==================== delay_key_ctrl
delay_key_ctrl/met2.png
Drawn at 3 px/um.
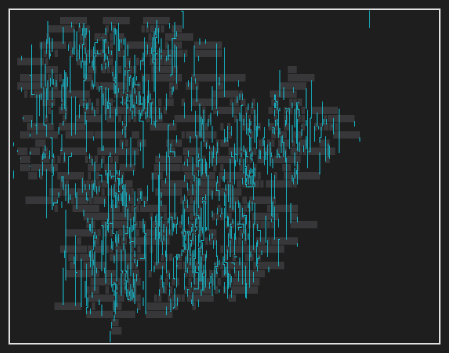
delay_key_ctrl/clock_map.png
Drawn at 3 px/um.
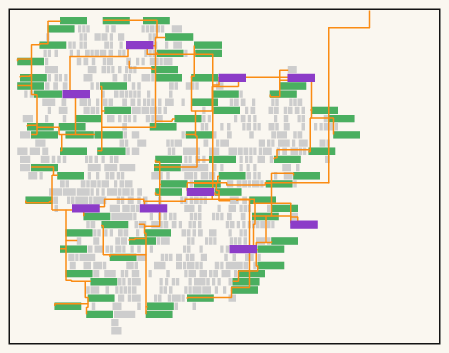
<file path="src/rtl/delay_key_pkg.sv">
// Shared types for the push-button delay controller front end.
package delay_key_pkg;

    typedef enum logic [1:0] {
        ST_IDLE   = 2'd0,
        ST_FIRST  = 2'd1,
        ST_REPEAT = 2'd2,
        ST_LOCK   = 2'd3
    } state_e;

    // Value doubles as the key index inside the top module.
    typedef enum logic {
        DIR_SLOWER = 1'b0,
        DIR_FASTER = 1'b1
    } dir_e;

endpackage

</file>
<file path="src/rtl/key_debounce.sv">
// Two-flop synchroniser followed by a counting debouncer for one active-low key.
module key_debounce #(
    parameter int DEBOUNCE_CYCLES = 1000000
) (
    input  logic clk,
    input  logic reset_n,
    input  logic key_n,
    output logic pressed
);
    localparam int CW = $clog2(DEBOUNCE_CYCLES + 1);

    logic [1:0]    sync_q, sync_d;
    logic [CW-1:0] cnt_q, cnt_d;
    logic          deb_q, deb_d;   // tracks the key level: 1 = released

    always_ff @(posedge clk or negedge reset_n) begin
        if (!reset_n) begin
            sync_q <= 2'b11;
            cnt_q  <= '0;
            deb_q  <= 1'b1;
        end else begin
            sync_q <= sync_d;
            cnt_q  <= cnt_d;
            deb_q  <= deb_d;
        end
    end

    always_comb begin
        sync_d = {sync_q[0], key_n};
        cnt_d  = cnt_q;
        deb_d  = deb_q;
        if (sync_q[1] == deb_q) begin
            cnt_d = '0;
        end else if (cnt_q == CW'(DEBOUNCE_CYCLES)) begin
            deb_d = ~deb_q;
            cnt_d = '0;
        end else begin
            cnt_d = cnt_q + CW'(1);
        end
    end

    assign pressed = ~deb_q;

endmodule

</file>
<file path="src/rtl/delay_key_ctrl.sv">
// Turns the slower/faster push-buttons into single-cycle, auto-repeating,
// range-guarded requests for the HPS delay controller.
module delay_key_ctrl
    import delay_key_pkg::*;
#(
    parameter int DEBOUNCE_CYCLES = 1000000,
    parameter int REPEAT_START    = 25000000,
    parameter int REPEAT_PERIOD   = 5000000,
    parameter int DELAY_MAX       = 15
) (
    input  logic       clk,
    input  logic       reset_n,
    input  logic       key_slower_n,
    input  logic       key_faster_n,
    input  logic [3:0] delay,
    output logic       slower,
    output logic       faster,
    output logic       lockout
);
    localparam int RMAX = (REPEAT_START > REPEAT_PERIOD) ? REPEAT_START : REPEAT_PERIOD;
    localparam int RCW  = (RMAX > 2) ? $clog2(RMAX) : 1;

    logic [1:0] key_raw_n;
    logic [1:0] pressed;

    assign key_raw_n = {key_faster_n, key_slower_n};

    genvar g;
    for (g = 0; g < 2; g++) begin : g_key
        key_debounce #(.DEBOUNCE_CYCLES(DEBOUNCE_CYCLES)) u_deb (
            .clk     (clk),
            .reset_n (reset_n),
            .key_n   (key_raw_n[g]),
            .pressed (pressed[g])
        );
    end

    state_e         state_q, state_d;
    dir_e           dir_q, dir_d;
    logic [RCW-1:0] rcnt_q, rcnt_d;
    logic           slower_q, slower_d;
    logic           faster_q, faster_d;
    logic           pulse;
    logic           both, none, cur_held;

    always_ff @(posedge clk or negedge reset_n) begin
        if (!reset_n) begin
            state_q  <= ST_IDLE;
            dir_q    <= DIR_SLOWER;
            rcnt_q   <= '0;
            slower_q <= 1'b0;
            faster_q <= 1'b0;
        end else begin
            state_q  <= state_d;
            dir_q    <= dir_d;
            rcnt_q   <= rcnt_d;
            slower_q <= slower_d;
            faster_q <= faster_d;
        end
    end

    always_comb begin
        state_d  = state_q;
        dir_d    = dir_q;
        rcnt_d   = '0;
        pulse    = 1'b0;
        both     = &pressed;
        none     = ~|pressed;
        cur_held = (dir_q == DIR_FASTER) ? pressed[1] : pressed[0];
        case (state_q)
            ST_IDLE: begin
                if (both) begin
                    state_d = ST_LOCK;
                end else if (!none) begin
                    state_d = ST_FIRST;
                    dir_d   = pressed[1] ? DIR_FASTER : DIR_SLOWER;
                    pulse   = 1'b1;
                end
            end
            ST_FIRST: begin
                if (both) begin
                    state_d = ST_LOCK;
                end else if (!cur_held) begin
                    state_d = ST_IDLE;
                end else if (rcnt_q == RCW'(REPEAT_START - 1)) begin
                    state_d = ST_REPEAT;
                    pulse   = 1'b1;
                end else begin
                    rcnt_d = rcnt_q + RCW'(1);
                end
            end
            ST_REPEAT: begin
                if (both) begin
                    state_d = ST_LOCK;
                end else if (!cur_held) begin
                    state_d = ST_IDLE;
                end else if (rcnt_q == RCW'(REPEAT_PERIOD - 1)) begin
                    pulse = 1'b1;
                end else begin
                    rcnt_d = rcnt_q + RCW'(1);
                end
            end
            ST_LOCK: begin
                if (none) state_d = ST_IDLE;
            end
            default: state_d = ST_IDLE;
        endcase
        // The guard only masks the request; timing keeps running so a held
        // key resumes as soon as delay leaves the limit.
        slower_d = pulse && (dir_d == DIR_SLOWER) && (delay != 4'(DELAY_MAX));
        faster_d = pulse && (dir_d == DIR_FASTER) && (delay != 4'd0);
    end

    assign slower  = slower_q;
    assign faster  = faster_q;
    assign lockout = (state_q == ST_LOCK);

endmodule
</file>
<file path="config.mk">
export PLATFORM = sky130hd
export DESIGN_NAME = delay_key_ctrl
export DESIGN_NICKNAME = d
export VERILOG_FILES = /design/src/rtl/delay_key_pkg.sv /design/src/rtl/key_debounce.sv /design/src/rtl/delay_key_ctrl.sv
export SDC_FILE = /design/constraint.sdc
export NUM_CORES = 1
export LEC_CHECK = 0
export ABC_AREA = 1
export CAP_MARGIN = 20
export CORE_AREA = 2 2 141 109
export DETAILED_ROUTE_END_ITERATION = 6
export DIE_AREA = 0 0 143 111
export SLEW_MARGIN = 40
export SYNTH_ARGS = -nofsm -noshare
export SYNTH_HDL_FRONTEND = slang
export SYNTH_SLANG_ARGS = --single-unit
</file>
<file path="constraint.sdc">
create_clock -name clk -period 1.9 [get_ports clk]
set_clock_uncertainty 0.15 [all_clocks]
set_input_delay 0.285 -clock clk [delete_from_list [all_inputs] [get_ports clk]]
set_output_delay 0.285 -clock clk [all_outputs]
set_load 0.03 [all_outputs]
</file>
==> results_slide.txt <==
Run Summary

Setup path
  • Beginning of the critical path: rcnt_q[0]
  • Crit path kind: reg -> reg

STA
  • Worst-margin pin slew: 0.404 ns
  • Hold WS: 0.199 ns
  • Final Setup Violations: 0
  • Period minus WS final: 1.85 ns
  • F_max: 0.541 GHz

Status
  • Status: completed

Global routing
  • First-pass GRT wire length: 15800 um

Synth
  • Top-area cell share: 41.0%
  • Flops after synth: 76

Finish
  • Comb/total area: 41.9%
  • Layout cells sized above 1: 11.7%

Routing
  • Via Count: 3517
  • Antenna-violating nets left: 0

Placement
  • Dpl cell area: 0.00473 sq mm
  • Dpl cells: 795

Pwr
  • Switching fraction of total power: 23.4%

Clocking
  • TritonCTS clock tree: built
## Picture notes: delay_key_ctrl/met2.png
The layer holds 40% of the routed length. The longest straight run is 29.9 um.

## Picture notes: delay_key_ctrl/clock_map.png
cells driving clock nets: drawn in purple, count 9. clock wires: drawn in orange, length 1150 um. flip-flops: drawn in green, count 76.
There are 10 routed clock nets.
Clock group: 0.00159 W
Worst-Skew Late Latency: 0.34 ns
clock share of power: 47.5%

## cells by family (layout without fill, tap and decap cells)
family	Yosys count	in the layout	share of synthesized area [%]
AND/OR/NAND/NOR	347	347	35.1
flip-flops	76	76	44.6
buffers and inverters	75	120	6.93
XOR/XNOR	30	30	6.14
AND-OR/OR-AND	27	27	3.36
adder cells (fa/ha/maj)	13	13	3.80
## through the flow
step	setup slack [ns]	total power (W)
after floorplan	0.0655	0.00171
after detailed placement	0.0106	0.00179
final	0.0518	0.00335
after CTS	0.0153	0.00343
after global routing	-0.0270	0.00350
after global placement	0.0826	0.00179
## repair_timing
item / CTS / global route
pin swaps: 0 / 7
hold endpoints to repair: 24 / 0
hold buffers: 1 / 0
gates resized: 2 / 18
setup endpoints to repair: 5 / 33
buffers inserted: 0 / 6
## state kept, by name (all words and copies together), names as in the netlist
signal              flops
g_key.u_deb.cnt_q      40
rcnt_q                 25
g_key.u_deb.sync_q      4
g_key.u_deb.deb_q       2
state_q                 2
dir_q                   1
faster                  1
slower                  1
## routing by layer
layer  vias to the layer above  track usage, %  routed length [um]
li1                       1874               -                   -
met1                      1594            19.1                4960
met2                        44            16.9                3620
met3                         5            3.93                 317
met4                         0            3.63                  97
met5                         -               0                   0

==================== ahb_arbiter
ahb_arbiter/clock_map.png
Drawn at 6 px/um.
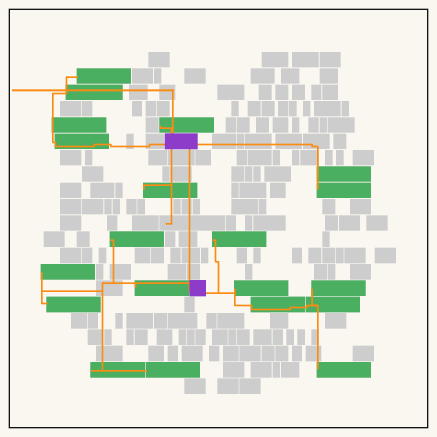
ahb_arbiter/met2.png
Drawn at 6 px/um.
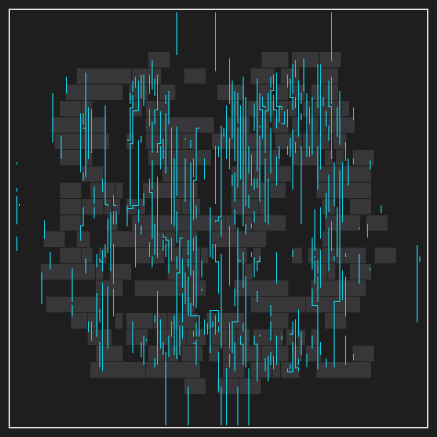
ahb_arbiter/final_clocks.png
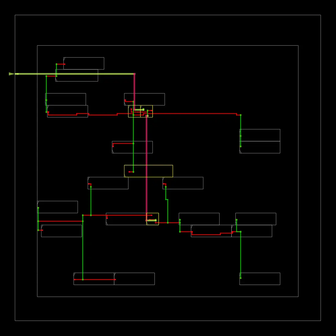
## src/rtl/ahb_arbiter.sv

```systemverilog
// ahb_arbiter: AHB bus arbiter with fixed-burst, locked-sequence and SPLIT-mask tracking.
// Round-robin by default; defining AHB_ARB_FIXED_PRIO_EN selects lowest-index static priority.
module ahb_arbiter #(
  parameter int NO_OF_MASTERS  = 4,
  parameter int DEFAULT_MASTER = 0
) (
  input  logic                             HCLK,
  input  logic                             HRESETn,
  input  logic [NO_OF_MASTERS-1:0]         HBUSREQ,
  input  logic [NO_OF_MASTERS-1:0]         HLOCK,
  input  logic [NO_OF_MASTERS-1:0]         HSPLIT,
  input  logic [1:0]                       HTRANS,
  input  logic [2:0]                       HBURST,
  input  logic                             HREADY,
  input  logic [1:0]                       HRESP,
  output logic [NO_OF_MASTERS-1:0]         HGRANT,
  output logic [$clog2(NO_OF_MASTERS)-1:0] HMASTER,
  output logic                             HMASTLOCK
);
  localparam int N  = NO_OF_MASTERS;
  localparam int MW = $clog2(NO_OF_MASTERS);
  localparam logic [1:0] ARB = 2'd0, BURST = 2'd1, LOCKED = 2'd2;
  logic [1:0]    state;
  logic [4:0]    cnt, len;
  logic [N-1:0]  split_mask, elig, split_set, one;
  logic [MW-1:0] g, win;
  logic          rearb, hold, load, dec;
`ifndef AHB_ARB_FIXED_PRIO_EN
  logic [MW-1:0] rr;
`endif
  assign one       = {{(N-1){1'b0}}, 1'b1};
  assign elig      = HBUSREQ & ~split_mask;
  assign rearb     = state == ARB || (state == BURST && cnt == 5'd1);
  assign hold      = HLOCK[g] & HBUSREQ[g];
  assign len       = (HBURST inside {3'd2, 3'd3}) ? 5'd4 :
                     (HBURST inside {3'd4, 3'd5}) ? 5'd8 :
                     (HBURST inside {3'd6, 3'd7}) ? 5'd16 : 5'd0;
  assign load      = HTRANS == 2'd2 && len != 5'd0;
  assign dec       = HTRANS == 2'd3 && cnt != 5'd0;
  assign split_set = (!HREADY && HRESP == 2'd3) ? one << HMASTER : '0;
  always_comb begin
    g = '0;
    for (int j = 0; j < N; j++) if (HGRANT[j]) g = MW'(j);
  end
  // Lowest distance past the pointer wins; the pointer itself ranks last.
  always_comb begin
    int best, off;
    win  = MW'(DEFAULT_MASTER);
    best = N + 1;
    for (int j = 0; j < N; j++) begin
`ifdef AHB_ARB_FIXED_PRIO_EN
      off = j;
`else
      off = (j + N - int'(rr)) % N;
      off = off == 0 ? N : off;
`endif
      if (elig[j] && off < best) begin
        best = off;
        win  = MW'(j);
      end
    end
  end
  always_ff @(posedge HCLK or negedge HRESETn) begin
    if (!HRESETn) begin
      HGRANT     <= one << DEFAULT_MASTER;
      HMASTER    <= MW'(DEFAULT_MASTER);
      HMASTLOCK  <= 1'b0;
      split_mask <= '0;
      cnt        <= 5'd0;
      state      <= ARB;
`ifndef AHB_ARB_FIXED_PRIO_EN
      rr         <= MW'(DEFAULT_MASTER);
`endif
    end else begin
      split_mask <= (split_mask & ~HSPLIT) | split_set;
      if (!HREADY) begin
        if (HRESP == 2'd2 || HRESP == 2'd3) begin
          cnt   <= 5'd0;
          state <= ARB;
        end
      end else begin
        HMASTER   <= g;
        HMASTLOCK <= HLOCK[g];
        cnt       <= load ? len : dec ? cnt - 5'd1 : cnt;
        if (state == LOCKED) state <= HLOCK[g] ? LOCKED : ARB;
        else if (rearb && hold) state <= LOCKED;
        else if (load) state <= BURST;
        else if (dec && cnt == 5'd1) state <= ARB;
        if (rearb && !hold) begin
          HGRANT <= one << win;
`ifndef AHB_ARB_FIXED_PRIO_EN
          rr     <= win;
`endif
        end
      end
    end
  end
endmodule
```

## config.mk

```make
export PLATFORM = sky130hd
export DESIGN_NAME = ahb_arbiter
export DESIGN_NICKNAME = d
export VERILOG_FILES = /design/src/rtl/ahb_arbiter.sv
export SDC_FILE = /design/constraint.sdc
export NUM_CORES = 1
export LEC_CHECK = 0
export ABC_CLOCK_PERIOD_IN_PS = 8039
export CELL_PAD_IN_SITES_DETAIL_PLACEMENT = 0
export CELL_PAD_IN_SITES_GLOBAL_PLACEMENT = 1
export CORE_MARGIN = 5
export CORE_UTILIZATION = 42
export DETAILED_ROUTE_END_ITERATION = 8
export PLACE_DENSITY_LB_ADDON = 0.25
export SLEW_MARGIN = 20
export SYNTH_ARGS = -nofsm -noshare
export SYNTH_HDL_FRONTEND = slang
export SYNTH_SLANG_ARGS = --single-unit
```

## constraint.sdc

```tcl
create_clock -name HCLK -period 8.04 [get_ports HCLK]
set_input_delay 1.608 -clock HCLK [delete_from_list [all_inputs] [get_ports HCLK]]
set_output_delay 1.608 -clock HCLK [all_outputs]
set_load 0.03 [all_outputs]
```

==> results_slide.txt <==
Run Summary

Finish
  • Design Area, Final: 0.00185 sq mm
  • Top flop regs: cnt x5, HGRANT x4, split_mask x4
  • N_diodes: 0
  • Final Non-Filler Cells: 242
  • Layout cells sized above 1: 9.18%

Die
  • Width of the die: 69.5 um
  • Init Core Util: 43.9%

Synth
  • Yosys top cell by instances: dfrtp_1
  • Syn_nets: 203

Routing
  • Initial DRC count: 115
  • Final Routed Wirelength: 3580 um
  • 1st-pass router iterations: 4

Global routing
  • GRT Util Overall: 15.4%

Setup path
  • Depth of the worst register-to-register path: 16
  • Max FO, Critical Path: 8

Pwr
  • Internal power: 0.000348 W

STA
  • F_max: 0.173 GHz

Clocking
  • CTS root buf: clkbuf_4

Status
  • Status: completed

Worst hold path
  • Hold Startpoint: cnt[1]
Notes on ahb_arbiter/clock_map.png above:
cells driving clock nets: drawn in purple, count 3. flip-flops: drawn in green, count 20. clock wires: drawn in orange, length 276 um.
There are 4 routed clock nets.
Worst Skew: 0.00236 ns
Worst-Skew Late Latency: 0.31 ns

Notes on ahb_arbiter/met2.png above:
192 nets have wire on it. The longest straight run is 24.8 um. The layer holds 43% of the routed length. The wires run mostly vertical. The layer carries 1530 um of wire.

Notes on ahb_arbiter/final_clocks.png above:
number of clock buffers in the layout: 3
Num CTS Buffers: 3
CTS Sinks: 20
Flops: 20
Clock group: 0.0000850 W

## metal layers
layer	global-route usage, %	vias up	share of wire, %
li1	-	675	-
met1	21.9	621	49
met2	23.7	45	43
met3	3.77	4	7.6
met4	3.25	0	0.87
met5	0	-	0
## worst register-to-register path, stage by stage (launching register included)
cell and delay, ns:
dfrtp_1 0.50, inv_1 0.16, ha_1 0.16, nor2_1 0.05, ha_1 0.19, nor3b_1 0.34
nand2_1 0.25, o21ai_0 0.32, ha_1 0.31, a2111oi_2 0.43, a21boi_2 0.43, mux2_2 0.38
ha_1 0.26, and2_1 0.15, and2_1 0.17, and2_1 0.17, o41ai_1 0.28
## cells by family after synthesis
group	synth area share, %
simple gates	21.5
fa+ha+maj	11.8
xor+xnor	0.589
buf+inv	4.80
mux	2.27
compound gates	25.3
flops	33.8
## area by class of cell
type / count / area, sq um / share of cell area (%)
clock inverter: 1 / 30.0 / 1.62
clock buffer: 3 / 22.5 / 1.22
multi-input combinational: 130 / 913 / 49.3
sequential: 20 / 502 / 27.1
inverter: 15 / 56.3 / 3.04
timing repair buffer: 27 / 270 / 14.6
tap: 46 / 57.6 / 3.11

==================== pipe_output_credit_fifo
## src/rtl/pipe_stream_pkg.sv

```systemverilog
// Shared defaults and width helpers for the valid-only pipeline output stage.
// Both the FIFO and the credit wrapper derive their counter widths from here.
package pipe_stream_pkg;

   localparam int WIDTH_DEFAULT        = 32;
   localparam int DEPTH_DEFAULT        = 4;
   localparam int PIPE_LATENCY_DEFAULT = 2;
   localparam int CNT_W_DEFAULT        = $clog2(DEPTH_DEFAULT + 1);

   typedef logic [WIDTH_DEFAULT-1:0] data_t;

   // Counter must hold the value DEPTH itself, hence DEPTH+1 states.
   function automatic int cnt_width(input int depth);
      return $clog2(depth + 1);
   endfunction

   function automatic int ptr_width(input int depth);
      return (depth < 2) ? 1 : $clog2(depth);
   endfunction

endpackage

```

## src/rtl/sync_fifo_showahead.sv

```systemverilog
// Show-ahead synchronous FIFO with explicit pointer wrap (any DEPTH >= 2).
// Drops a write that finds the FIFO full with no pop and raises a sticky overflow.
module sync_fifo_showahead
   import pipe_stream_pkg::*;
#(
   parameter  int WIDTH = WIDTH_DEFAULT,
   parameter  int DEPTH = DEPTH_DEFAULT,
   localparam int CNT_W = cnt_width(DEPTH)
) (
   input  logic             clk,
   input  logic             rst,
   input  logic             in_valid,
   input  logic [WIDTH-1:0] in_data,
   input  logic             out_ready,
   output logic             out_valid,
   output logic [WIDTH-1:0] out_data,
   output logic [CNT_W-1:0] occupancy,
   output logic             overflow
);

   localparam int PTR_W = ptr_width(DEPTH);

   logic [WIDTH-1:0] r_mem [DEPTH];
   logic [PTR_W-1:0] r_wr_ptr;
   logic [PTR_W-1:0] r_rd_ptr;
   logic [CNT_W-1:0] r_count;
   logic             r_overflow;

   logic w_full;
   logic w_push;
   logic w_pop;

   function automatic logic [PTR_W-1:0] next_ptr(input logic [PTR_W-1:0] ptr);
      return (ptr == PTR_W'(DEPTH - 1)) ? '0 : ptr + PTR_W'(1);
   endfunction

   assign w_full = (r_count == CNT_W'(DEPTH));
   assign w_pop  = (r_count != '0) && out_ready;
   // A pop frees the slot in the same edge, so a full FIFO still accepts.
   assign w_push = in_valid && (!w_full || w_pop);

   // NOTE: storage carries no reset; the count alone decides what is valid,
   // and leaving the array unreset lets it map onto plain RAM/flop banks.
   always_ff @(posedge clk) begin
      if (w_push) begin
         r_mem[r_wr_ptr] <= in_data;
      end
   end

   // NOTE: every register here uses <= so all updates see pre-edge values.
   always_ff @(posedge clk) begin
      if (!rst) begin
         r_wr_ptr   <= '0;
         r_rd_ptr   <= '0;
         r_count    <= '0;
         r_overflow <= 1'b0;
      end else begin
         if (w_push) begin
            r_wr_ptr <= next_ptr(r_wr_ptr);
         end
         if (w_pop) begin
            r_rd_ptr <= next_ptr(r_rd_ptr);
         end
         case ({w_push, w_pop})
            2'b10:   r_count <= r_count + CNT_W'(1);
            2'b01:   r_count <= r_count - CNT_W'(1);
            default: r_count <= r_count;
         endcase
         if (in_valid && w_full && !w_pop) begin
            r_overflow <= 1'b1;
         end
      end
   end

   assign out_valid = (r_count != '0);
   assign out_data  = r_mem[r_rd_ptr];
   assign occupancy = r_count;
   assign overflow  = r_overflow;

endmodule

```

## src/rtl/pipe_output_credit_fifo.sv

```systemverilog
// Consumer-side stage for a no-backpressure pipeline: result FIFO plus an
// in-flight credit gate so the issuer never starts work without a free slot.
module pipe_output_credit_fifo
   import pipe_stream_pkg::*;
#(
   parameter  int WIDTH        = WIDTH_DEFAULT,
   parameter  int DEPTH        = DEPTH_DEFAULT,
   parameter  int PIPE_LATENCY = PIPE_LATENCY_DEFAULT,
   localparam int CNT_W        = cnt_width(DEPTH)
) (
   input  logic             clk,
   input  logic             rst,
   input  logic             issue_valid,
   output logic             issue_ok,
   input  logic             in_valid,
   input  logic [WIDTH-1:0] in_data,
   output logic             out_valid,
   input  logic             out_ready,
   output logic [WIDTH-1:0] out_data,
   output logic [CNT_W-1:0] occupancy,
   output logic             overflow,
   output logic             proto_err
);

   // PIPE_LATENCY only bounds how many results can be in flight; no logic uses it.
   if (DEPTH < 2 || PIPE_LATENCY < 1) begin : g_param_check
      $error("pipe_output_credit_fifo: DEPTH must be >= 2 and PIPE_LATENCY >= 1");
   end

   logic [CNT_W-1:0] r_inflight;
   logic             r_proto_err;

   logic [CNT_W:0]   w_credit_sum;
   logic             w_at_zero;
   logic             w_at_max;
   logic             w_issue_err;
   logic             w_underflow;
   logic             w_saturate;

   sync_fifo_showahead #(
      .WIDTH (WIDTH),
      .DEPTH (DEPTH)
   ) u_fifo (
      .clk       (clk),
      .rst       (rst),
      .in_valid  (in_valid),
      .in_data   (in_data),
      .out_ready (out_ready),
      .out_valid (out_valid),
      .out_data  (out_data),
      .occupancy (occupancy),
      .overflow  (overflow)
   );

   // Registers only: the issuer may look at issue_ok before deciding issue_valid.
   assign w_credit_sum = {1'b0, occupancy} + {1'b0, r_inflight};
   assign issue_ok     = (w_credit_sum < (CNT_W+1)'(DEPTH));

   assign w_at_zero   = (r_inflight == '0);
   assign w_at_max    = (r_inflight == '1);
   assign w_issue_err = issue_valid && !issue_ok;
   assign w_underflow = in_valid && w_at_zero;
   assign w_saturate  = issue_valid && !in_valid && w_at_max;

   always_ff @(posedge clk) begin
      if (!rst) begin
         r_inflight  <= '0;
         r_proto_err <= 1'b0;
      end else begin
         if (w_issue_err || w_underflow || w_saturate) begin
            r_proto_err <= 1'b1;
         end
         if (issue_valid && !in_valid && !w_at_max) begin
            r_inflight <= r_inflight + CNT_W'(1);
         end else if (in_valid && !issue_valid && !w_at_zero) begin
            r_inflight <= r_inflight - CNT_W'(1);
         end
      end
   end

   assign proto_err = r_proto_err;

endmodule

```

## config.mk

```make
export PLATFORM = sky130hd
export DESIGN_NAME = pipe_output_credit_fifo
export DESIGN_NICKNAME = d
export VERILOG_FILES = /design/src/rtl/pipe_stream_pkg.sv /design/src/rtl/sync_fifo_showahead.sv /design/src/rtl/pipe_output_credit_fifo.sv
export SDC_FILE = /design/constraint.sdc
export NUM_CORES = 1
export LEC_CHECK = 0
export ABC_AREA = 0
export CORE_AREA = 3 3 96 98
export DETAILED_ROUTE_END_ITERATION = 7
export DIE_AREA = 0 0 99 101
export DONT_BUFFER_PORTS = 1
export GPL_TIMING_DRIVEN = 0
export HOLD_SLACK_MARGIN = 0.08
export PLACE_DENSITY = 0.92
export SLEW_MARGIN = 20
export SYNTH_ARGS = -nofsm -noshare
export SYNTH_HDL_FRONTEND = slang
export SYNTH_SLANG_ARGS = --single-unit
```

## constraint.sdc

```tcl
create_clock -name clk -period 4.52 [get_ports clk]
set_input_delay 1.356 -clock clk [delete_from_list [all_inputs] [get_ports clk]]
set_output_delay 1.356 -clock clk [all_outputs]
set_load 0.05 [all_outputs]
```

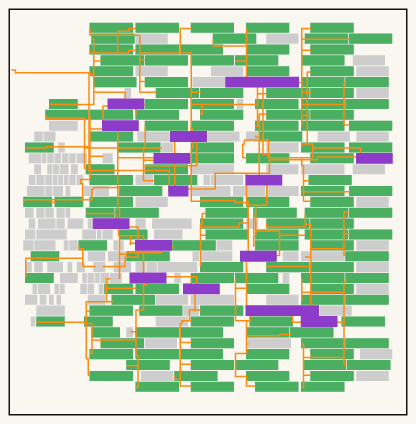
pipe_output_credit_fifo/clock_map.png
Drawn at 4 px/um.
cells driving clock nets: drawn in purple, count 17. flip-flops: drawn in green, count 142. clock wires: drawn in orange, length 1470 um.
There are 18 routed clock nets.

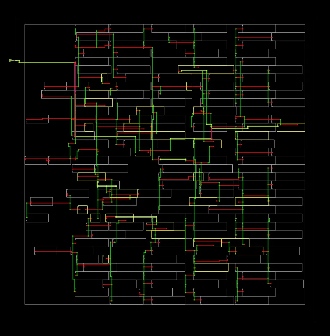
pipe_output_credit_fifo/final_clocks.png
Worst Skew: 0.00374 ns
Flops: 142
Num CTS Buffers: 17
Worst-Skew Late Latency: 0.50 ns
CTS Sinks: 142

==> results_slide.txt <==
Run Summary

Status
  • Status: completed

STA
  • Hold WS: 0.506 ns
  • F_max: 0.266 GHz

Synth
  • Top-area cell share: 70.4%
  • Main logic family: multiplexers
  • Synthesis Warnings: 0

Placement
  • Dpl cells: 375
  • Dpl cell area: 0.00571 sq mm

Setup path
  • R2R Setup Slk: 1.85 ns
  • Beginning of the critical path: u_fifo.occupancy[1]

Clocking
  • Worst-path clk slew: 0.06 ns
  • CTS Buffer Depth: 2

Routing
  • Routed vias/inst: 6.16
  • DR top layer: met4
  • Final Routed Wirelength: 9450 um

Finish
  • Area Growth Syn to Fin: 16.2%

Global routing
  • Initial antenna violation count: 0

Pwr
  • Worst VDD drop: 0.488 mV

Die
  • Placeable core area: 0.00855 sq mm
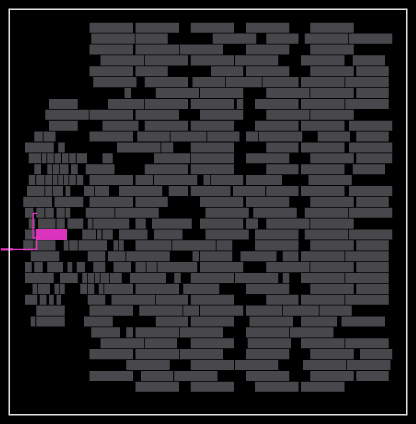
pipe_output_credit_fifo/port_nets.png
Drawn at 4 px/um.
issue_ok: drawn in magenta, bits 1, direction output, end cells 1, buffers 0, wire 17.5 um.
# IOs: 76
port bufs: 0

## report_power, final
part	leakage, nW	switching (W)	internal, W
combinational	0.502	0.000649	0.000279
clock	0.308	0.000514	0.000951
sequential	1.29	0.0000976	0.00154
total	2.10	0.00126	0.00277
## synthesized netlist by cell type (all sizes together) (2+ instances only)
cell    instances
dfxtp          14
edfxtp        128
buf             9
nand2b          3
nand3           4
a31oi           2
and2            4
inv             9
nor2            9
a211oi          2
nand2           5
a21oi           6
ha              8
or3             3
nor2b           5
fa              2
o21ai           7
mux2i           2
mux4           32
xor2            2
## sequential cells by signal (all words and copies together), names as in the netlist, named ones only
signal	count
r_inflight	3
u_fifo.overflow	1
u_fifo.occupancy	3
proto_err	1
u_fifo.r_wr_ptr	2
u_fifo.r_mem	128
u_fifo.r_rd_ptr	2
## area by class of cell
type                    count  area (sq um)
well taps                 108           135
flip-flops and latches    142          4120
fillers                   452          2210
multi-input cells         103          1240
inverters                   9          33.8
clock buffers              17           414
clock inverters            14           216
repair buffers              4           103
plain buffers               9          70.1
## critical path, cell delays in order (launching register included)
cell and delay [ns]:
dfxtp_1 0.75, ha_1 0.35, and3_2 0.23, nor4_4 0.58

==================== reg8_access_ctrl
[src/rtl/reg8_ctrl_pkg.sv]
// rtl/reg8_ctrl_pkg.sv - shared mode and state encodings for the reg8 access controller
package reg8_ctrl_pkg;

  localparam logic MODE_LOAD = 1'b0;
  localparam logic MODE_INC  = 1'b1;

  typedef enum logic [1:0] {
    ST_IDLE   = 2'd0,
    ST_SWITCH = 2'd1,
    ST_ISSUE  = 2'd2
  } state_t;

endpackage

[src/rtl/reg8_access_ctrl_rr_arb2.sv]
// rtl/reg8_access_ctrl_rr_arb2.sv - two-input round-robin arbiter with registered last-grant pointer
module rr_arb2 #(
  parameter int FIRST_CLIENT = 0
) (
  input  logic       clk,
  input  logic       rst,
  input  logic [1:0] req,
  input  logic       update,
  input  logic       done_id,
  output logic       gnt_id,
  output logic       valid
);

  logic last_id;

  // Pretend the other client was served last so FIRST_CLIENT wins the first tie.
  always_ff @(posedge clk or posedge rst) begin
    if (rst)
      last_id <= (FIRST_CLIENT == 0) ? 1'b1 : 1'b0;
    else if (update)
      last_id <= done_id;
  end

  always_comb begin
    valid  = |req;
    gnt_id = (req == 2'b11) ? ~last_id : req[1];
  end

endmodule

[src/rtl/reg8_access_ctrl.sv]
// rtl/reg8_access_ctrl.sv - arbitrates two clients onto the load/increment register, sequencing mode switches
module reg8_access_ctrl
  import reg8_ctrl_pkg::*;
#(
  parameter int WIDTH        = 8,
  parameter int FIRST_CLIENT = 0
) (
  input  logic             clk,
  input  logic             rst,
  input  logic             req0,
  input  logic             op0,
  input  logic [WIDTH-1:0] data0,
  output logic             ack0,
  input  logic             req1,
  input  logic             op1,
  input  logic [WIDTH-1:0] data1,
  output logic             ack1,
  output logic [WIDTH-1:0] reg_in,
  output logic             reg_ld_inc,
  output logic             reg_choose,
  output logic             busy
);

  state_t           state, state_nx;
  logic             mirror, mirror_nx;
  logic             lat_id, lat_id_nx;
  logic             lat_op, lat_op_nx;
  logic [WIDTH-1:0] lat_data, lat_data_nx;

  logic             gnt_id, gnt_valid, arb_update;
  logic             sel_op;
  logic [WIDTH-1:0] sel_data;
  logic             fire, fire_id, fire_op;
  logic [WIDTH-1:0] fire_data;

  logic             ack0_nx, ack1_nx, ld_nx, choose_nx, busy_nx;
  logic [WIDTH-1:0] in_nx;

  rr_arb2 #(.FIRST_CLIENT(FIRST_CLIENT)) u_arb (
    .clk     (clk),
    .rst     (rst),
    .req     ({req1, req0}),
    .update  (arb_update),
    .done_id (lat_id),
    .gnt_id  (gnt_id),
    .valid   (gnt_valid)
  );

  always_comb begin
    state_nx    = state;
    mirror_nx   = mirror;
    lat_id_nx   = lat_id;
    lat_op_nx   = lat_op;
    lat_data_nx = lat_data;
    arb_update  = 1'b0;
    fire        = 1'b0;
    fire_id     = lat_id;
    fire_op     = lat_op;
    fire_data   = lat_data;
    choose_nx   = mirror;
    sel_op      = gnt_id ? op1 : op0;
    sel_data    = gnt_id ? data1 : data0;

    case (state)
      ST_IDLE: begin
        if (gnt_valid) begin
          lat_id_nx   = gnt_id;
          lat_op_nx   = sel_op;
          lat_data_nx = sel_data;
          if (sel_op == mirror) begin
            state_nx  = ST_ISSUE;
            fire      = 1'b1;
            fire_id   = gnt_id;
            fire_op   = sel_op;
            fire_data = sel_data;
          end else begin
            state_nx  = ST_SWITCH;
            choose_nx = sel_op;
          end
        end
      end
      // The register adopts the new mode at the end of this cycle, so the mirror moves with it.
      ST_SWITCH: begin
        state_nx  = ST_ISSUE;
        mirror_nx = lat_op;
        choose_nx = lat_op;
        fire      = 1'b1;
      end
      ST_ISSUE: begin
        state_nx   = ST_IDLE;
        arb_update = 1'b1;
      end
      default: state_nx = ST_IDLE;
    endcase

    ld_nx   = fire;
    ack0_nx = fire & ~fire_id;
    ack1_nx = fire & fire_id;
    in_nx   = (fire && fire_op == MODE_LOAD) ? fire_data : '0;
    busy_nx = (state_nx != ST_IDLE);
  end

  always_ff @(posedge clk or posedge rst) begin
    if (rst) begin
      state      <= ST_IDLE;
      mirror     <= MODE_LOAD;
      lat_id     <= 1'b0;
      lat_op     <= MODE_LOAD;
      lat_data   <= '0;
      ack0       <= 1'b0;
      ack1       <= 1'b0;
      reg_in     <= '0;
      reg_ld_inc <= 1'b0;
      reg_choose <= MODE_LOAD;
      busy       <= 1'b0;
    end else begin
      state      <= state_nx;
      mirror     <= mirror_nx;
      lat_id     <= lat_id_nx;
      lat_op     <= lat_op_nx;
      lat_data   <= lat_data_nx;
      ack0       <= ack0_nx;
      ack1       <= ack1_nx;
      reg_in     <= in_nx;
      reg_ld_inc <= ld_nx;
      reg_choose <= choose_nx;
      busy       <= busy_nx;
    end
  end

endmodule

[config.mk]
export PLATFORM = sky130hd
export DESIGN_NAME = reg8_access_ctrl
export DESIGN_NICKNAME = d
export VERILOG_FILES = /design/src/rtl/reg8_ctrl_pkg.sv /design/src/rtl/reg8_access_ctrl_rr_arb2.sv /design/src/rtl/reg8_access_ctrl.sv
export SDC_FILE = /design/constraint.sdc
export NUM_CORES = 1
export LEC_CHECK = 0
export ABC_AREA = 1
export CAP_MARGIN = 40
export CORE_MARGIN = 4
export CORE_UTILIZATION = 50
export CTS_CLUSTER_SIZE = 40
export DETAILED_ROUTE_END_ITERATION = 7
export GPL_TIMING_DRIVEN = 0
export HOLD_SLACK_MARGIN = 0.15
export PLACE_DENSITY = 0.88
export SYNTH_ARGS = -nofsm -noshare
export SYNTH_HDL_FRONTEND = slang
export SYNTH_SLANG_ARGS = --single-unit
[constraint.sdc]
create_clock -name clk -period 4 [get_ports clk]
set_clock_uncertainty 0.15 [all_clocks]
set_input_delay 0.8 -clock clk [delete_from_list [all_inputs] [get_ports clk]]
set_output_delay 0.8 -clock clk [all_outputs]
set_load 0.01 [all_outputs]
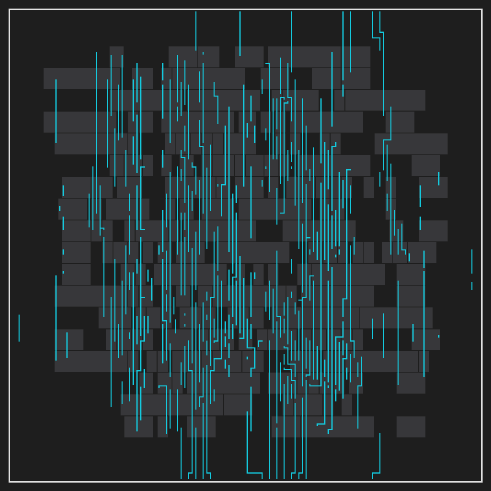
reg8_access_ctrl/met2.png
Drawn at 8 px/um.
The wires run mostly vertical. The layer holds 49% of the routed length.

==> results_slide.txt <==
Run Summary

Routing
  • Final Routed Wirelength: 3200 um

Setup path
  • Worst EP required: 3.05 ns

Placement
  • Hpwl dp: 2370 um

Status
  • Status: completed

Clocking
  • CTS root buf: clkbuf_4
  • Post-CTS Resized: 0
  • Post-CTS setup buffers: 0

STA
  • Worst-margin pin slew: 0.492 ns
  • Slew headroom: 67.2%

Finish
  • Filler Cell Count: 212
  • Area Growth Syn to Fin: 33.3%
  • Total area of sequential cells: 677 sq um

Die
  • Placeable core area: 0.00248 sq mm
  • FP Rows: 18

Synth
  • Top-area cell share: 50.2%
  • Synthesized cell area: 0.00129 sq mm
  • Yosys top cell by instances: nand2_1
  • Avg Cell Area, Syn: 8.46 sq um

Pwr
  • Leakage Power: 0.858 nW
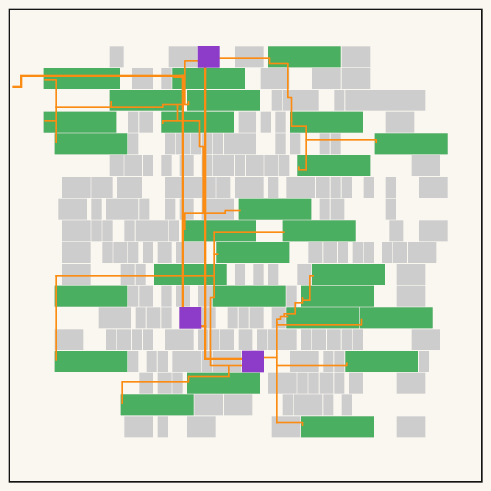
reg8_access_ctrl/clock_map.png
Drawn at 8 px/um.
cells driving clock nets: drawn in purple, count 3. clock wires: drawn in orange, length 334 um. flip-flops: drawn in green, count 27.
There are 4 routed clock nets.

==> layout make-up <==
type,instances,share of cell area [%]
Tap cell,30,2.17
Buffer,7,3.33
Multi-Input combinational cell,100,28.3
Clock buffer,4,1.52
Timing Repair Buffer,35,21.3
Inverter,19,4.13
Sequential cell,27,39.2
==> where the power goes <==
group / total, W / switching [W] / internal, W
combinational: 0.000623 / 0.000354 / 0.000269
sequential: 0.000442 / 0.0000460 / 0.000396
clock: 0.000121 / 0.0000818 / 0.0000392
total: 0.00119 / 0.000481 / 0.000704
==> logic make-up (layout without fill, tap and decap cells) <==
family                 after synthesis  count (layout)  synth area share, %
buffers and inverters               26              65                 9.95
AND-OR/OR-AND                       25              25                 9.95
flip-flops                          27              27                 52.3
AND/OR/NAND/NOR                     75              75                 27.8
==> routing by layer <==
layer / vias up / track usage [%] / wire length (um) / part of all wire [%]
met5: - / 0 / 0 / 0
met3: 7 / 2.63 / 207 / 6.5
met1: 530 / 27.1 / 1330 / 42
met4: 0 / 11.3 / 79 / 2.5
met2: 47 / 34.2 / 1580 / 49
li1: 561 / - / - / -

==================== line_window_gen
`src/rtl/line_window_gen_pkg.sv`:
```
// Shared helpers for the line window generator: log2 ceiling and parameter range checks.
package line_window_gen_pkg;

  localparam int unsigned LP_K_MIN = 2;
  localparam int unsigned LP_K_MAX = 7;

  // Smallest n with 2**n >= v (0 for v <= 1).
  function automatic int unsigned f_clog2(input int unsigned v);
    int unsigned r;
    r = 0;
    for (int unsigned i = 0; i < 32; i++) begin
      if ((64'd1 << i) < 64'(v)) r = i + 1;
    end
    return r;
  endfunction

  function automatic bit f_k_legal(input int unsigned k);
    return (k >= LP_K_MIN) && (k <= LP_K_MAX);
  endfunction

  function automatic bit f_stride_legal(input int unsigned s, input int unsigned k);
    return (s >= 1) && (s <= k);
  endfunction

endpackage

```
`src/rtl/line_window_gen_line_ram.sv`:
```
// Single-port line buffer: combinational read at the addressed entry, registered write.
// A read and a write to the same address in one cycle returns the old contents.
module line_ram
  import line_window_gen_pkg::*;
#(
  parameter int unsigned P_DW    = 8,
  parameter int unsigned P_DEPTH = 150
) (
  input  logic                         i_clk,
  input  logic                         i_we,
  input  logic [f_clog2(P_DEPTH)-1:0]  i_addr,
  input  logic [P_DW-1:0]              i_wdata,
  output logic [P_DW-1:0]              o_rdata
);

  logic [P_DW-1:0] r_mem [P_DEPTH];

  assign o_rdata = r_mem[i_addr];

  // Registered write; contents are intentionally not reset.
  always_ff @(posedge i_clk) begin
    if (i_we) r_mem[i_addr] <= i_wdata;
  end

endmodule

```
`src/rtl/line_window_gen.sv`:
```
// Sliding KxK window generator over a raster pixel stream with configurable stride.
module line_window_gen
  import line_window_gen_pkg::*;
#(
  parameter int unsigned P_DW     = 8,
  parameter int unsigned P_K      = 3,
  parameter int unsigned P_IMG_W  = 150,
  parameter int unsigned P_IMG_H  = 150,
  parameter int unsigned P_STRIDE = 1
) (
  input  logic                          jct_i_clk,
  input  logic                          jct_i_rst_n,
  input  logic                          jct_i_c_clr,
  input  logic [P_DW-1:0]               jct_i_d_dataflow,
  input  logic                          jct_i_c_valid,
  output logic [P_K*P_K*P_DW-1:0]       jct_o_d_window,
  output logic                          jct_o_c_valid,
  output logic                          jct_o_c_last,
  output logic [f_clog2(P_IMG_H)-1:0]   jct_o_d_row,
  output logic [f_clog2(P_IMG_W)-1:0]   jct_o_d_col
);

  localparam int unsigned LP_RW = f_clog2(P_IMG_H);
  localparam int unsigned LP_CW = f_clog2(P_IMG_W);
  localparam int unsigned LP_PW = f_clog2(P_K + 1);

  localparam logic [LP_CW-1:0] LP_COL_MAX  = LP_CW'(P_IMG_W - 1);
  localparam logic [LP_RW-1:0] LP_ROW_MAX  = LP_RW'(P_IMG_H - 1);
  localparam logic [LP_CW-1:0] LP_COL_K    = LP_CW'(P_K - 1);
  localparam logic [LP_RW-1:0] LP_ROW_K    = LP_RW'(P_K - 1);
  localparam logic [LP_PW-1:0] LP_PH_MAX   = LP_PW'(P_STRIDE - 1);
  // Position of the final window that lands on the stride grid.
  localparam logic [LP_RW-1:0] LP_ROW_LAST = LP_RW'(P_K - 1 + ((P_IMG_H - P_K) / P_STRIDE) * P_STRIDE);
  localparam logic [LP_CW-1:0] LP_COL_LAST = LP_CW'(P_K - 1 + ((P_IMG_W - P_K) / P_STRIDE) * P_STRIDE);

  if (!f_k_legal(P_K)) begin : g_bad_k
    $error("line_window_gen: P_K must be in 2..7");
  end
  if (!f_stride_legal(P_STRIDE, P_K)) begin : g_bad_stride
    $error("line_window_gen: P_STRIDE must be in 1..P_K");
  end
  if ((P_IMG_W < P_K) || (P_IMG_H < P_K)) begin : g_bad_img
    $error("line_window_gen: image dimensions must be >= P_K");
  end

  logic [LP_CW-1:0] r_col;
  logic [LP_RW-1:0] r_row;
  logic [LP_PW-1:0] r_cph;
  logic [LP_PW-1:0] r_rph;

  logic w_accept;
  logic w_col_wrap;
  logic w_row_wrap;
  logic w_fire;
  logic w_last;

  logic [P_DW-1:0] w_lb_in  [P_K-1];
  logic [P_DW-1:0] w_lb_out [P_K-1];
  logic [P_DW-1:0] w_col_in [P_K];
  logic [P_DW-1:0] r_win    [P_K][P_K];
  logic [P_DW-1:0] w_win_nxt[P_K][P_K];
  logic [P_K*P_K*P_DW-1:0] w_win_flat;

  assign w_accept   = jct_i_c_valid & ~jct_i_c_clr;
  assign w_col_wrap = (r_col == LP_COL_MAX);
  assign w_row_wrap = (r_row == LP_ROW_MAX);
  assign w_fire     = w_accept && (r_row >= LP_ROW_K) && (r_col >= LP_COL_K) &&
                      (r_rph == '0) && (r_cph == '0);
  assign w_last     = (r_row == LP_ROW_LAST) && (r_col == LP_COL_LAST);

  // Line buffer chain: buffer 0 takes the pixel, buffer g takes buffer g-1's old entry.
  // Incoming column is ordered oldest line at row 0, current pixel at row P_K-1.
  assign w_col_in[P_K-1] = jct_i_d_dataflow;
  for (genvar g = 0; g < P_K - 1; g++) begin : g_lb
    if (g == 0) begin : g_first
      assign w_lb_in[g] = jct_i_d_dataflow;
    end else begin : g_chain
      assign w_lb_in[g] = w_lb_out[g-1];
    end
    assign w_col_in[g] = w_lb_out[P_K-2-g];

    line_ram #(
      .P_DW    (P_DW),
      .P_DEPTH (P_IMG_W)
    ) u_line_ram (
      .i_clk   (jct_i_clk),
      .i_we    (w_accept),
      .i_addr  (r_col),
      .i_wdata (w_lb_in[g]),
      .o_rdata (w_lb_out[g])
    );
  end

  // Next shift-array contents: each row moves one column left, new column enters on the right.
  always_comb begin
    for (int unsigned r = 0; r < P_K; r++) begin
      for (int unsigned c = 0; c < P_K - 1; c++) begin
        w_win_nxt[r][c] = r_win[r][c+1];
      end
      w_win_nxt[r][P_K-1] = w_col_in[r];
    end
  end

  // Flatten the next window into the output bus layout.
  always_comb begin
    w_win_flat = '0;
    for (int unsigned r = 0; r < P_K; r++) begin
      for (int unsigned c = 0; c < P_K; c++) begin
        w_win_flat[(r*P_K+c)*P_DW +: P_DW] = w_win_nxt[r][c];
      end
    end
  end

  // Raster counters plus stride phases; a phase is pinned to 0 until its counter reaches K-1,
  // so phase 0 at K-1+n*S marks the stride grid without any division.
  always_ff @(posedge jct_i_clk or negedge jct_i_rst_n) begin
    if (!jct_i_rst_n) begin
      r_col <= '0;
      r_row <= '0;
      r_cph <= '0;
      r_rph <= '0;
    end else if (jct_i_c_clr) begin
      r_col <= '0;
      r_row <= '0;
      r_cph <= '0;
      r_rph <= '0;
    end else if (w_accept) begin
      if (w_col_wrap) begin
        r_col <= '0;
        r_cph <= '0;
        if (w_row_wrap) begin
          r_row <= '0;
          r_rph <= '0;
        end else begin
          r_row <= r_row + 1'b1;
          if (r_row < LP_ROW_K)        r_rph <= '0;
          else if (r_rph == LP_PH_MAX) r_rph <= '0;
          else                         r_rph <= r_rph + 1'b1;
        end
      end else begin
        r_col <= r_col + 1'b1;
        if (r_col < LP_COL_K)        r_cph <= '0;
        else if (r_cph == LP_PH_MAX) r_cph <= '0;
        else                         r_cph <= r_cph + 1'b1;
      end
    end
  end

  // Shift array advances only on accepted pixels.
  always_ff @(posedge jct_i_clk or negedge jct_i_rst_n) begin
    if (!jct_i_rst_n) begin
      r_win <= '{default: '0};
    end else if (w_accept) begin
      r_win <= w_win_nxt;
    end
  end

  // Registered window outputs; data and position hold between emitted windows.
  always_ff @(posedge jct_i_clk or negedge jct_i_rst_n) begin
    if (!jct_i_rst_n) begin
      jct_o_c_valid  <= 1'b0;
      jct_o_c_last   <= 1'b0;
      jct_o_d_window <= '0;
      jct_o_d_row    <= '0;
      jct_o_d_col    <= '0;
    end else begin
      jct_o_c_valid <= w_fire;
      jct_o_c_last  <= w_fire & w_last;
      if (w_fire) begin
        jct_o_d_window <= w_win_flat;
        jct_o_d_row    <= r_row - LP_ROW_K;
        jct_o_d_col    <= r_col - LP_COL_K;
      end
    end
  end

endmodule

```
`config.mk`:
```
export PLATFORM = sky130hd
export DESIGN_NAME = line_window_gen
export DESIGN_NICKNAME = d
export VERILOG_FILES = /design/src/rtl/line_window_gen_pkg.sv /design/src/rtl/line_window_gen_line_ram.sv /design/src/rtl/line_window_gen.sv
export SDC_FILE = /design/constraint.sdc
export NUM_CORES = 2
export LEC_CHECK = 0
export CELL_PAD_IN_SITES_DETAIL_PLACEMENT = 1
export CELL_PAD_IN_SITES_GLOBAL_PLACEMENT = 2
export CORE_UTILIZATION = 50
export DETAILED_ROUTE_END_ITERATION = 10
export PLACE_DENSITY_LB_ADDON = 0.1
export SLEW_MARGIN = 20
export SYNTH_ARGS = -nofsm -noshare
export SYNTH_HDL_FRONTEND = slang
export SYNTH_HIERARCHICAL = 1
export SYNTH_SLANG_ARGS = --single-unit
```
`constraint.sdc`:
```
create_clock -name jct_i_clk -period 7.6 [get_ports jct_i_clk]
set_input_delay 1.9 -clock jct_i_clk [delete_from_list [all_inputs] [get_ports jct_i_clk]]
set_output_delay 1.9 -clock jct_i_clk [all_outputs]
set_load 0.05 [all_outputs]
```
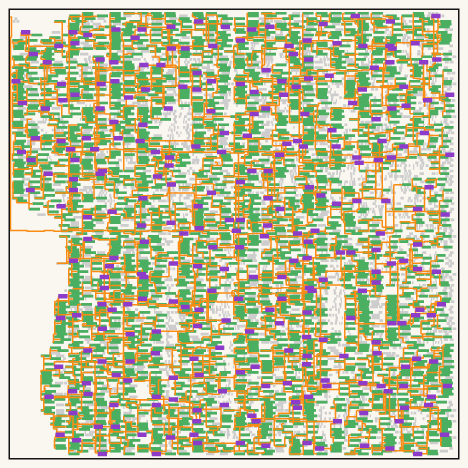
line_window_gen/clock_map.png
Drawn at 1 px/um.
flip-flops: drawn in green, count 2558. cells driving clock nets: drawn in purple, count 285. clock wires: drawn in orange, length 29.8 mm.
There are 286 routed clock nets. Position of the flops: widely spread.

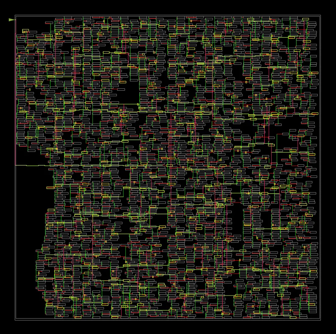
line_window_gen/final_clocks.png
Worst-Skew Late Latency: 0.94 ns
Clock group: 0.0133 W
Worst Skew: 0.0543 ns
CTS Sinks: 2558
Num CTS Buffers: 285

==> results_slide.txt <==
Run Summary

Clocking
  • Post-CTS Resized: 0

Synth
  • Unique cell types: 51
  • Syn_nets: 5067

Placement
  • Dpl cell area: 0.104 sq mm
  • Routability cong.: 0.814

Status
  • Status: completed

Finish
  • Non-CTS inverters: 15
  • Final non-clock buffer share: 1.83%
  • Comb/total area: 19.7%

Global routing
  • Met1 Use GR: 40.3%
  • GR Layer Usage met3: 5.33%

STA
  • Setup ws final: 2.37 ns

Worst hold path
  • Min-Delay Path Depth: 2

Die
  • # IOs: 102

Pwr
  • Leakage Power: 35.5 nW

Setup path
  • Worst EP required: 8.16 ns
  • Cell depth of the worst setup path: 9

Routing
  • Routed vias/inst: 6.23
-- synthesized netlist by cell type (7+ instances only) --
master	number	area share (%)
edfxtp_1	2400	72
mux4_2	490	11
nor2_1	342	1.3
mux2i_1	325	3.3
nand2_1	262	0.99
a22oi_1	216	1.6
dfrtp_1	158	4.0
clkbuf_1	133	0.50
a21oi_1	99	0.50
nand3_1	96	0.48
buf_2	83	0.42
mux2_1	48	0.54
mux2_2	44	0.50
buf_1	33	0.12
o22ai_1	31	0.20
nand4_1	27	0.17
nor2b_1	27	0.17
nor3_1	25	0.13
o21ai_0	21	0.11
buf_4	20	0.15
nand2b_1	19	0.12
inv_1	15	0.057
ha_1	14	0.18
buf_6	13	0.15
o41ai_1	12	0.11
o31ai_1	9	0.068
nor4_1	7	0.044
-- registers in the layout, summed over array words and instances (netlist names) --
signal and flops:
r_row 8, jct_o_c_last 1, jct_o_c_valid 1, jct_o_d_window 72, jct_o_d_row 8, r_cph 2, r_win 48, r_col 8
g_lb.u_line_ram/r_mem 2400, r_rph 2, jct_o_d_col 8

==================== fence_sequencer_flat
File: src/rtl/fence_if.sv
// Handshake bundle between the decode/memory pipeline and the fence sequencer.
interface fence_if;
  logic [3:0] hazard_signal;
  logic       fence_req;
  logic [1:0] fence_type;
  logic       pipe_empty;
  logic       sb_empty;
  logic       tlb_flush_ack;
  logic       icache_inv_ack;
  logic       fence_stall;
  logic       tlb_flush_req;
  logic       icache_inv_req;
  logic       fence_done;
  logic       fence_timeout;

  modport master (
    output hazard_signal, fence_req, fence_type, pipe_empty, sb_empty,
           tlb_flush_ack, icache_inv_ack,
    input  fence_stall, tlb_flush_req, icache_inv_req, fence_done, fence_timeout
  );

  modport slave (
    input  hazard_signal, fence_req, fence_type, pipe_empty, sb_empty,
           tlb_flush_ack, icache_inv_ack,
    output fence_stall, tlb_flush_req, icache_inv_req, fence_done, fence_timeout
  );
endinterface

File: src/rtl/fence_sequencer.sv
// Sequences FENCE / FENCE.I / SFENCE.VMA: drain, optional TLB flush or I-cache invalidate, done pulse.
// Optional DRAIN watchdog enabled by defining FENCE_WATCHDOG_EN.
module fence_sequencer (
  input  logic   clk,
  input  logic   rst,
  fence_if.slave bus
);
  localparam logic [3:0] HZ_FLUSH_EARLY = 4'b0100;
  localparam logic [3:0] HZ_FLUSH_ALL   = 4'b0101;
  localparam logic [3:0] HZ_STALL_MMU   = 4'b1000;

  localparam logic [1:0] FT_FENCE_I = 2'b01;
  localparam logic [1:0] FT_SFENCE  = 2'b10;

  typedef enum logic [2:0] {
    ST_IDLE       = 3'd0,
    ST_DRAIN      = 3'd1,
    ST_FLUSH_TLB  = 3'd2,
    ST_INV_ICACHE = 3'd3,
    ST_DONE       = 3'd4
  } state_e;

  state_e     state_q, state_d;
  logic [1:0] type_q, type_d;
  logic       abort_q, abort_d;
  logic       tlb_req_q, tlb_req_d;
  logic       ic_req_q, ic_req_d;

  logic flush_s;
  logic mmu_s;
  logic wd_expired_s;
  logic drain_ok_s;
  logic busy_s;

  assign flush_s    = (bus.hazard_signal == HZ_FLUSH_EARLY) || (bus.hazard_signal == HZ_FLUSH_ALL);
  assign mmu_s      = (bus.hazard_signal == HZ_STALL_MMU);
  assign drain_ok_s = (bus.pipe_empty && bus.sb_empty) || wd_expired_s;

`ifdef FENCE_WATCHDOG_EN
  logic [7:0] wd_q, wd_d;

  assign wd_expired_s      = (state_q == ST_DRAIN) && (wd_q == 8'd255);
  assign bus.fence_timeout = wd_expired_s && !mmu_s && !flush_s;

  // Watchdog counter register
  always_ff @(posedge clk or posedge rst) begin
    if (rst) begin
      wd_q <= 8'd0;
    end else begin
      wd_q <= wd_d;
    end
  end

  // Counts DRAIN cycles; held at zero outside DRAIN so every entry starts fresh
  always_comb begin
    wd_d = wd_q;
    if (mmu_s) begin
      wd_d = wd_q;
    end else if (state_q != ST_DRAIN) begin
      wd_d = 8'd0;
    end else if (!wd_expired_s) begin
      wd_d = wd_q + 8'd1;
    end else begin
      wd_d = wd_q;
    end
  end
`else
  assign wd_expired_s      = 1'b0;
  assign bus.fence_timeout = 1'b0;
`endif

  // State, latched type, abort flag and request registers
  always_ff @(posedge clk or posedge rst) begin
    if (rst) begin
      state_q   <= ST_IDLE;
      type_q    <= 2'b00;
      abort_q   <= 1'b0;
      tlb_req_q <= 1'b0;
      ic_req_q  <= 1'b0;
    end else begin
      state_q   <= state_d;
      type_q    <= type_d;
      abort_q   <= abort_d;
      tlb_req_q <= tlb_req_d;
      ic_req_q  <= ic_req_d;
    end
  end

  // Next-state logic; STALL_MMU freezes everything, flushes abort or cancel
  always_comb begin
    state_d = state_q;
    type_d  = type_q;
    abort_d = abort_q;
    if (mmu_s) begin
      state_d = state_q;
    end else begin
      case (state_q)
        ST_IDLE: begin
          if (bus.fence_req && !flush_s) begin
            state_d = ST_DRAIN;
            type_d  = bus.fence_type;
          end else begin
            state_d = ST_IDLE;
          end
        end
        ST_DRAIN: begin
          if (flush_s) begin
            state_d = ST_IDLE;
          end else if (drain_ok_s) begin
            case (type_q)
              FT_FENCE_I: state_d = ST_INV_ICACHE;
              FT_SFENCE:  state_d = ST_FLUSH_TLB;
              default:    state_d = ST_DONE;
            endcase
          end else begin
            state_d = ST_DRAIN;
          end
        end
        ST_FLUSH_TLB, ST_INV_ICACHE: begin
          // The handshake must finish even when aborted; the flag only suppresses the done pulse
          if ((state_q == ST_FLUSH_TLB) ? bus.tlb_flush_ack : bus.icache_inv_ack) begin
            state_d = (abort_q || flush_s) ? ST_IDLE : ST_DONE;
            abort_d = 1'b0;
          end else if (flush_s) begin
            abort_d = 1'b1;
          end else begin
            abort_d = abort_q;
          end
        end
        ST_DONE: begin
          state_d = ST_IDLE;
        end
        default: begin
          state_d = ST_IDLE;
          abort_d = 1'b0;
        end
      endcase
    end
    tlb_req_d = (state_d == ST_FLUSH_TLB);
    ic_req_d  = (state_d == ST_INV_ICACHE);
  end

  assign busy_s = (state_q == ST_DRAIN) || (state_q == ST_FLUSH_TLB) || (state_q == ST_INV_ICACHE);

  assign bus.fence_stall    = !flush_s && (busy_s || ((state_q == ST_IDLE) && bus.fence_req));
  assign bus.tlb_flush_req  = tlb_req_q;
  assign bus.icache_inv_req = ic_req_q;
  assign bus.fence_done     = (state_q == ST_DONE) && !flush_s && !mmu_s;
endmodule

File: src/flat_wrapper.sv
// flat-port wrapper written by rule: the top's interface ports become plain ports
module fence_sequencer_flat 
  (clk, rst, bus_hazard_signal, bus_fence_req, bus_fence_type, bus_pipe_empty, bus_sb_empty, bus_tlb_flush_ack, bus_icache_inv_ack, bus_fence_stall, bus_tlb_flush_req, bus_icache_inv_req, bus_fence_done, bus_fence_timeout);
  fence_if bus_i ();
  input  logic clk;
  input  logic rst;
  input wire logic [$bits(bus_i.hazard_signal)-1:0] bus_hazard_signal;
  input wire logic [$bits(bus_i.fence_req)-1:0] bus_fence_req;
  input wire logic [$bits(bus_i.fence_type)-1:0] bus_fence_type;
  input wire logic [$bits(bus_i.pipe_empty)-1:0] bus_pipe_empty;
  input wire logic [$bits(bus_i.sb_empty)-1:0] bus_sb_empty;
  input wire logic [$bits(bus_i.tlb_flush_ack)-1:0] bus_tlb_flush_ack;
  input wire logic [$bits(bus_i.icache_inv_ack)-1:0] bus_icache_inv_ack;
  output wire logic [$bits(bus_i.fence_stall)-1:0] bus_fence_stall;
  output wire logic [$bits(bus_i.tlb_flush_req)-1:0] bus_tlb_flush_req;
  output wire logic [$bits(bus_i.icache_inv_req)-1:0] bus_icache_inv_req;
  output wire logic [$bits(bus_i.fence_done)-1:0] bus_fence_done;
  output wire logic [$bits(bus_i.fence_timeout)-1:0] bus_fence_timeout;
  assign bus_i.hazard_signal = bus_hazard_signal;
  assign bus_i.fence_req = bus_fence_req;
  assign bus_i.fence_type = bus_fence_type;
  assign bus_i.pipe_empty = bus_pipe_empty;
  assign bus_i.sb_empty = bus_sb_empty;
  assign bus_i.tlb_flush_ack = bus_tlb_flush_ack;
  assign bus_i.icache_inv_ack = bus_icache_inv_ack;
  assign bus_fence_stall = bus_i.fence_stall;
  assign bus_tlb_flush_req = bus_i.tlb_flush_req;
  assign bus_icache_inv_req = bus_i.icache_inv_req;
  assign bus_fence_done = bus_i.fence_done;
  assign bus_fence_timeout = bus_i.fence_timeout;
  fence_sequencer u_core (.clk(clk), .rst(rst), .bus(bus_i));
endmodule
File: config.mk
export PLATFORM = sky130hd
export DESIGN_NAME = fence_sequencer_flat
export DESIGN_NICKNAME = d
export VERILOG_FILES = /design/src/rtl/fence_if.sv /design/src/rtl/fence_sequencer.sv /design/src/flat_wrapper.sv
export SDC_FILE = /design/constraint.sdc
export NUM_CORES = 1
export LEC_CHECK = 0
export CORE_AREA = 2 2 39 41
export CTS_BUF_LIST = sky130_fd_sc_hd__clkbuf_4 sky130_fd_sc_hd__clkbuf_8
export CTS_CLUSTER_SIZE = 8
export DETAILED_ROUTE_END_ITERATION = 16
export DIE_AREA = 0 0 41 43
export PLACE_DENSITY_LB_ADDON = 0.3
export SETUP_SLACK_MARGIN = 0.5
export SYNTH_ARGS = -nofsm -noshare
export SYNTH_HDL_FRONTEND = slang
export SYNTH_SLANG_ARGS = --single-unit
File: constraint.sdc
create_clock -name clk -period 3.9 [get_ports clk]
set_input_delay 0.585 -clock clk [delete_from_list [all_inputs] [get_ports clk]]
set_output_delay 0.585 -clock clk [all_outputs]
set_load 0.02 [all_outputs]
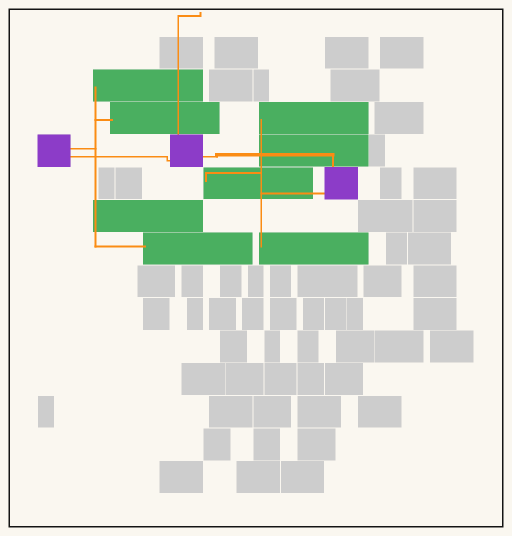
fence_sequencer_flat/clock_map.png
Drawn at 12 px/um.
flip-flops: drawn in green, count 8. cells driving clock nets: drawn in purple, count 3. clock wires: drawn in orange, length 82.2 um.
There are 4 routed clock nets.
clock share of power: 15.6%
Worst-Skew Late Latency: 0.24 ns

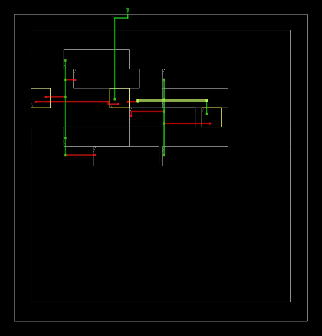
fence_sequencer_flat/final_clocks.png
Flops: 8
Worst Skew: 0.00319 ns

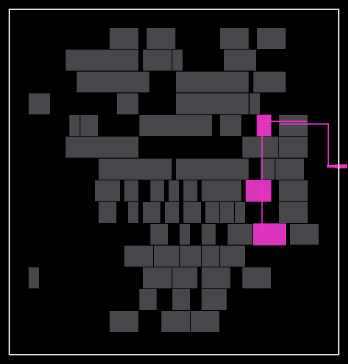
fence_sequencer_flat/port_nets.png
Drawn at 8 px/um.
bus_fence_req: drawn in magenta, bits 1, direction input, end cells 3, buffers 1, wire 33.1 um.
# IOs: 18
port bufs: 16

==> results_slide.txt <==
Run Summary

Status
  • Status: completed

Setup path
  • Reg-to-reg endpoint: u_core.bus.icache_inv_req
  • CP dominant cell by count: clkdlybuf4s50_1

Finish
  • Design Area, Final: 677 sq um
  • Area Growth Syn to Fin: 38.4%
  • Total area of sequential cells: 200 sq um

Synth
  • Share of flip-flops with an asynchronous set or reset: 100%
  • Ao+oa area frac: 14.8%
  • Main logic family: simple AND/OR/NAND/NOR gates
  • Mux share: 6.65%
  • XOR/XNOR Area Share: 0%

Pwr
  • PD cells: 557 mW/mm^2
  • Seq pwr share: 38.9%

Clocking
  • CTS root buf: clkbuf_4

Routing
  • 1st-pass router iterations: 4

STA
  • Final Setup Violations: 0
[metal layers]
metal | up-vias | part of all wire [%] | wire (um) | GRT usage (%)
li1 | 218 | - | - | -
met1 | 192 | 47 | 437 | 17.2
met2 | 10 | 50 | 469 | 19.1
met3 | 0 | 3.2 | 30 | 4.71
met4 | 0 | 0 | 0 | 2.00
met5 | - | 0 | 0 | 0
[power by group through the flow]
stage          logic (W)  clock network (W)  registers, W
3_5_place_dp    0.000174                  0      0.000149
6_report        0.000172          0.0000589      0.000147
2_1_floorplan   0.000125                  0      0.000139
3_3_place_gp    0.000176                  0      0.000149
5_1_grt         0.000192          0.0000668      0.000153
4_1_cts         0.000175          0.0000624      0.000147
[stage by stage]
stage | total power, W | utilization, %
floorplan | 0.000265 | -
global placement | 0.000325 | 47.3
detailed placement | 0.000323 | 47.3
CTS | 0.000384 | 48.9
global route | 0.000411 | 48.9
finish | 0.000377 | 48.9
[flip-flops by register name (all words and copies together), names as in the netlist]
| name | cells |
|---|---|
| u_core.state_q | 3 |
| u_core.bus.tlb_flush_req | 1 |
| u_core.type_q | 2 |
| u_core.bus.icache_inv_req | 1 |
| u_core.abort_q | 1 |

==================== vga_fill
vga_fill/met2.png
Drawn at 2 px/um.
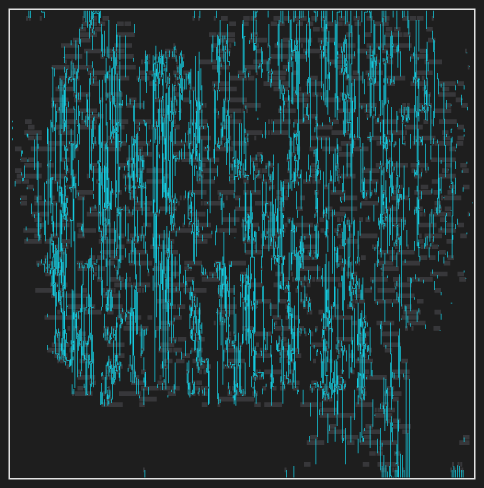
vga_fill/port_nets.png
Drawn at 1.5 px/um.
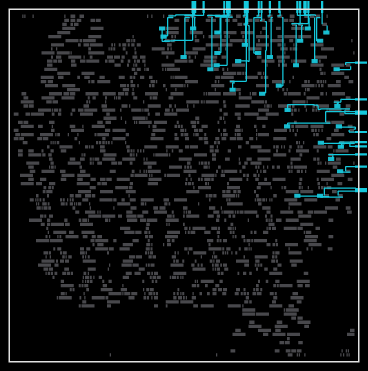
`config.mk`:
```
export PLATFORM = sky130hd
export DESIGN_NAME = vga_fill
export DESIGN_NICKNAME = d
export VERILOG_FILES = /design/src/rtl/vga_fill.sv
export SDC_FILE = /design/constraint.sdc
export NUM_CORES = 1
export LEC_CHECK = 0
export CORE_AREA = 2 2 230 232
export CTS_BUF_LIST = sky130_fd_sc_hd__clkbuf_16
export CTS_CLUSTER_DIAMETER = 80
export DETAILED_ROUTE_END_ITERATION = 8
export DIE_AREA = 0 0 232 234
export PLACE_DENSITY_LB_ADDON = 0.08
export SLEW_MARGIN = 30
export SYNTH_ARGS = -nofsm -noshare
export SYNTH_HDL_FRONTEND = slang
export SYNTH_SLANG_ARGS = --single-unit
```
`constraint.sdc`:
```
create_clock -name clk -period 4.1 [get_ports clk]
set_clock_uncertainty 0.2 [all_clocks]
set_input_delay 0.41 -clock clk [delete_from_list [all_inputs] [get_ports clk]]
set_output_delay 0.41 -clock clk [all_outputs]
set_load 0.005 [all_outputs]
```
`src/rtl/vga_fill.sv`:
```
// Rectangle fill engine: CPU-programmed bus master that paints a solid 4-bit colour
// into the 4 bpp framebuffer, using read-modify-write only on partially covered words.
module vga_fill #(
    parameter int unsigned FB_W = 424,
    parameter int unsigned FB_H = 240,
    parameter int unsigned WPL  = 53
) (
    input  logic        clk,
    input  logic        reset_ni,
    input  logic        sel_i,
    input  logic        wr_en_i,
    input  logic [2:0]  address_in_i,
    input  logic [31:0] data_in_i,
    output logic [31:0] data_out_o,
    output logic        ack_o,
    output logic        m_sel_o,
    output logic        m_wr_en_o,
    output logic [3:0]  m_wr_mask_o,
    output logic [15:0] m_address_o,
    output logic [31:0] m_data_o,
    input  logic [31:0] m_data_i,
    input  logic        m_ack_i,
    output logic        done_o
);
    localparam int unsigned AW = 15;
    localparam logic [10:0]   FB_W_X = 11'(FB_W);
    localparam logic [9:0]    FB_H_Y = 10'(FB_H);
    localparam logic [AW-1:0] WPL_A  = AW'(WPL);

    typedef enum logic [2:0] {S_IDLE, S_ROW, S_WORD, S_RD, S_WR, S_NEXT, S_DONE} state_t;
    state_t state, state_d;

    logic [8:0]    x0_r;
    logic [7:0]    y0_r;
    logic [9:0]    wid_r;
    logic [8:0]    hei_r;
    logic [3:0]    col_r;
    logic          go;

    logic [8:0]    wx0, wy, y_end;
    logic [9:0]    x_end;
    logic [3:0]    wcol;
    logic [AW-1:0] row_base, waddr;
    logic [5:0]    wcur;
    logic [31:0]   rd_data;
    logic          empty;

    logic [10:0]   x_sum;
    logic [9:0]    y_sum, x_end_c;
    logic [8:0]    y_end_c, x_last, wy_inc;
    logic [AW-1:0] base_c;
    logic          empty_c, busy, full, last_word, bus_done;
    logic [5:0]    first_w, last_w;
    logic [7:0]    smask, emask, nmask;
    logic [31:0]   nm32, wdata;

    logic          sel_d, wr_d, done_d;
    logic [3:0]    mask_d;
    logic [15:0]   addr_d;
    logic [31:0]   data_d;

    logic          unused_bits;
    assign unused_bits = ^data_in_i[31:10];

    // Clipped geometry and row base taken from the programmed registers at start
    assign x_sum   = 11'(x0_r) + 11'(wid_r);
    assign y_sum   = 10'(y0_r) + 10'(hei_r);
    assign x_end_c = (x_sum > FB_W_X) ? FB_W_X[9:0] : x_sum[9:0];
    assign y_end_c = (y_sum > FB_H_Y) ? FB_H_Y[8:0] : y_sum[8:0];
    assign empty_c = ({2'b00, x0_r} >= FB_W_X) || ({2'b00, y0_r} >= FB_H_Y) ||
                     (wid_r == 10'd0) || (hei_r == 9'd0);
    // y*53 as shift-add
    assign base_c  = (AW'(y0_r) << 5) + (AW'(y0_r) << 4) + (AW'(y0_r) << 2) + AW'(y0_r);

    // Per-word nibble coverage within the current line
    assign x_last    = 9'(x_end - 10'd1);
    assign first_w   = wx0[8:3];
    assign last_w    = x_last[8:3];
    assign smask     = (wcur == first_w) ? (8'hFF << wx0[2:0]) : 8'hFF;
    assign emask     = (wcur == last_w) ? (8'hFF >> (3'd7 - x_last[2:0])) : 8'hFF;
    assign nmask     = smask & emask;
    assign full      = &nmask;
    assign last_word = (wcur == last_w);
    assign wy_inc    = wy + 9'd1;
    assign bus_done  = m_sel_o && m_ack_i;
    assign busy      = go || (state != S_IDLE);

    always_comb begin
        nm32 = '0;
        for (int i = 0; i < 8; i++) nm32[4*i +: 4] = {4{nmask[i]}};
        wdata = (rd_data & ~nm32) | ({8{wcol}} & nm32);
    end

    // CPU register port
    always_ff @(posedge clk or negedge reset_ni) begin
        if (!reset_ni) begin
            ack_o      <= 1'b0;
            data_out_o <= '0;
            x0_r       <= '0;
            y0_r       <= '0;
            wid_r      <= '0;
            hei_r      <= '0;
            col_r      <= '0;
            go         <= 1'b0;
        end else begin
            ack_o      <= sel_i && !ack_o;
            data_out_o <= '0;
            if (state == S_IDLE && go) go <= 1'b0;
            if (sel_i && !ack_o) begin
                if (wr_en_i) begin
                    case (address_in_i)
                        3'd0: if (data_in_i[0] && state == S_IDLE && !go) go <= 1'b1;
                        3'd1: x0_r  <= data_in_i[8:0];
                        3'd2: y0_r  <= data_in_i[7:0];
                        3'd3: wid_r <= data_in_i[9:0];
                        3'd4: hei_r <= data_in_i[8:0];
                        3'd5: col_r <= data_in_i[3:0];
                        default: ;
                    endcase
                end else begin
                    case (address_in_i)
                        3'd0: data_out_o <= 32'(busy);
                        3'd1: data_out_o <= 32'(x0_r);
                        3'd2: data_out_o <= 32'(y0_r);
                        3'd3: data_out_o <= 32'(wid_r);
                        3'd4: data_out_o <= 32'(hei_r);
                        3'd5: data_out_o <= 32'(col_r);
                        default: data_out_o <= '0;
                    endcase
                end
            end
        end
    end

    // State, registered bus outputs and working datapath
    always_ff @(posedge clk or negedge reset_ni) begin
        if (!reset_ni) begin
            state       <= S_IDLE;
            m_sel_o     <= 1'b0;
            m_wr_en_o   <= 1'b0;
            m_wr_mask_o <= '0;
            m_address_o <= '0;
            m_data_o    <= '0;
            done_o      <= 1'b0;
            wx0         <= '0;
            wy          <= '0;
            y_end       <= '0;
            x_end       <= '0;
            wcol        <= '0;
            row_base    <= '0;
            waddr       <= '0;
            wcur        <= '0;
            rd_data     <= '0;
            empty       <= 1'b0;
        end else begin
            state       <= state_d;
            m_sel_o     <= sel_d;
            m_wr_en_o   <= wr_d;
            m_wr_mask_o <= mask_d;
            m_address_o <= addr_d;
            m_data_o    <= data_d;
            done_o      <= done_d;
            case (state)
                S_IDLE: if (go) begin
                    wx0      <= x0_r;
                    wy       <= 9'(y0_r);
                    y_end    <= y_end_c;
                    x_end    <= x_end_c;
                    wcol     <= col_r;
                    row_base <= base_c;
                    empty    <= empty_c;
                end
                S_ROW: begin
                    wcur  <= first_w;
                    waddr <= row_base + AW'(first_w);
                end
                S_RD: if (bus_done) rd_data <= m_data_i;
                S_WR: if (bus_done && !last_word) begin
                    wcur  <= wcur + 6'd1;
                    waddr <= waddr + AW'(1);
                end
                S_NEXT: begin
                    row_base <= row_base + WPL_A;
                    wy       <= wy_inc;
                end
                default: ;
            endcase
        end
    end

    always_comb begin
        state_d = state;
        case (state)
            S_IDLE: if (go) state_d = S_ROW;
            S_ROW:  state_d = empty ? S_DONE : S_WORD;
            S_WORD: state_d = full ? S_WR : S_RD;
            S_RD:   if (bus_done) state_d = S_WR;
            S_WR:   if (bus_done) state_d = last_word ? S_NEXT : S_WORD;
            S_NEXT: state_d = (wy_inc == y_end) ? S_DONE : S_ROW;
            S_DONE: state_d = S_IDLE;
            default: state_d = S_IDLE;
        endcase
    end

    // Next values of the registered bus outputs; sel drops for a cycle after every ack
    always_comb begin
        sel_d  = 1'b0;
        wr_d   = 1'b0;
        mask_d = m_wr_mask_o;
        addr_d = m_address_o;
        data_d = m_data_o;
        done_d = (state_d == S_DONE);
        case (state)
            S_WORD: begin
                sel_d  = 1'b1;
                wr_d   = full;
                mask_d = 4'hF;
                addr_d = {1'b0, waddr};
                data_d = wdata;
            end
            S_RD: sel_d = !bus_done;
            S_WR: if (!bus_done) begin
                sel_d  = 1'b1;
                wr_d   = 1'b1;
                data_d = wdata;
            end
            default: ;
        endcase
    end
endmodule

```
==> results_slide.txt <==
Run Summary

Global routing
  • Gr ovfl total: 0
  • GRT Util Overall: 14.6%

Status
  • Status: completed

Die
  • Init Core Util: 24.6%

Placement
  • Dpl cells: 2050

Synth
  • Ys flop type: dfrtp_1
  • Post-synth EDFFs: 0
  • XOR/XNOR Area Share: 3.74%
  • Main logic family: simple AND/OR/NAND/NOR gates

Clocking
  • Num CTS Buffers: 30
  • # H-tree levels: 1

Routing
  • Met2 wire len: 18600 um
  • Met1 WL: 19200 um

Setup path
  • CP delay by family, top: adder cells
  • CP dominant cell by count: fa_1
  • Worst r2r src: y0_r[0]

Worst hold path
  • Min-delay worst type: in -> reg

Pwr
  • Seq pwr share: 32.3%
  • Sw Pwr: 0.00472 W

STA
  • Final Setup Violations: 0
## Picture notes: vga_fill/met2.png
The layer carries 18600 um of wire. The longest straight run is 84.0 um. The layer holds 47% of the routed length. The wires run mostly vertical.
global routing usage on met2: 24.0%
Via Count: 10096
Final Routed Wirelength: 39900 um

## Picture notes: vga_fill/port_nets.png
m_data_i: drawn in cyan, bits 32, direction input, end cells 32, buffers 32, wire 1120 um.
port bufs: 114
# IOs: 160

==> cells in the final DEF, fill, tap and decap left out, types with 8 or more instances in the layout <==
| cell type | n |
|---|---|
| dfrtp_1 | 215 |
| nand2_1 | 143 |
| clkdlybuf4s50_1 | 113 |
| mux2_2 | 86 |
| nor2_1 | 85 |
| o21ai_0 | 66 |
| a21oi_1 | 62 |
| ha_1 | 51 |
| nand3_1 | 39 |
| nor3_1 | 33 |
| inv_1 | 32 |
| clkbuf_16 | 31 |
| xnor2_1 | 26 |
| buf_4 | 26 |
| xor2_1 | 25 |
| conb_1 | 23 |
| and3_1 | 22 |
| mux2i_1 | 22 |
| or3_1 | 17 |
| nand4_1 | 15 |
| and2_1 | 14 |
| nor4_1 | 13 |
| o211ai_1 | 13 |
| fa_1 | 13 |
| a22oi_1 | 12 |
| nand2b_1 | 11 |
| a31oi_1 | 11 |
| a32o_1 | 10 |
| a21o_1 | 9 |
| a221o_1 | 8 |
| a211oi_1 | 8 |
==> stage by stage <==
step                util [%]  power [W]
CTS                     30.0     0.0116
floorplan                  -    0.00709
detailed placement      28.2    0.00893
finish                  30.1     0.0114
global route            30.1     0.0122
global placement        28.2    0.00886

==================== uart_tx_flat
uart_tx_flat/met2.png
Drawn at 2 px/um.
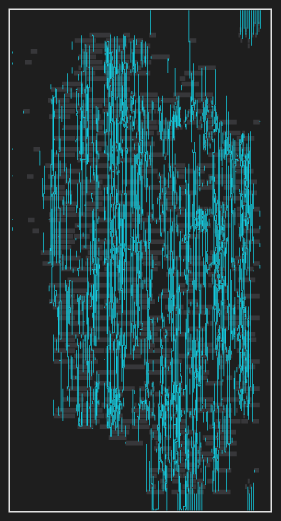
uart_tx_flat/port_nets.png
Drawn at 2 px/um.
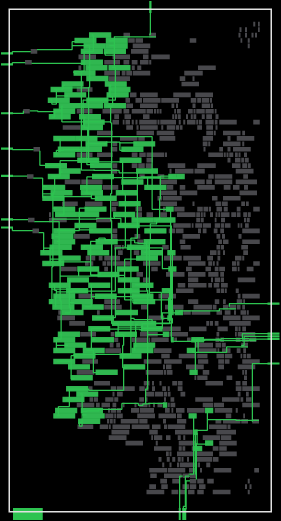
==> src/rtl/uart_tx_if.sv <==
// CPU-side start/busy bus for the UART transmitter.
// The master drives a one-cycle start with address/we/data; the slave answers with busy and q.
interface uart_tx_if;
  logic        start;
  logic        we;
  logic [1:0]  address;
  logic [31:0] data;
  logic        busy;
  logic [31:0] q;

  modport master (output start, we, address, data, input busy, q);
  modport slave  (input start, we, address, data, output busy, q);
endinterface

==> src/rtl/uart_tx.sv <==
// Memory-mapped 8N1 UART transmitter: the bus side pushes bytes into a FIFO,
// and the TX FSM drains them onto uart_out at a programmable baud divisor.
module uart_tx #(
  parameter int CLKS_PER_BIT = 434,
  parameter int FIFO_DEPTH   = 16
) (
  input  logic     clk,
  input  logic     nreset,
  uart_tx_if.slave bus,
  output logic     uart_out,
  output logic     tx_done
);
  localparam int AW = $clog2(FIFO_DEPTH);
  localparam int CW = AW + 1;

  typedef enum logic {B_IDLE, B_ACK} bus_state_t;
  typedef enum logic [1:0] {T_IDLE, T_START, T_DATA, T_STOP} tx_state_t;

  bus_state_t bstate;
  tx_state_t  tstate;

  logic [FIFO_DEPTH-1:0][7:0] mem;
  logic [AW-1:0] wr_ptr, rd_ptr;
  logic [CW-1:0] count;
  logic          overflow;
  logic [15:0]   div;

  logic          busy_r;
  logic [31:0]   q_r;
  logic [31:0]   rdata;

  logic [7:0]    shreg;
  logic [2:0]    bit_idx;
  logic [15:0]   cnt;
  logic [15:0]   div_lat;

  logic accept, push_req, push, pop, full, empty, bit_end;
  logic [15:0] wr_div;
  logic unused_bits;

  assign bus.busy = busy_r;
  assign bus.q    = q_r;
  assign unused_bits = ^bus.data[31:16];

  assign full     = (count == CW'(FIFO_DEPTH));
  assign empty    = (count == '0);
  assign accept   = (bstate == B_IDLE) && bus.start;
  assign push_req = accept && bus.we && (bus.address == 2'd0);
  assign push     = push_req && !full;
  assign bit_end  = (cnt == div_lat - 16'd1);
  // Pops happen only from idle or at the very end of a stop bit, and only on pre-edge non-empty.
  assign pop      = !empty && ((tstate == T_IDLE) || (tstate == T_STOP && bit_end));
  assign wr_div   = (bus.data[15:0] < 16'd2) ? 16'd2 : bus.data[15:0];

  always_comb begin
    rdata = '0;
    case (bus.address)
      2'd1:    rdata = {16'b0, 8'(count), 5'b0, overflow, empty, full};
      2'd2:    rdata = {16'b0, div};
      default: rdata = '0;
    endcase
  end

  // Bus FSM: every access is exactly two cycles; register writes commit on the accepting edge.
  always_ff @(posedge clk or negedge nreset) begin
    if (!nreset) begin
      bstate   <= B_IDLE;
      busy_r   <= 1'b0;
      q_r      <= '0;
      overflow <= 1'b0;
      div      <= 16'(CLKS_PER_BIT);
    end else begin
      case (bstate)
        B_IDLE: if (bus.start) begin
          busy_r <= 1'b1;
          bstate <= B_ACK;
          q_r    <= bus.we ? 32'd0 : rdata;
          if (bus.we) begin
            case (bus.address)
              2'd1:    if (bus.data[0]) overflow <= 1'b0;
              2'd2:    div <= wr_div;
              default: ;
            endcase
          end
        end
        B_ACK: begin
          busy_r <= 1'b0;
          bstate <= B_IDLE;
        end
        default: bstate <= B_IDLE;
      endcase
      if (push_req && full) overflow <= 1'b1;
    end
  end

  always_ff @(posedge clk) begin
    if (push) mem[wr_ptr] <= bus.data[7:0];
  end

  always_ff @(posedge clk or negedge nreset) begin
    if (!nreset) begin
      wr_ptr <= '0;
      rd_ptr <= '0;
      count  <= '0;
    end else begin
      if (push) wr_ptr <= wr_ptr + AW'(1);
      if (pop)  rd_ptr <= rd_ptr + AW'(1);
      count <= count + CW'(push) - CW'(pop);
    end
  end

  // TX FSM: the divisor is latched with each popped byte so mid-frame writes wait for the next start bit.
  always_ff @(posedge clk or negedge nreset) begin
    if (!nreset) begin
      tstate   <= T_IDLE;
      uart_out <= 1'b1;
      tx_done  <= 1'b0;
      shreg    <= '0;
      bit_idx  <= '0;
      cnt      <= '0;
      div_lat  <= 16'(CLKS_PER_BIT);
    end else begin
      tx_done <= 1'b0;
      case (tstate)
        T_IDLE: if (pop) begin
          shreg    <= mem[rd_ptr];
          div_lat  <= div;
          cnt      <= '0;
          uart_out <= 1'b0;
          tstate   <= T_START;
        end
        T_START: begin
          if (bit_end) begin
            cnt      <= '0;
            bit_idx  <= '0;
            uart_out <= shreg[0];
            tstate   <= T_DATA;
          end else begin
            cnt <= cnt + 16'd1;
          end
        end
        T_DATA: begin
          if (bit_end) begin
            cnt <= '0;
            if (bit_idx == 3'd7) begin
              uart_out <= 1'b1;
              tstate   <= T_STOP;
            end else begin
              bit_idx  <= bit_idx + 3'd1;
              uart_out <= shreg[bit_idx + 3'd1];
            end
          end else begin
            cnt <= cnt + 16'd1;
          end
        end
        T_STOP: begin
          if (bit_end) begin
            cnt <= '0;
            if (pop) begin
              shreg    <= mem[rd_ptr];
              div_lat  <= div;
              uart_out <= 1'b0;
              tstate   <= T_START;
            end else begin
              tx_done <= 1'b1;
              tstate  <= T_IDLE;
            end
          end else begin
            cnt <= cnt + 16'd1;
          end
        end
        default: tstate <= T_IDLE;
      endcase
    end
  end
endmodule

==> src/flat_wrapper.sv <==
// flat-port wrapper written by rule: the top's interface ports become plain ports
module uart_tx_flat 
#(
  parameter int CLKS_PER_BIT = 434,
  parameter int FIFO_DEPTH   = 16
)
  (clk, nreset, uart_out, tx_done, bus_start, bus_we, bus_address, bus_data, bus_busy, bus_q);
  uart_tx_if bus_i ();
  input  logic clk;
  input  logic nreset;
  output logic uart_out;
  output logic tx_done;
  input wire logic [$bits(bus_i.start)-1:0] bus_start;
  input wire logic [$bits(bus_i.we)-1:0] bus_we;
  input wire logic [$bits(bus_i.address)-1:0] bus_address;
  input wire logic [$bits(bus_i.data)-1:0] bus_data;
  output wire logic [$bits(bus_i.busy)-1:0] bus_busy;
  output wire logic [$bits(bus_i.q)-1:0] bus_q;
  assign bus_i.start = bus_start;
  assign bus_i.we = bus_we;
  assign bus_i.address = bus_address;
  assign bus_i.data = bus_data;
  assign bus_busy = bus_i.busy;
  assign bus_q = bus_i.q;
  uart_tx #(.CLKS_PER_BIT(CLKS_PER_BIT), .FIFO_DEPTH(FIFO_DEPTH)) u_core (.clk(clk), .nreset(nreset), .bus(bus_i), .uart_out(uart_out), .tx_done(tx_done));
endmodule
==> config.mk <==
export PLATFORM = sky130hd
export DESIGN_NAME = uart_tx_flat
export DESIGN_NICKNAME = d
export VERILOG_FILES = /design/src/rtl/uart_tx_if.sv /design/src/rtl/uart_tx.sv /design/src/flat_wrapper.sv
export SDC_FILE = /design/constraint.sdc
export NUM_CORES = 1
export LEC_CHECK = 0
export CAP_MARGIN = 20
export CORE_ASPECT_RATIO = 2
export CORE_MARGIN = 5
export CORE_UTILIZATION = 35
export CTS_CLUSTER_SIZE = 16
export DETAILED_ROUTE_END_ITERATION = 7
export GPL_TIMING_DRIVEN = 0
export HOLD_SLACK_MARGIN = 0.08
export PLACE_DENSITY = 0.51
export REMOVE_ABC_BUFFERS = 1
export SYNTH_ARGS = -nofsm -noshare
export SYNTH_HDL_FRONTEND = slang
export SYNTH_SLANG_ARGS = --single-unit
export TNS_END_PERCENT = 50
==> constraint.sdc <==
create_clock -name clk -period 4.92 [get_ports clk]
set_clock_uncertainty 0.2 [all_clocks]
set_input_delay 0.984 -clock clk [delete_from_list [all_inputs] [get_ports clk]]
set_output_delay 0.984 -clock clk [all_outputs]
set_load 0.005 [all_outputs]
==> results_slide.txt <==
Run Summary

Status
  • Status: completed

Clocking
  • CTS root buf: clkbuf_16
  • Worst-Skew Late Latency: 0.51 ns
  • # hold bufs at CTS: 0

Die
  • Tap Cells: 360

Pwr
  • PD cells: 549 mW/mm^2
  • Worst VDD drop: 0.214 mV

Global routing
  • Initial antenna violation count: 0

Routing
  • Wire length per cell: 21.7 um

Setup path
  • Max incr delay on CP: 0.62 ns

Placement
  • Routability cong.: 0.838

STA
  • Slew headroom: 36.0%
  • Setup TNS: 0 ns

Synth
  • Area reported by Yosys stat: 0.0101 sq mm
  • Commonest cells in the synthesized netlist: edfxtp_1, dfrtp_1, nand2_1, inv_1, mux2i_1
Notes on uart_tx_flat/met2.png above:
The layer holds 59% of the routed length. The longest straight run is 120 um. 710 nets have wire on it.
Final Routed Wirelength: 24400 um
global routing usage on met2: 30.6%

Notes on uart_tx_flat/port_nets.png above:
bus_data: drawn in green, bits 32, direction input, end cells 149, buffers 16, wire 2990 um.
# IOs: 73
port bufs: 40

[layout by cell type (no fill, tap or decap), types with 10 or more instances in the layout]
cell and instances:
a21oi_1 10, mux4_2 26, and2_1 17, and3_1 11
ha_1 22, inv_1 33, mux2_4 12, conb_1 16
clkbuf_16 25, edfxtp_1 128, mux2i_1 27, a22o_1 10
clkdlybuf4s50_1 39, dfrtp_1 83, nand3_1 20, xnor2_1 22
mux2_2 20, nor2_1 21, a21o_1 15, dfstp_2 11
nor4_1 10, o21ai_0 26, nand2_1 42
[per-layer routing]
layer  share of wire (%)  vias to the layer above  global-route usage [%]
met3                 2.8                       54                    2.09
met4                 5.4                        0                    8.29
met5                   0                        -                       0
met1                  33                     3017                    14.3
li1                    -                     2736                       -
met2                  59                      102                    30.6
[metrics by stage]
stage	hold slack (ns)	utilization, %	instances
final	0.236	40.6	1126
after global routing	0.268	40.6	1126
after CTS	0.251	40.6	1126
after detailed placement	0.247	37.8	1086
after global placement	0.218	37.5	1083
after floorplan	0.194	-	683
[where the power goes]
group / total (W) / internal, W / switching (W)
clock: 0.00186 / 0.00115 / 0.000715
sequential: 0.00261 / 0.00224 / 0.000366
combinational: 0.00193 / 0.000951 / 0.000983

==================== reg_bank_sb_flat
reg_bank_sb_flat/met2.png
Drawn at 1 px/um.
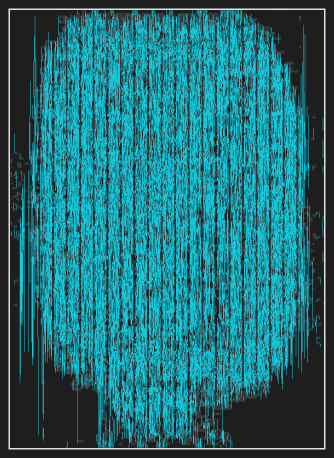
--- src/rtl/reg_bank_sb_pkg.sv ---
// Shared defaults and types for the scoreboarded register bank.
// Optional read bypass is enabled by defining REG_BANK_SB_BYPASS_EN.
package reg_bank_pkg;

    localparam int XLEN_DEF   = 32;
    localparam int NREG_DEF   = 32;
    localparam int NUM_RD_DEF = 3;
    localparam int AW_DEF     = $clog2(NREG_DEF);
    localparam int SEL_PC_BIT = AW_DEF;

    typedef logic [AW_DEF-1:0]   reg_idx_t;
    typedef logic [XLEN_DEF-1:0] xdata_t;

endpackage

--- src/rtl/reg_bank_sb_if.sv ---
// Operand-read, issue and writeback signals between the pipeline and reg_bank_sb.
// master = pipeline side, slave = register bank.
interface reg_bank_sb_if #(
    parameter int XLEN   = reg_bank_pkg::XLEN_DEF,
    parameter int NREG   = reg_bank_pkg::NREG_DEF,
    parameter int NUM_RD = reg_bank_pkg::NUM_RD_DEF
);
    localparam int AW = $clog2(NREG);
    localparam int SW = AW + 1;

    logic [NUM_RD*SW-1:0]   rd_sel;
    logic [XLEN-1:0]        in_pc;
    logic [NUM_RD*XLEN-1:0] rd_data;
    logic [NUM_RD-1:0]      rd_busy;
    logic                   iss_valid;
    logic [AW-1:0]          iss_rd;
    logic                   iss_ready;
    logic                   wb_valid;
    logic [AW-1:0]          wb_rd;
    logic [XLEN-1:0]        wb_data;
    logic [AW:0]            pend_cnt;

    modport master (
        output rd_sel, in_pc, iss_valid, iss_rd, wb_valid, wb_rd, wb_data,
        input  rd_data, rd_busy, iss_ready, pend_cnt
    );

    modport slave (
        input  rd_sel, in_pc, iss_valid, iss_rd, wb_valid, wb_rd, wb_data,
        output rd_data, rd_busy, iss_ready, pend_cnt
    );
endinterface

--- src/rtl/reg_bank_sb_rdport.sv ---
// One combinational read port: PC select, x0 handling, optional writeback bypass
// (REG_BANK_SB_BYPASS_EN) and busy lookup.
module reg_bank_sb_rdport #(
    parameter  int XLEN = 32,
    parameter  int NREG = 32,
    localparam int AW   = $clog2(NREG)
) (
    input  logic [AW:0]     sel_i,
    input  logic [XLEN-1:0] pc_i,
    input  logic [XLEN-1:0] bank_i [NREG],
    input  logic [NREG-1:0] busy_i,
`ifdef REG_BANK_SB_BYPASS_EN
    input  logic            wb_valid_i,
    input  logic [AW-1:0]   wb_rd_i,
    input  logic [XLEN-1:0] wb_data_i,
    input  logic            iss_en_i,
    input  logic [AW-1:0]   iss_rd_i,
`endif
    output logic [XLEN-1:0] data_o,
    output logic            busy_o
);
    import reg_bank_pkg::*;

    logic [AW-1:0] idx;

    always_comb begin
        idx    = sel_i[AW-1:0];
        data_o = '0;
        busy_o = 1'b0;
        if (sel_i[AW]) begin
            data_o = pc_i;
        end else if (idx != '0) begin
            data_o = bank_i[idx];
            busy_o = busy_i[idx];
`ifdef REG_BANK_SB_BYPASS_EN
            // Retiring value is forwarded; it stays busy only if re-reserved this cycle.
            if (wb_valid_i && (wb_rd_i == idx)) begin
                data_o = wb_data_i;
                busy_o = iss_en_i && (iss_rd_i == idx);
            end
`endif
        end
    end
endmodule

--- src/rtl/reg_bank_sb.sv ---
// Integer register file with per-register busy scoreboard and pending-write count.
// Define REG_BANK_SB_BYPASS_EN to forward writeback data to read ports in the same cycle.
module reg_bank_sb #(
    parameter int XLEN   = reg_bank_pkg::XLEN_DEF,
    parameter int NREG   = reg_bank_pkg::NREG_DEF,
    parameter int NUM_RD = reg_bank_pkg::NUM_RD_DEF
) (
    input logic          clk,
    input logic          reset,
    reg_bank_sb_if.slave bus
);
    import reg_bank_pkg::*;

    localparam int AW = $clog2(NREG);
    localparam int SW = AW + 1;

    logic [XLEN-1:0] bank_q [NREG];
    logic [NREG-1:0] busy_q;
    logic [AW:0]     pend_q, pend_d;

    logic wb_en, iss_ready, iss_en, clr_en;

    assign wb_en     = bus.wb_valid && (bus.wb_rd != '0);
    assign iss_ready = bus.iss_valid &&
                       ((bus.iss_rd == '0) || !busy_q[bus.iss_rd] ||
                        (bus.wb_valid && (bus.wb_rd == bus.iss_rd)));
    assign iss_en    = iss_ready && (bus.iss_rd != '0);
    assign clr_en    = wb_en && busy_q[bus.wb_rd];

    // Same-rd wb+issue counts as one clear and one set, so the total stays a popcount.
    assign pend_d = pend_q + {{AW{1'b0}}, iss_en} - {{AW{1'b0}}, clr_en};

    always_ff @(posedge clk or posedge reset) begin
        if (reset) begin
            for (int unsigned i = 0; i < NREG; i++) begin
                bank_q[i] <= '0;
            end
            busy_q <= '0;
            pend_q <= '0;
        end else begin
            if (wb_en) begin
                bank_q[bus.wb_rd] <= bus.wb_data;
                busy_q[bus.wb_rd] <= 1'b0;
            end
            if (iss_en) begin
                busy_q[bus.iss_rd] <= 1'b1;
            end
            pend_q <= pend_d;
        end
    end

    logic [NUM_RD*XLEN-1:0] rd_data_w;
    logic [NUM_RD-1:0]      rd_busy_w;

    for (genvar p = 0; p < NUM_RD; p++) begin : g_rd
        reg_bank_sb_rdport #(
            .XLEN (XLEN),
            .NREG (NREG)
        ) u_rdport (
            .sel_i      (bus.rd_sel[p*SW +: SW]),
            .pc_i       (bus.in_pc),
            .bank_i     (bank_q),
            .busy_i     (busy_q),
`ifdef REG_BANK_SB_BYPASS_EN
            .wb_valid_i (bus.wb_valid),
            .wb_rd_i    (bus.wb_rd),
            .wb_data_i  (bus.wb_data),
            .iss_en_i   (iss_en),
            .iss_rd_i   (bus.iss_rd),
`endif
            .data_o     (rd_data_w[p*XLEN +: XLEN]),
            .busy_o     (rd_busy_w[p])
        );
    end

    assign bus.rd_data   = rd_data_w;
    assign bus.rd_busy   = rd_busy_w;
    assign bus.iss_ready = iss_ready;
    assign bus.pend_cnt  = pend_q;
endmodule

--- src/flat_wrapper.sv ---
// flat-port wrapper written by rule: the top's interface ports become plain ports
module reg_bank_sb_flat import reg_bank_pkg::*;
#(
    parameter int XLEN   = reg_bank_pkg::XLEN_DEF,
    parameter int NREG   = reg_bank_pkg::NREG_DEF,
    parameter int NUM_RD = reg_bank_pkg::NUM_RD_DEF
)
  (clk, reset, bus_rd_sel, bus_in_pc, bus_iss_valid, bus_iss_rd, bus_wb_valid, bus_wb_rd, bus_wb_data, bus_rd_data, bus_rd_busy, bus_iss_ready, bus_pend_cnt);
  reg_bank_sb_if #(.XLEN(XLEN), .NREG(NREG), .NUM_RD(NUM_RD)) bus_i ();
  input logic clk;
  input logic reset;
  input wire logic [$bits(bus_i.rd_sel)-1:0] bus_rd_sel;
  input wire logic [$bits(bus_i.in_pc)-1:0] bus_in_pc;
  input wire logic [$bits(bus_i.iss_valid)-1:0] bus_iss_valid;
  input wire logic [$bits(bus_i.iss_rd)-1:0] bus_iss_rd;
  input wire logic [$bits(bus_i.wb_valid)-1:0] bus_wb_valid;
  input wire logic [$bits(bus_i.wb_rd)-1:0] bus_wb_rd;
  input wire logic [$bits(bus_i.wb_data)-1:0] bus_wb_data;
  output wire logic [$bits(bus_i.rd_data)-1:0] bus_rd_data;
  output wire logic [$bits(bus_i.rd_busy)-1:0] bus_rd_busy;
  output wire logic [$bits(bus_i.iss_ready)-1:0] bus_iss_ready;
  output wire logic [$bits(bus_i.pend_cnt)-1:0] bus_pend_cnt;
  assign bus_i.rd_sel = bus_rd_sel;
  assign bus_i.in_pc = bus_in_pc;
  assign bus_i.iss_valid = bus_iss_valid;
  assign bus_i.iss_rd = bus_iss_rd;
  assign bus_i.wb_valid = bus_wb_valid;
  assign bus_i.wb_rd = bus_wb_rd;
  assign bus_i.wb_data = bus_wb_data;
  assign bus_rd_data = bus_i.rd_data;
  assign bus_rd_busy = bus_i.rd_busy;
  assign bus_iss_ready = bus_i.iss_ready;
  assign bus_pend_cnt = bus_i.pend_cnt;
  reg_bank_sb #(.XLEN(XLEN), .NREG(NREG), .NUM_RD(NUM_RD)) u_core (.clk(clk), .reset(reset), .bus(bus_i));
endmodule
--- config.mk ---
export PLATFORM = sky130hd
export DESIGN_NAME = reg_bank_sb_flat
export DESIGN_NICKNAME = d
export VERILOG_FILES = /design/src/rtl/reg_bank_sb_pkg.sv /design/src/rtl/reg_bank_sb_if.sv /design/src/rtl/reg_bank_sb_rdport.sv /design/src/rtl/reg_bank_sb.sv /design/src/flat_wrapper.sv
export SDC_FILE = /design/constraint.sdc
export NUM_CORES = 2
export LEC_CHECK = 0
export CORE_ASPECT_RATIO = 1.4
export CORE_MARGIN = 2
export CORE_UTILIZATION = 50
export CTS_BUF_LIST = sky130_fd_sc_hd__clkbuf_4 sky130_fd_sc_hd__clkbuf_8 sky130_fd_sc_hd__clkbuf_16
export CTS_CLUSTER_DIAMETER = 40
export DETAILED_ROUTE_END_ITERATION = 6
export GPL_TIMING_DRIVEN = 0
export PLACE_DENSITY = 0.82
export SYNTH_ARGS = -nofsm -noshare
export SYNTH_HDL_FRONTEND = slang
export SYNTH_SLANG_ARGS = --single-unit
--- constraint.sdc ---
create_clock -name clk -period 34.5 [get_ports clk]
set_clock_uncertainty 0.05 [all_clocks]
set_input_delay 6.9 -clock clk [delete_from_list [all_inputs] [get_ports clk]]
set_output_delay 6.9 -clock clk [all_outputs]
set_load 0.1 [all_outputs]
==> results_slide.txt <==
Run Summary

Synth
  • Unique cell types: 54

Routing
  • Met2 wire len: 132000 um
  • DRC: 197
  • Initial DRC count: 10026

Pwr
  • Sequential power: 0.00175 W
  • Worst VDD drop: 0.0572 mV
  • Clock share of power: 33.7%

Setup path
  • Max FO, Critical Path: 10
  • R2R Setup Slk: 31.24 ns

Flow run
  • Maxcap violations: 29

Status
  • Failing checks: DRC, capacitance limit, slew limit
  • Status: complete, but fails checks

Global routing
  • GRT Util Overall: 45.4%
  • First-pass GRT wire length: 434000 um

Finish
  • Number of clock buffers in the layout: 170
  • Multi-In Gates: 3611
  • Filler Cell Count: 10618
  • Clk cell area share: 6.14%
  • Comb/total area: 49.1%

STA
  • Count of pins over their slew limit: 310

Clocking
  • Worst-path clk slew: 0.06 ns

Placement
  • Pre-CTS setup slack: 15.72 ns
## Picture notes: reg_bank_sb_flat/met2.png
The layer holds 42% of the routed length. The layer carries 132 mm of wire. 5284 nets have wire on it. The longest straight run is 180 um. The wires run mostly vertical.
global routing usage on met2: 65.0%
Via Count: 59726
Final Routed Wirelength: 314000 um

cell usage after synthesis, types with 4 or more instances:
cell      number
o21ai_1       30
a211o_1       96
o31ai_1       27
a32oi_1       24
o21ai_0      168
or3b_1         6
and2_1         4
mux4_2       410
nand3b_1       6
o22ai_1      111
nand2_1      128
buf_1         14
nand2b_1       6
dfrtp_1     1061
xnor2_1       10
clkbuf_1     292
mux2_2       954
o221ai_1     386
nor3_1        99
nand2_2       13
buf_4         60
ha_1           6
inv_1         18
a21oi_1      197
nand3_1       19
buf_6         16
a22oi_1        4
nor2_1        17
nor2b_1        8
and3_1         6
mux2_1        39
buf_2        233
mux2i_1      798
worst max-delay path: stages:
cell	delay (ns)
clkdlybuf4s50_1	0.67
inv_1	0.23
clkbuf_1	1.21
clkbuf_1	1.31
a2111oi_0	0.21
o31ai_1	0.99
clkdlybuf4s50_1	1.30
worst max path at each step:
stage	end	slack, ns	depth (start not counted)
floorplan	u_core.bank_q[0]	12.92	1
global placement	u_core.bank_q[627]	6.66	2
detailed placement	bus_rd_data[62]	15.72	7
CTS	bus_rd_data[62]	15.70	7
global route	bus_rd_data[94]	15.14	7
finish	bus_rd_data[94]	14.70	7

==================== multicycle_controller
multicycle_controller/clock_map.png
Drawn at 4 px/um.
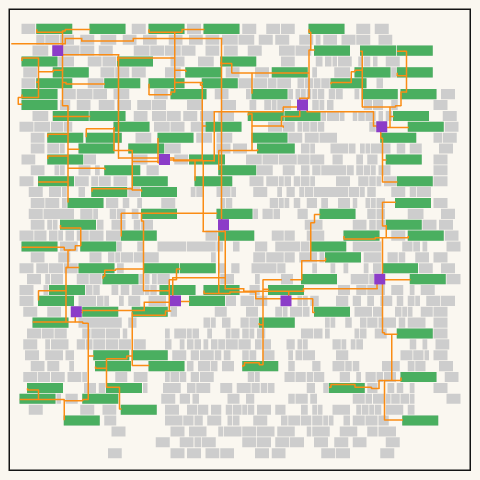
**config.mk**
```make
export PLATFORM = sky130hd
export DESIGN_NAME = multicycle_controller
export DESIGN_NICKNAME = d
export VERILOG_FILES = /design/src/rtl/multicycle_controller.sv
export SDC_FILE = /design/constraint.sdc
export NUM_CORES = 1
export LEC_CHECK = 0
export CORE_MARGIN = 2
export CORE_UTILIZATION = 49
export CTS_BUF_LIST = sky130_fd_sc_hd__clkbuf_4
export DETAILED_ROUTE_END_ITERATION = 8
export GPL_ROUTABILITY_DRIVEN = 1
export HOLD_SLACK_MARGIN = 0.08
export PLACE_DENSITY_LB_ADDON = 0.2
export SYNTH_ARGS = -nofsm -noshare
export SYNTH_HDL_FRONTEND = slang
export SYNTH_SLANG_ARGS = --single-unit
export TNS_END_PERCENT = 100
```
**constraint.sdc**
```tcl
create_clock -name clk -period 4.2 [get_ports clk]
set_input_delay 0.84 -clock clk [delete_from_list [all_inputs] [get_ports clk]]
set_output_delay 0.84 -clock clk [all_outputs]
set_load 0.01 [all_outputs]
```
**src/rtl/multicycle_controller.sv**
```systemverilog
// Multi-cycle RV32I control unit: sequences FETCH/DECODE/EXEC/MEM/WB,
// owns the PC and IR, services ecall, halts on illegal or misaligned flow,
// and counts retired instructions.
module multicycle_controller #(
   parameter int unsigned          PC_WIDTH   = 16,
   parameter logic [PC_WIDTH-1:0]  RESET_PC   = '0,
   parameter bit                   ECALL_HOLD = 1'b1
) (
   input  logic                clk,
   input  logic                rst,
   output logic                instr_req,
   input  logic                instr_ready,
   input  logic [31:0]         instr_rdata,
   output logic [31:0]         ir,
   input  logic [31:0]         imm32,
   input  logic                branch,
   input  logic [PC_WIDTH-1:0] jalr_target,
   output logic [PC_WIDTH-1:0] pc,
   output logic [5:0]          alu_control,
   output logic [1:0]          op1_sel,
   output logic                op2_sel,
   output logic                branch_op,
   output logic                mem_req,
   output logic                mem_write,
   input  logic                mem_ready,
   output logic                mem_to_reg,
   output logic                reg_write,
   output logic                ecall,
   input  logic                ecall_done,
   output logic                halted,
   output logic [1:0]          halt_cause,
   output logic [31:0]         instret,
   output logic [2:0]          state
);

   localparam logic [31:0] NOP_INSTR = 32'h0000_0013;

   localparam logic [6:0] OP_R      = 7'b0110011;
   localparam logic [6:0] OP_I      = 7'b0010011;
   localparam logic [6:0] OP_LOAD   = 7'b0000011;
   localparam logic [6:0] OP_STORE  = 7'b0100011;
   localparam logic [6:0] OP_BRANCH = 7'b1100011;
   localparam logic [6:0] OP_JALR   = 7'b1100111;
   localparam logic [6:0] OP_JAL    = 7'b1101111;
   localparam logic [6:0] OP_AUIPC  = 7'b0010111;
   localparam logic [6:0] OP_LUI    = 7'b0110111;
   localparam logic [6:0] OP_SYSTEM = 7'b1110011;

   localparam logic [1:0] CAUSE_ILLEGAL  = 2'b01;
   localparam logic [1:0] CAUSE_MISALIGN = 2'b10;

   typedef enum logic [2:0] {
      S_FETCH  = 3'd0,
      S_DECODE = 3'd1,
      S_EXEC   = 3'd2,
      S_MEM    = 3'd3,
      S_WB     = 3'd4,
      S_ECALL  = 3'd5,
      S_HALT   = 3'd6
   } state_t;

   state_t state_q;

   logic [6:0] opcode;
   logic [2:0] funct3;
   logic       funct7_b5;

   logic is_load;
   logic is_store;
   logic is_branch;
   logic is_jal;
   logic is_jalr;
   logic is_system;

   logic       dec_legal;
   logic [5:0] dec_alu;
   logic [1:0] dec_op1;
   logic       dec_op2;
   logic       dec_br;

   logic [PC_WIDTH-1:0] pc_plus4;
   logic [PC_WIDTH-1:0] pc_plus_imm;
   logic [PC_WIDTH-1:0] next_pc;
   logic                next_misaligned;
   logic                retire_now;

   // Upper immediate bits and the JALR lsb never feed PC arithmetic.
   logic unused_bits;
   assign unused_bits = ^{imm32[31:PC_WIDTH], jalr_target[0]};

   assign state     = state_q;
   assign opcode    = ir[6:0];
   assign funct3    = ir[14:12];
   assign funct7_b5 = ir[30];

   assign is_load   = (opcode == OP_LOAD);
   assign is_store  = (opcode == OP_STORE);
   assign is_branch = (opcode == OP_BRANCH);
   assign is_jal    = (opcode == OP_JAL);
   assign is_jalr   = (opcode == OP_JALR);
   assign is_system = (opcode == OP_SYSTEM);

   // Decode the latched IR into legality and ALU steering fields.
   always_comb begin
      dec_legal = 1'b1;
      dec_alu   = 6'b000000;
      dec_op1   = 2'b00;
      dec_op2   = 1'b0;
      dec_br    = 1'b0;
      case (opcode)
         OP_R, OP_I: begin
            dec_op2 = (opcode == OP_I);
            case (funct3)
               3'b000: dec_alu = (opcode == OP_R && funct7_b5) ? 6'b001000 : 6'b000000;
               3'b001: dec_alu = 6'b000001;
               3'b010,
               3'b011: dec_alu = (opcode == OP_I) ? 6'b000011 : 6'b000010;
               3'b100: dec_alu = 6'b000100;
               3'b101: dec_alu = funct7_b5 ? 6'b001101 : 6'b000101;
               3'b110: dec_alu = 6'b000110;
               default: dec_alu = 6'b000111;
            endcase
         end
         OP_LOAD, OP_STORE: begin
            dec_op2 = 1'b1;
         end
         OP_BRANCH: begin
            dec_br = 1'b1;
            case (funct3)
               3'b000: dec_alu = 6'b010000;
               3'b001: dec_alu = 6'b010001;
               3'b100: dec_alu = 6'b000010;
               3'b101: dec_alu = 6'b010101;
               3'b110: dec_alu = 6'b010110;
               3'b111: dec_alu = 6'b010111;
               default: dec_alu = 6'b000000;
            endcase
         end
         OP_JALR: begin
            dec_alu = 6'b111111;
            dec_op2 = 1'b1;
         end
         OP_JAL: begin
            dec_alu = 6'b011111;
            dec_op1 = 2'b10;
            dec_op2 = 1'b1;
         end
         OP_AUIPC: begin
            dec_op1 = 2'b01;
            dec_op2 = 1'b1;
         end
         OP_LUI: begin
            dec_op1 = 2'b11;
            dec_op2 = 1'b1;
         end
         OP_SYSTEM: begin
            dec_alu = 6'b000000;
         end
         default: begin
            dec_legal = 1'b0;
         end
      endcase
   end

   // Next sequential PC for the instruction currently held in IR.
   always_comb begin
      pc_plus4    = pc + PC_WIDTH'(4);
      pc_plus_imm = pc + imm32[PC_WIDTH-1:0];
      next_pc     = pc_plus4;
      if (is_jal || (is_branch && branch)) begin
         next_pc = pc_plus_imm;
      end else if (is_jalr) begin
         next_pc = {jalr_target[PC_WIDTH-1:1], 1'b0};
      end
      next_misaligned = (next_pc[1:0] != 2'b00);
   end

   // Edge on which the current instruction completes and FETCH resumes.
   always_comb begin
      retire_now = 1'b0;
      case (state_q)
         S_EXEC:  retire_now = is_branch;
         S_MEM:   retire_now = is_store && mem_ready;
         S_WB:    retire_now = 1'b1;
         S_ECALL: retire_now = (ECALL_HOLD == 1'b0) || ecall_done;
         default: retire_now = 1'b0;
      endcase
   end

   // Sequencer: state, PC/IR/instret and all registered strobes.
   always_ff @(posedge clk or posedge rst) begin
      if (rst) begin
         state_q     <= S_FETCH;
         pc          <= RESET_PC;
         ir          <= NOP_INSTR;
         instret     <= 32'd0;
         halted      <= 1'b0;
         halt_cause  <= 2'b00;
         alu_control <= 6'b000000;
         op1_sel     <= 2'b00;
         op2_sel     <= 1'b0;
         branch_op   <= 1'b0;
         instr_req   <= 1'b0;
         mem_req     <= 1'b0;
         mem_write   <= 1'b0;
         mem_to_reg  <= 1'b0;
         reg_write   <= 1'b0;
         ecall       <= 1'b0;
      end else begin
         // Strobes are pulses unless the target state re-asserts them.
         instr_req  <= 1'b0;
         mem_req    <= 1'b0;
         mem_write  <= 1'b0;
         mem_to_reg <= 1'b0;
         reg_write  <= 1'b0;
         ecall      <= 1'b0;

         if (retire_now) begin
            if (next_misaligned) begin
               state_q    <= S_HALT;
               halted     <= 1'b1;
               halt_cause <= CAUSE_MISALIGN;
            end else begin
               state_q   <= S_FETCH;
               pc        <= next_pc;
               instret   <= instret + 32'd1;
               instr_req <= 1'b1;
            end
         end else begin
            case (state_q)
               S_FETCH: begin
                  if (instr_ready) begin
                     ir      <= instr_rdata;
                     state_q <= S_DECODE;
                  end else begin
                     instr_req <= 1'b1;
                  end
               end
               S_DECODE: begin
                  if (!dec_legal) begin
                     state_q    <= S_HALT;
                     halted     <= 1'b1;
                     halt_cause <= CAUSE_ILLEGAL;
                  end else begin
                     state_q     <= S_EXEC;
                     alu_control <= dec_alu;
                     op1_sel     <= dec_op1;
                     op2_sel     <= dec_op2;
                     branch_op   <= dec_br;
                  end
               end
               S_EXEC: begin
                  if (is_load || is_store) begin
                     state_q   <= S_MEM;
                     mem_req   <= 1'b1;
                     mem_write <= is_store;
                  end else if (is_system) begin
                     state_q <= S_ECALL;
                     ecall   <= 1'b1;
                  end else begin
                     state_q   <= S_WB;
                     reg_write <= 1'b1;
                  end
               end
               S_MEM: begin
                  if (mem_ready) begin
                     state_q    <= S_WB;
                     reg_write  <= 1'b1;
                     mem_to_reg <= 1'b1;
                  end else begin
                     mem_req   <= 1'b1;
                     mem_write <= is_store;
                  end
               end
               S_ECALL: begin
                  ecall <= 1'b1;
               end
               S_HALT: begin
                  state_q <= S_HALT;
               end
               default: begin
                  state_q <= S_HALT;
                  halted  <= 1'b1;
               end
            endcase
         end
      end
   end

endmodule
```
==> results_slide.txt <==
Run Summary

Status
  • Status: completed

Synth
  • Area reported by Yosys stat: 0.00602 sq mm
  • Synthesized cell area: 0.00602 sq mm
  • Yosys top cell by instances: dfrtp_1
  • Commonest cells in the synthesized netlist: dfrtp_1, nand2_1, nor2_1, o21ai_0

Finish
  • Filler Cell Count: 1006
  • Final Core Density: 66.0%
  • Layout cells sized above 1: 11.8%
  • Clk cell area share: 1.81%
  • Area Growth Syn to Fin: 31.6%
  • Total area of sequential cells: 0.00256 sq mm

STA
  • Count of pins over their slew limit: 0

Setup path
  • Worst setup path end: pc[14]
  • Worst r2r src: pc[0]
  • Worst EP required: 4.55 ns

Die
  • Tap Cells: 147

Global routing
  • Largest net degree at the start of global routing: 53

Pwr
  • Seq pwr share: 37.7%
About multicycle_controller/clock_map.png:
flip-flops: drawn in green, count 102. clock wires: drawn in orange, length 1330 um. cells driving clock nets: drawn in purple, count 9.
There are 10 routed clock nets.
Clock group: 0.000547 W
clock share of power: 11.9%

[stage by stage]
stage,area (sq um),total power (W),hold WS [ns]
after floorplan,6020,0.00308,0.493
after global routing,7930,0.00491,0.503
final,7930,0.00458,0.484
after global placement,7790,0.00397,0.446
after detailed placement,7790,0.00405,0.453
after CTS,7930,0.00460,0.484
[logic make-up after synthesis]
logic type	after synthesis	synth area share (%)
AND-OR/OR-AND	137	15.1
XOR/XNOR	51	7.41
adder cells (fa/ha/maj)	18	3.86
buffers and inverters	43	3.88
flip-flops	102	42.4
multiplexers	35	6.46
AND/OR/NAND/NOR	220	20.8
[per-layer routing]
metal | vias up | routed length [um] | global-route usage [%]
met4 | 0 | 199 | 5.78
li1 | 2507 | - | -
met3 | 17 | 940 | 6.64
met2 | 162 | 8050 | 41.9
met1 | 2598 | 6950 | 33.0
met5 | - | 0 | 0
[worst min-delay path by stage]
stage                     cells after the start      to
after floorplan                               1  halted
after global placement                        1  halted
final                                         1  halted
after detailed placement                      1  halted
after CTS                                     1  halted
after global routing                          1  halted

==================== fetch_ctrl
===== config.mk =====
export PLATFORM = sky130hd
export DESIGN_NAME = fetch_ctrl
export DESIGN_NICKNAME = d
export VERILOG_FILES = /design/src/rtl/fetch_ctrl_pkg.sv /design/src/rtl/fetch_fifo.sv /design/src/rtl/fetch_ctrl.sv
export SDC_FILE = /design/constraint.sdc
export NUM_CORES = 1
export LEC_CHECK = 0
export ABC_CLOCK_PERIOD_IN_PS = 16300
export CORE_MARGIN = 2
export CORE_UTILIZATION = 54
export CTS_CLUSTER_SIZE = 25
export DETAILED_ROUTE_END_ITERATION = 6
export GPL_ROUTABILITY_DRIVEN = 0
export PLACE_DENSITY = 0.85
export SYNTH_ARGS = -nofsm -noshare
export SYNTH_HDL_FRONTEND = slang
export SYNTH_SLANG_ARGS = --single-unit
export TNS_END_PERCENT = 50

===== constraint.sdc =====
create_clock -name clk -period 16.3 [get_ports clk]
set_input_delay 2.445 -clock clk [delete_from_list [all_inputs] [get_ports clk]]
set_output_delay 2.445 -clock clk [all_outputs]
set_load 0.01 [all_outputs]

===== src/rtl/fetch_ctrl_pkg.sv =====
// Shared CPU-side constants and types for the instruction fetch front end.
package fetch_ctrl_pkg;

  localparam logic [31:0] RESET_PC_DEFAULT = 32'h0000_0000;
  localparam logic [3:0]  HALT_OP_DEFAULT  = 4'b1111;

  typedef enum logic [1:0] {
    StRun    = 2'd0,
    StDrain  = 2'd1,
    StHalted = 2'd2
  } fetch_state_e;

endpackage


===== src/rtl/fetch_fifo.sv =====
// In-order instruction queue; full-with-pop may push, flush empties it in one edge.
module fetch_fifo #(
  parameter int unsigned Width = 64,
  parameter int unsigned Depth = 2
) (
  input  logic                     clk_i,
  input  logic                     rst_i,
  input  logic                     flush_i,
  input  logic                     push_i,
  input  logic [Width-1:0]         wdata_i,
  input  logic                     pop_i,
  output logic [Width-1:0]         rdata_o,
  output logic                     full_o,
  output logic                     empty_o,
  output logic [$clog2(Depth):0]   count_o
);

  localparam int unsigned AddrW = $clog2(Depth);
  localparam logic [AddrW:0] FullCnt = (AddrW + 1)'(Depth);

  logic [Width-1:0] mem_q [Depth];
  logic [AddrW:0]   wptr_q, rptr_q;
  logic             do_push, do_pop;

  assign count_o = wptr_q - rptr_q;
  assign full_o  = (count_o == FullCnt);
  assign empty_o = (wptr_q == rptr_q);
  assign rdata_o = mem_q[rptr_q[AddrW-1:0]];

  assign do_push = push_i & (~full_o | pop_i) & ~flush_i;
  assign do_pop  = pop_i & ~empty_o & ~flush_i;

  always_ff @(posedge clk_i or posedge rst_i) begin
    if (rst_i) begin
      wptr_q <= '0;
      rptr_q <= '0;
    end else if (flush_i) begin
      wptr_q <= '0;
      rptr_q <= '0;
    end else begin
      if (do_push) wptr_q <= wptr_q + 1'b1;
      if (do_pop)  rptr_q <= rptr_q + 1'b1;
    end
  end

  // Storage needs no reset: the pointers alone define which entries are live.
  always_ff @(posedge clk_i) begin
    if (do_push) mem_q[wptr_q[AddrW-1:0]] <= wdata_i;
  end

endmodule


===== src/rtl/fetch_ctrl.sv =====
// Fetch controller: pc register, RUN/DRAIN/HALTED FSM and queue enqueue/flush control.
module fetch_ctrl
  import fetch_ctrl_pkg::*;
#(
  parameter logic [31:0] RESET_PC = RESET_PC_DEFAULT,
  parameter int unsigned QDEPTH   = 2,
  parameter logic [3:0]  HALT_OP  = HALT_OP_DEFAULT
) (
  input  logic        clk,
  input  logic        rst,
  output logic [31:0] imem_addr_o,
  input  logic [31:0] imem_data_i,
  output logic [31:0] instr_o,
  output logic [31:0] instr_pc_o,
  output logic        valid_o,
  input  logic        ready_i,
  input  logic        redirect_i,
  input  logic [31:0] redirect_pc_i,
  output logic        halted_o
);

  localparam int unsigned CntW = $clog2(QDEPTH) + 1;

  fetch_state_e  state_q, state_d;
  logic [31:0]   pc_q, pc_d;
  logic          q_push, q_pop, q_flush, q_full, q_empty;
  logic [63:0]   q_rdata;
  logic [CntW-1:0] q_count;
  logic          fire, halt_word;

  fetch_fifo #(
    .Width (64),
    .Depth (QDEPTH)
  ) u_fifo (
    .clk_i   (clk),
    .rst_i   (rst),
    .flush_i (q_flush),
    .push_i  (q_push),
    .wdata_i ({imem_data_i, pc_q}),
    .pop_i   (q_pop),
    .rdata_o (q_rdata),
    .full_o  (q_full),
    .empty_o (q_empty),
    .count_o (q_count)
  );

  assign imem_addr_o = pc_q;
  assign valid_o     = ~q_empty;
  assign fire        = valid_o & ready_i;
  assign q_pop       = fire;
  assign instr_o     = valid_o ? q_rdata[63:32] : 32'h0;
  assign instr_pc_o  = valid_o ? q_rdata[31:0]  : 32'h0;
  assign halted_o    = (state_q == StHalted);
  assign halt_word   = (imem_data_i[31:28] == HALT_OP);

  always_comb begin
    state_d = state_q;
    pc_d    = pc_q;
    q_push  = 1'b0;
    q_flush = 1'b0;
    unique case (state_q)
      StRun: begin
        if (redirect_i) begin
          q_flush = 1'b1;
          pc_d    = redirect_pc_i;
        end else if (~q_full || fire) begin
          if (halt_word) begin
            state_d = StDrain;
          end else begin
            q_push = 1'b1;
            pc_d   = pc_q + 32'd1;
          end
        end
      end
      StDrain: begin
        if (redirect_i) begin
          q_flush = 1'b1;
          pc_d    = redirect_pc_i;
          state_d = StRun;
        end else if (q_empty || (fire && q_count == CntW'(1))) begin
          state_d = StHalted;
        end
      end
      StHalted: ;
      default: state_d = StRun;
    endcase
  end

  always_ff @(posedge clk or posedge rst) begin
    if (rst) begin
      state_q <= StRun;
      pc_q    <= RESET_PC;
    end else begin
      state_q <= state_d;
      pc_q    <= pc_d;
    end
  end

endmodule

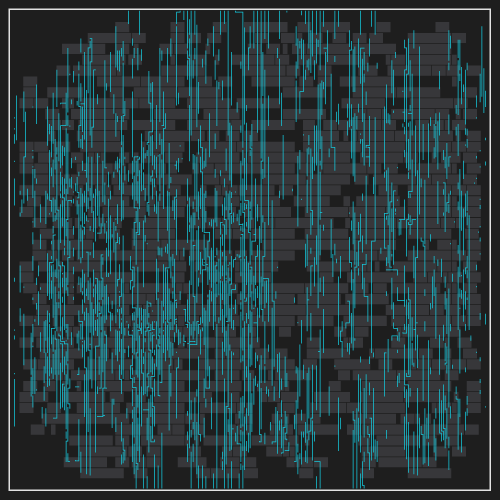
fetch_ctrl/met2.png
Drawn at 4 px/um.
The layer holds 48% of the routed length. The layer carries 8180 um of wire. The wires run mostly vertical. 677 nets have wire on it.

state kept, by name, summed over array words and instances, names as in the netlist:
| signal | cells |
|---|---|
| u_fifo.wptr_q | 2 |
| state_q | 2 |
| u_fifo.rptr_q | 2 |
| u_fifo.mem_q | 128 |
| imem_addr_o | 32 |
cells in the final DEF, fill, tap and decap left out, drive strengths merged, types with 3 or more instances in the layout:
| cell type | instances |
|---|---|
| a32oi | 5 |
| and3 | 6 |
| a31oi | 3 |
| clkinv | 5 |
| o21ai | 26 |
| nand4 | 11 |
| and4 | 4 |
| nand3 | 16 |
| a2bb2oi | 5 |
| nor2 | 89 |
| clkbuf | 18 |
| nand2 | 27 |
| dfrtp | 38 |
| nor2b | 4 |
| and2 | 3 |
| nor3 | 5 |
| clkdlybuf4s50 | 165 |
| buf | 5 |
| mux2i | 66 |
| o22a | 7 |
| a31o | 3 |
| a21oi | 32 |
| nor4 | 3 |
| xor2 | 3 |
| edfxtp | 128 |
| inv | 18 |
| o22ai | 7 |
power by group:
part	internal [W]	switching [W]	leakage [nW]	total [W]
combinational	0.000419	0.000422	1.49	0.000842
sequential	0.000646	0.000136	1.63	0.000782
clock	0.000215	0.000169	0.280	0.000384
total	0.00128	0.000728	3.40	0.00201
==> results_slide.txt <==
Run Summary

Global routing
  • Met1 Use GR: 32.3%
  • GR Layer Usage met3: 7.22%

Synth
  • Share of flip-flops with an asynchronous set or reset: 22.9%
  • Flops after synth: 166
  • Synthesized cell area: 0.00725 sq mm
  • Seq share, synth: 66.1%
  • Avg Cell Area, Syn: 12.8 sq um
  • Area reported by Yosys stat: 0.00725 sq mm

Setup path
  • Max incr delay on CP: 1.20 ns
  • Setup crit start kind: flop
  • Crit path kind: reg -> out
  • R2R Setup Slk: 12.42 ns
  • Worst EP required: 13.86 ns
  • Max FO, Critical Path: 67

Clocking
  • CTS Sinks: 166
  • Worst-path clk slew: 0.07 ns
  • # hold bufs at CTS: 0

Flow run
  • Count of tool warnings: 26

Placement
  • Port bufs: 165
  • Dpl cells: 877

Routing
  • Via Count: 5299

Status
  • Status: completed

Finish
  • Final Non-Filler Cells: 909
  • Final Core Density: 72.7%
  • Layout cells sized above 1: 6.82%

STA
  • Final Setup Violations: 0
  • Worst-margin pin slew: 1.23 ns
  • Setup ws final: 10.10 ns


==> notes/layouts.md <==
Pictures saved along the way, in no particular order.

Clock distribution.
shot_01.png
Drawn at 2 px/um.
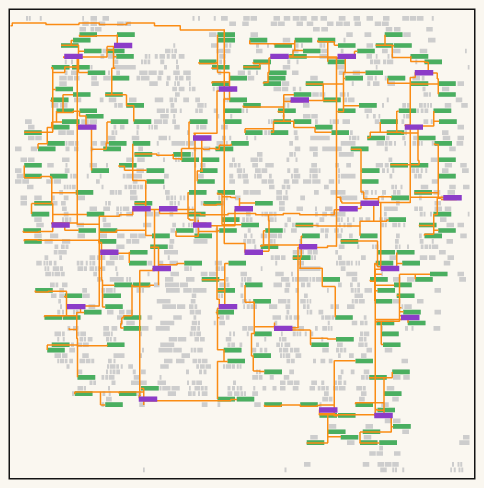
shot_02.png
Drawn at 2 px/um.
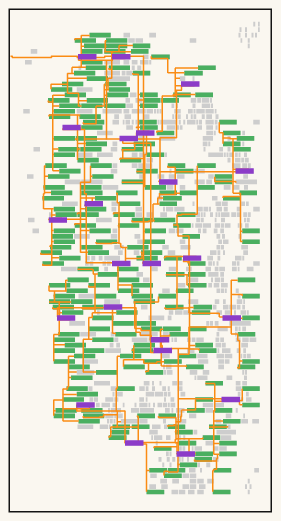
shot_03.png
Drawn at 4 px/um.
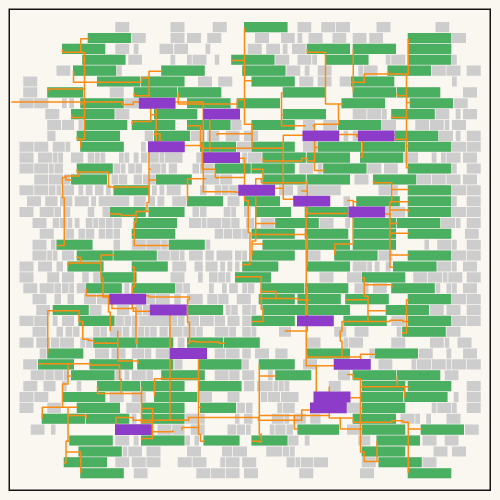
shot_04.png
Drawn at 1 px/um.
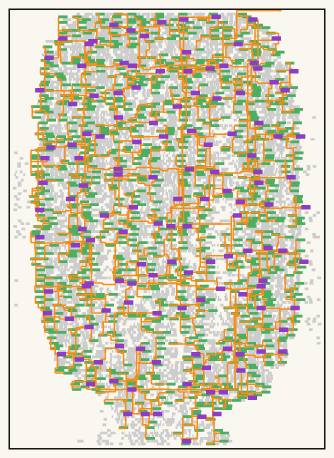
shot_03.png -> fetch_ctrl
shot_02.png -> uart_tx_flat
shot_04.png -> reg_bank_sb_flat
shot_01.png -> vga_fill

Key to shot_03.png:
flip-flops: drawn in green, count 166. clock wires: drawn in orange, length 1700 um. cells driving clock nets: drawn in purple, count 17.
Position of the flops: widely spread. There are 18 routed clock nets.


## Gallery

Nets reached from selected ports.
(a)
Drawn at 2 px/um.
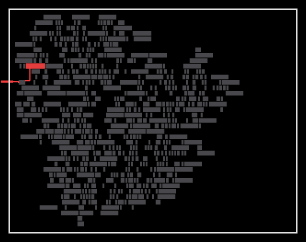
(b)
Drawn at 3 px/um.
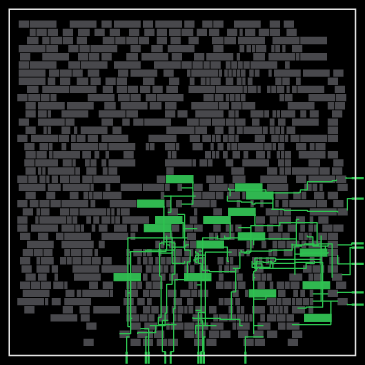
(c)
Drawn at 1 px/um.
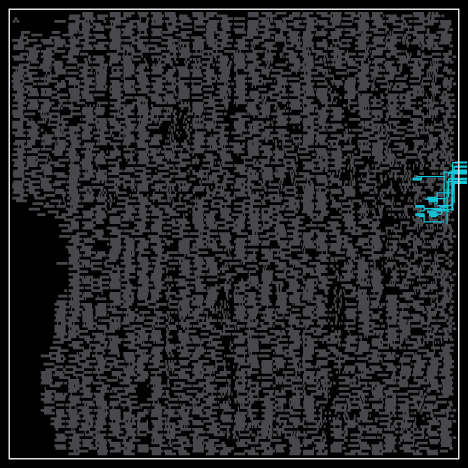
(d)
Drawn at 3 px/um.
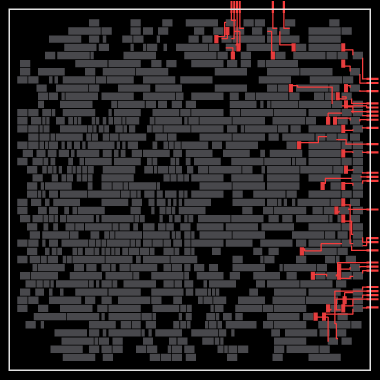
(e)
Drawn at 1 px/um.
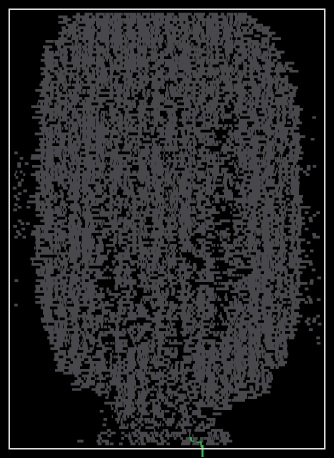
(f)
Drawn at 6 px/um.
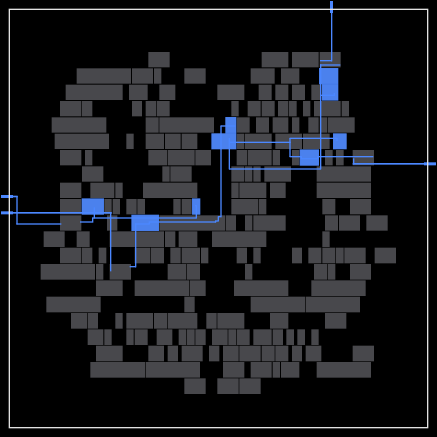
(e) -> reg_bank_sb_flat
(d) -> fetch_ctrl
(a) -> delay_key_ctrl
(b) -> multicycle_controller
(c) -> line_window_gen
(f) -> ahb_arbiter
Of these, smallest die: (f)
Of these, largest die: (c)

Key to (c):
jct_o_d_col: drawn in cyan, bits 8, direction output, end cells 8, buffers 8, wire 496 um.

Power figures rest on the tool's default switching activity, not on a simulated workload.
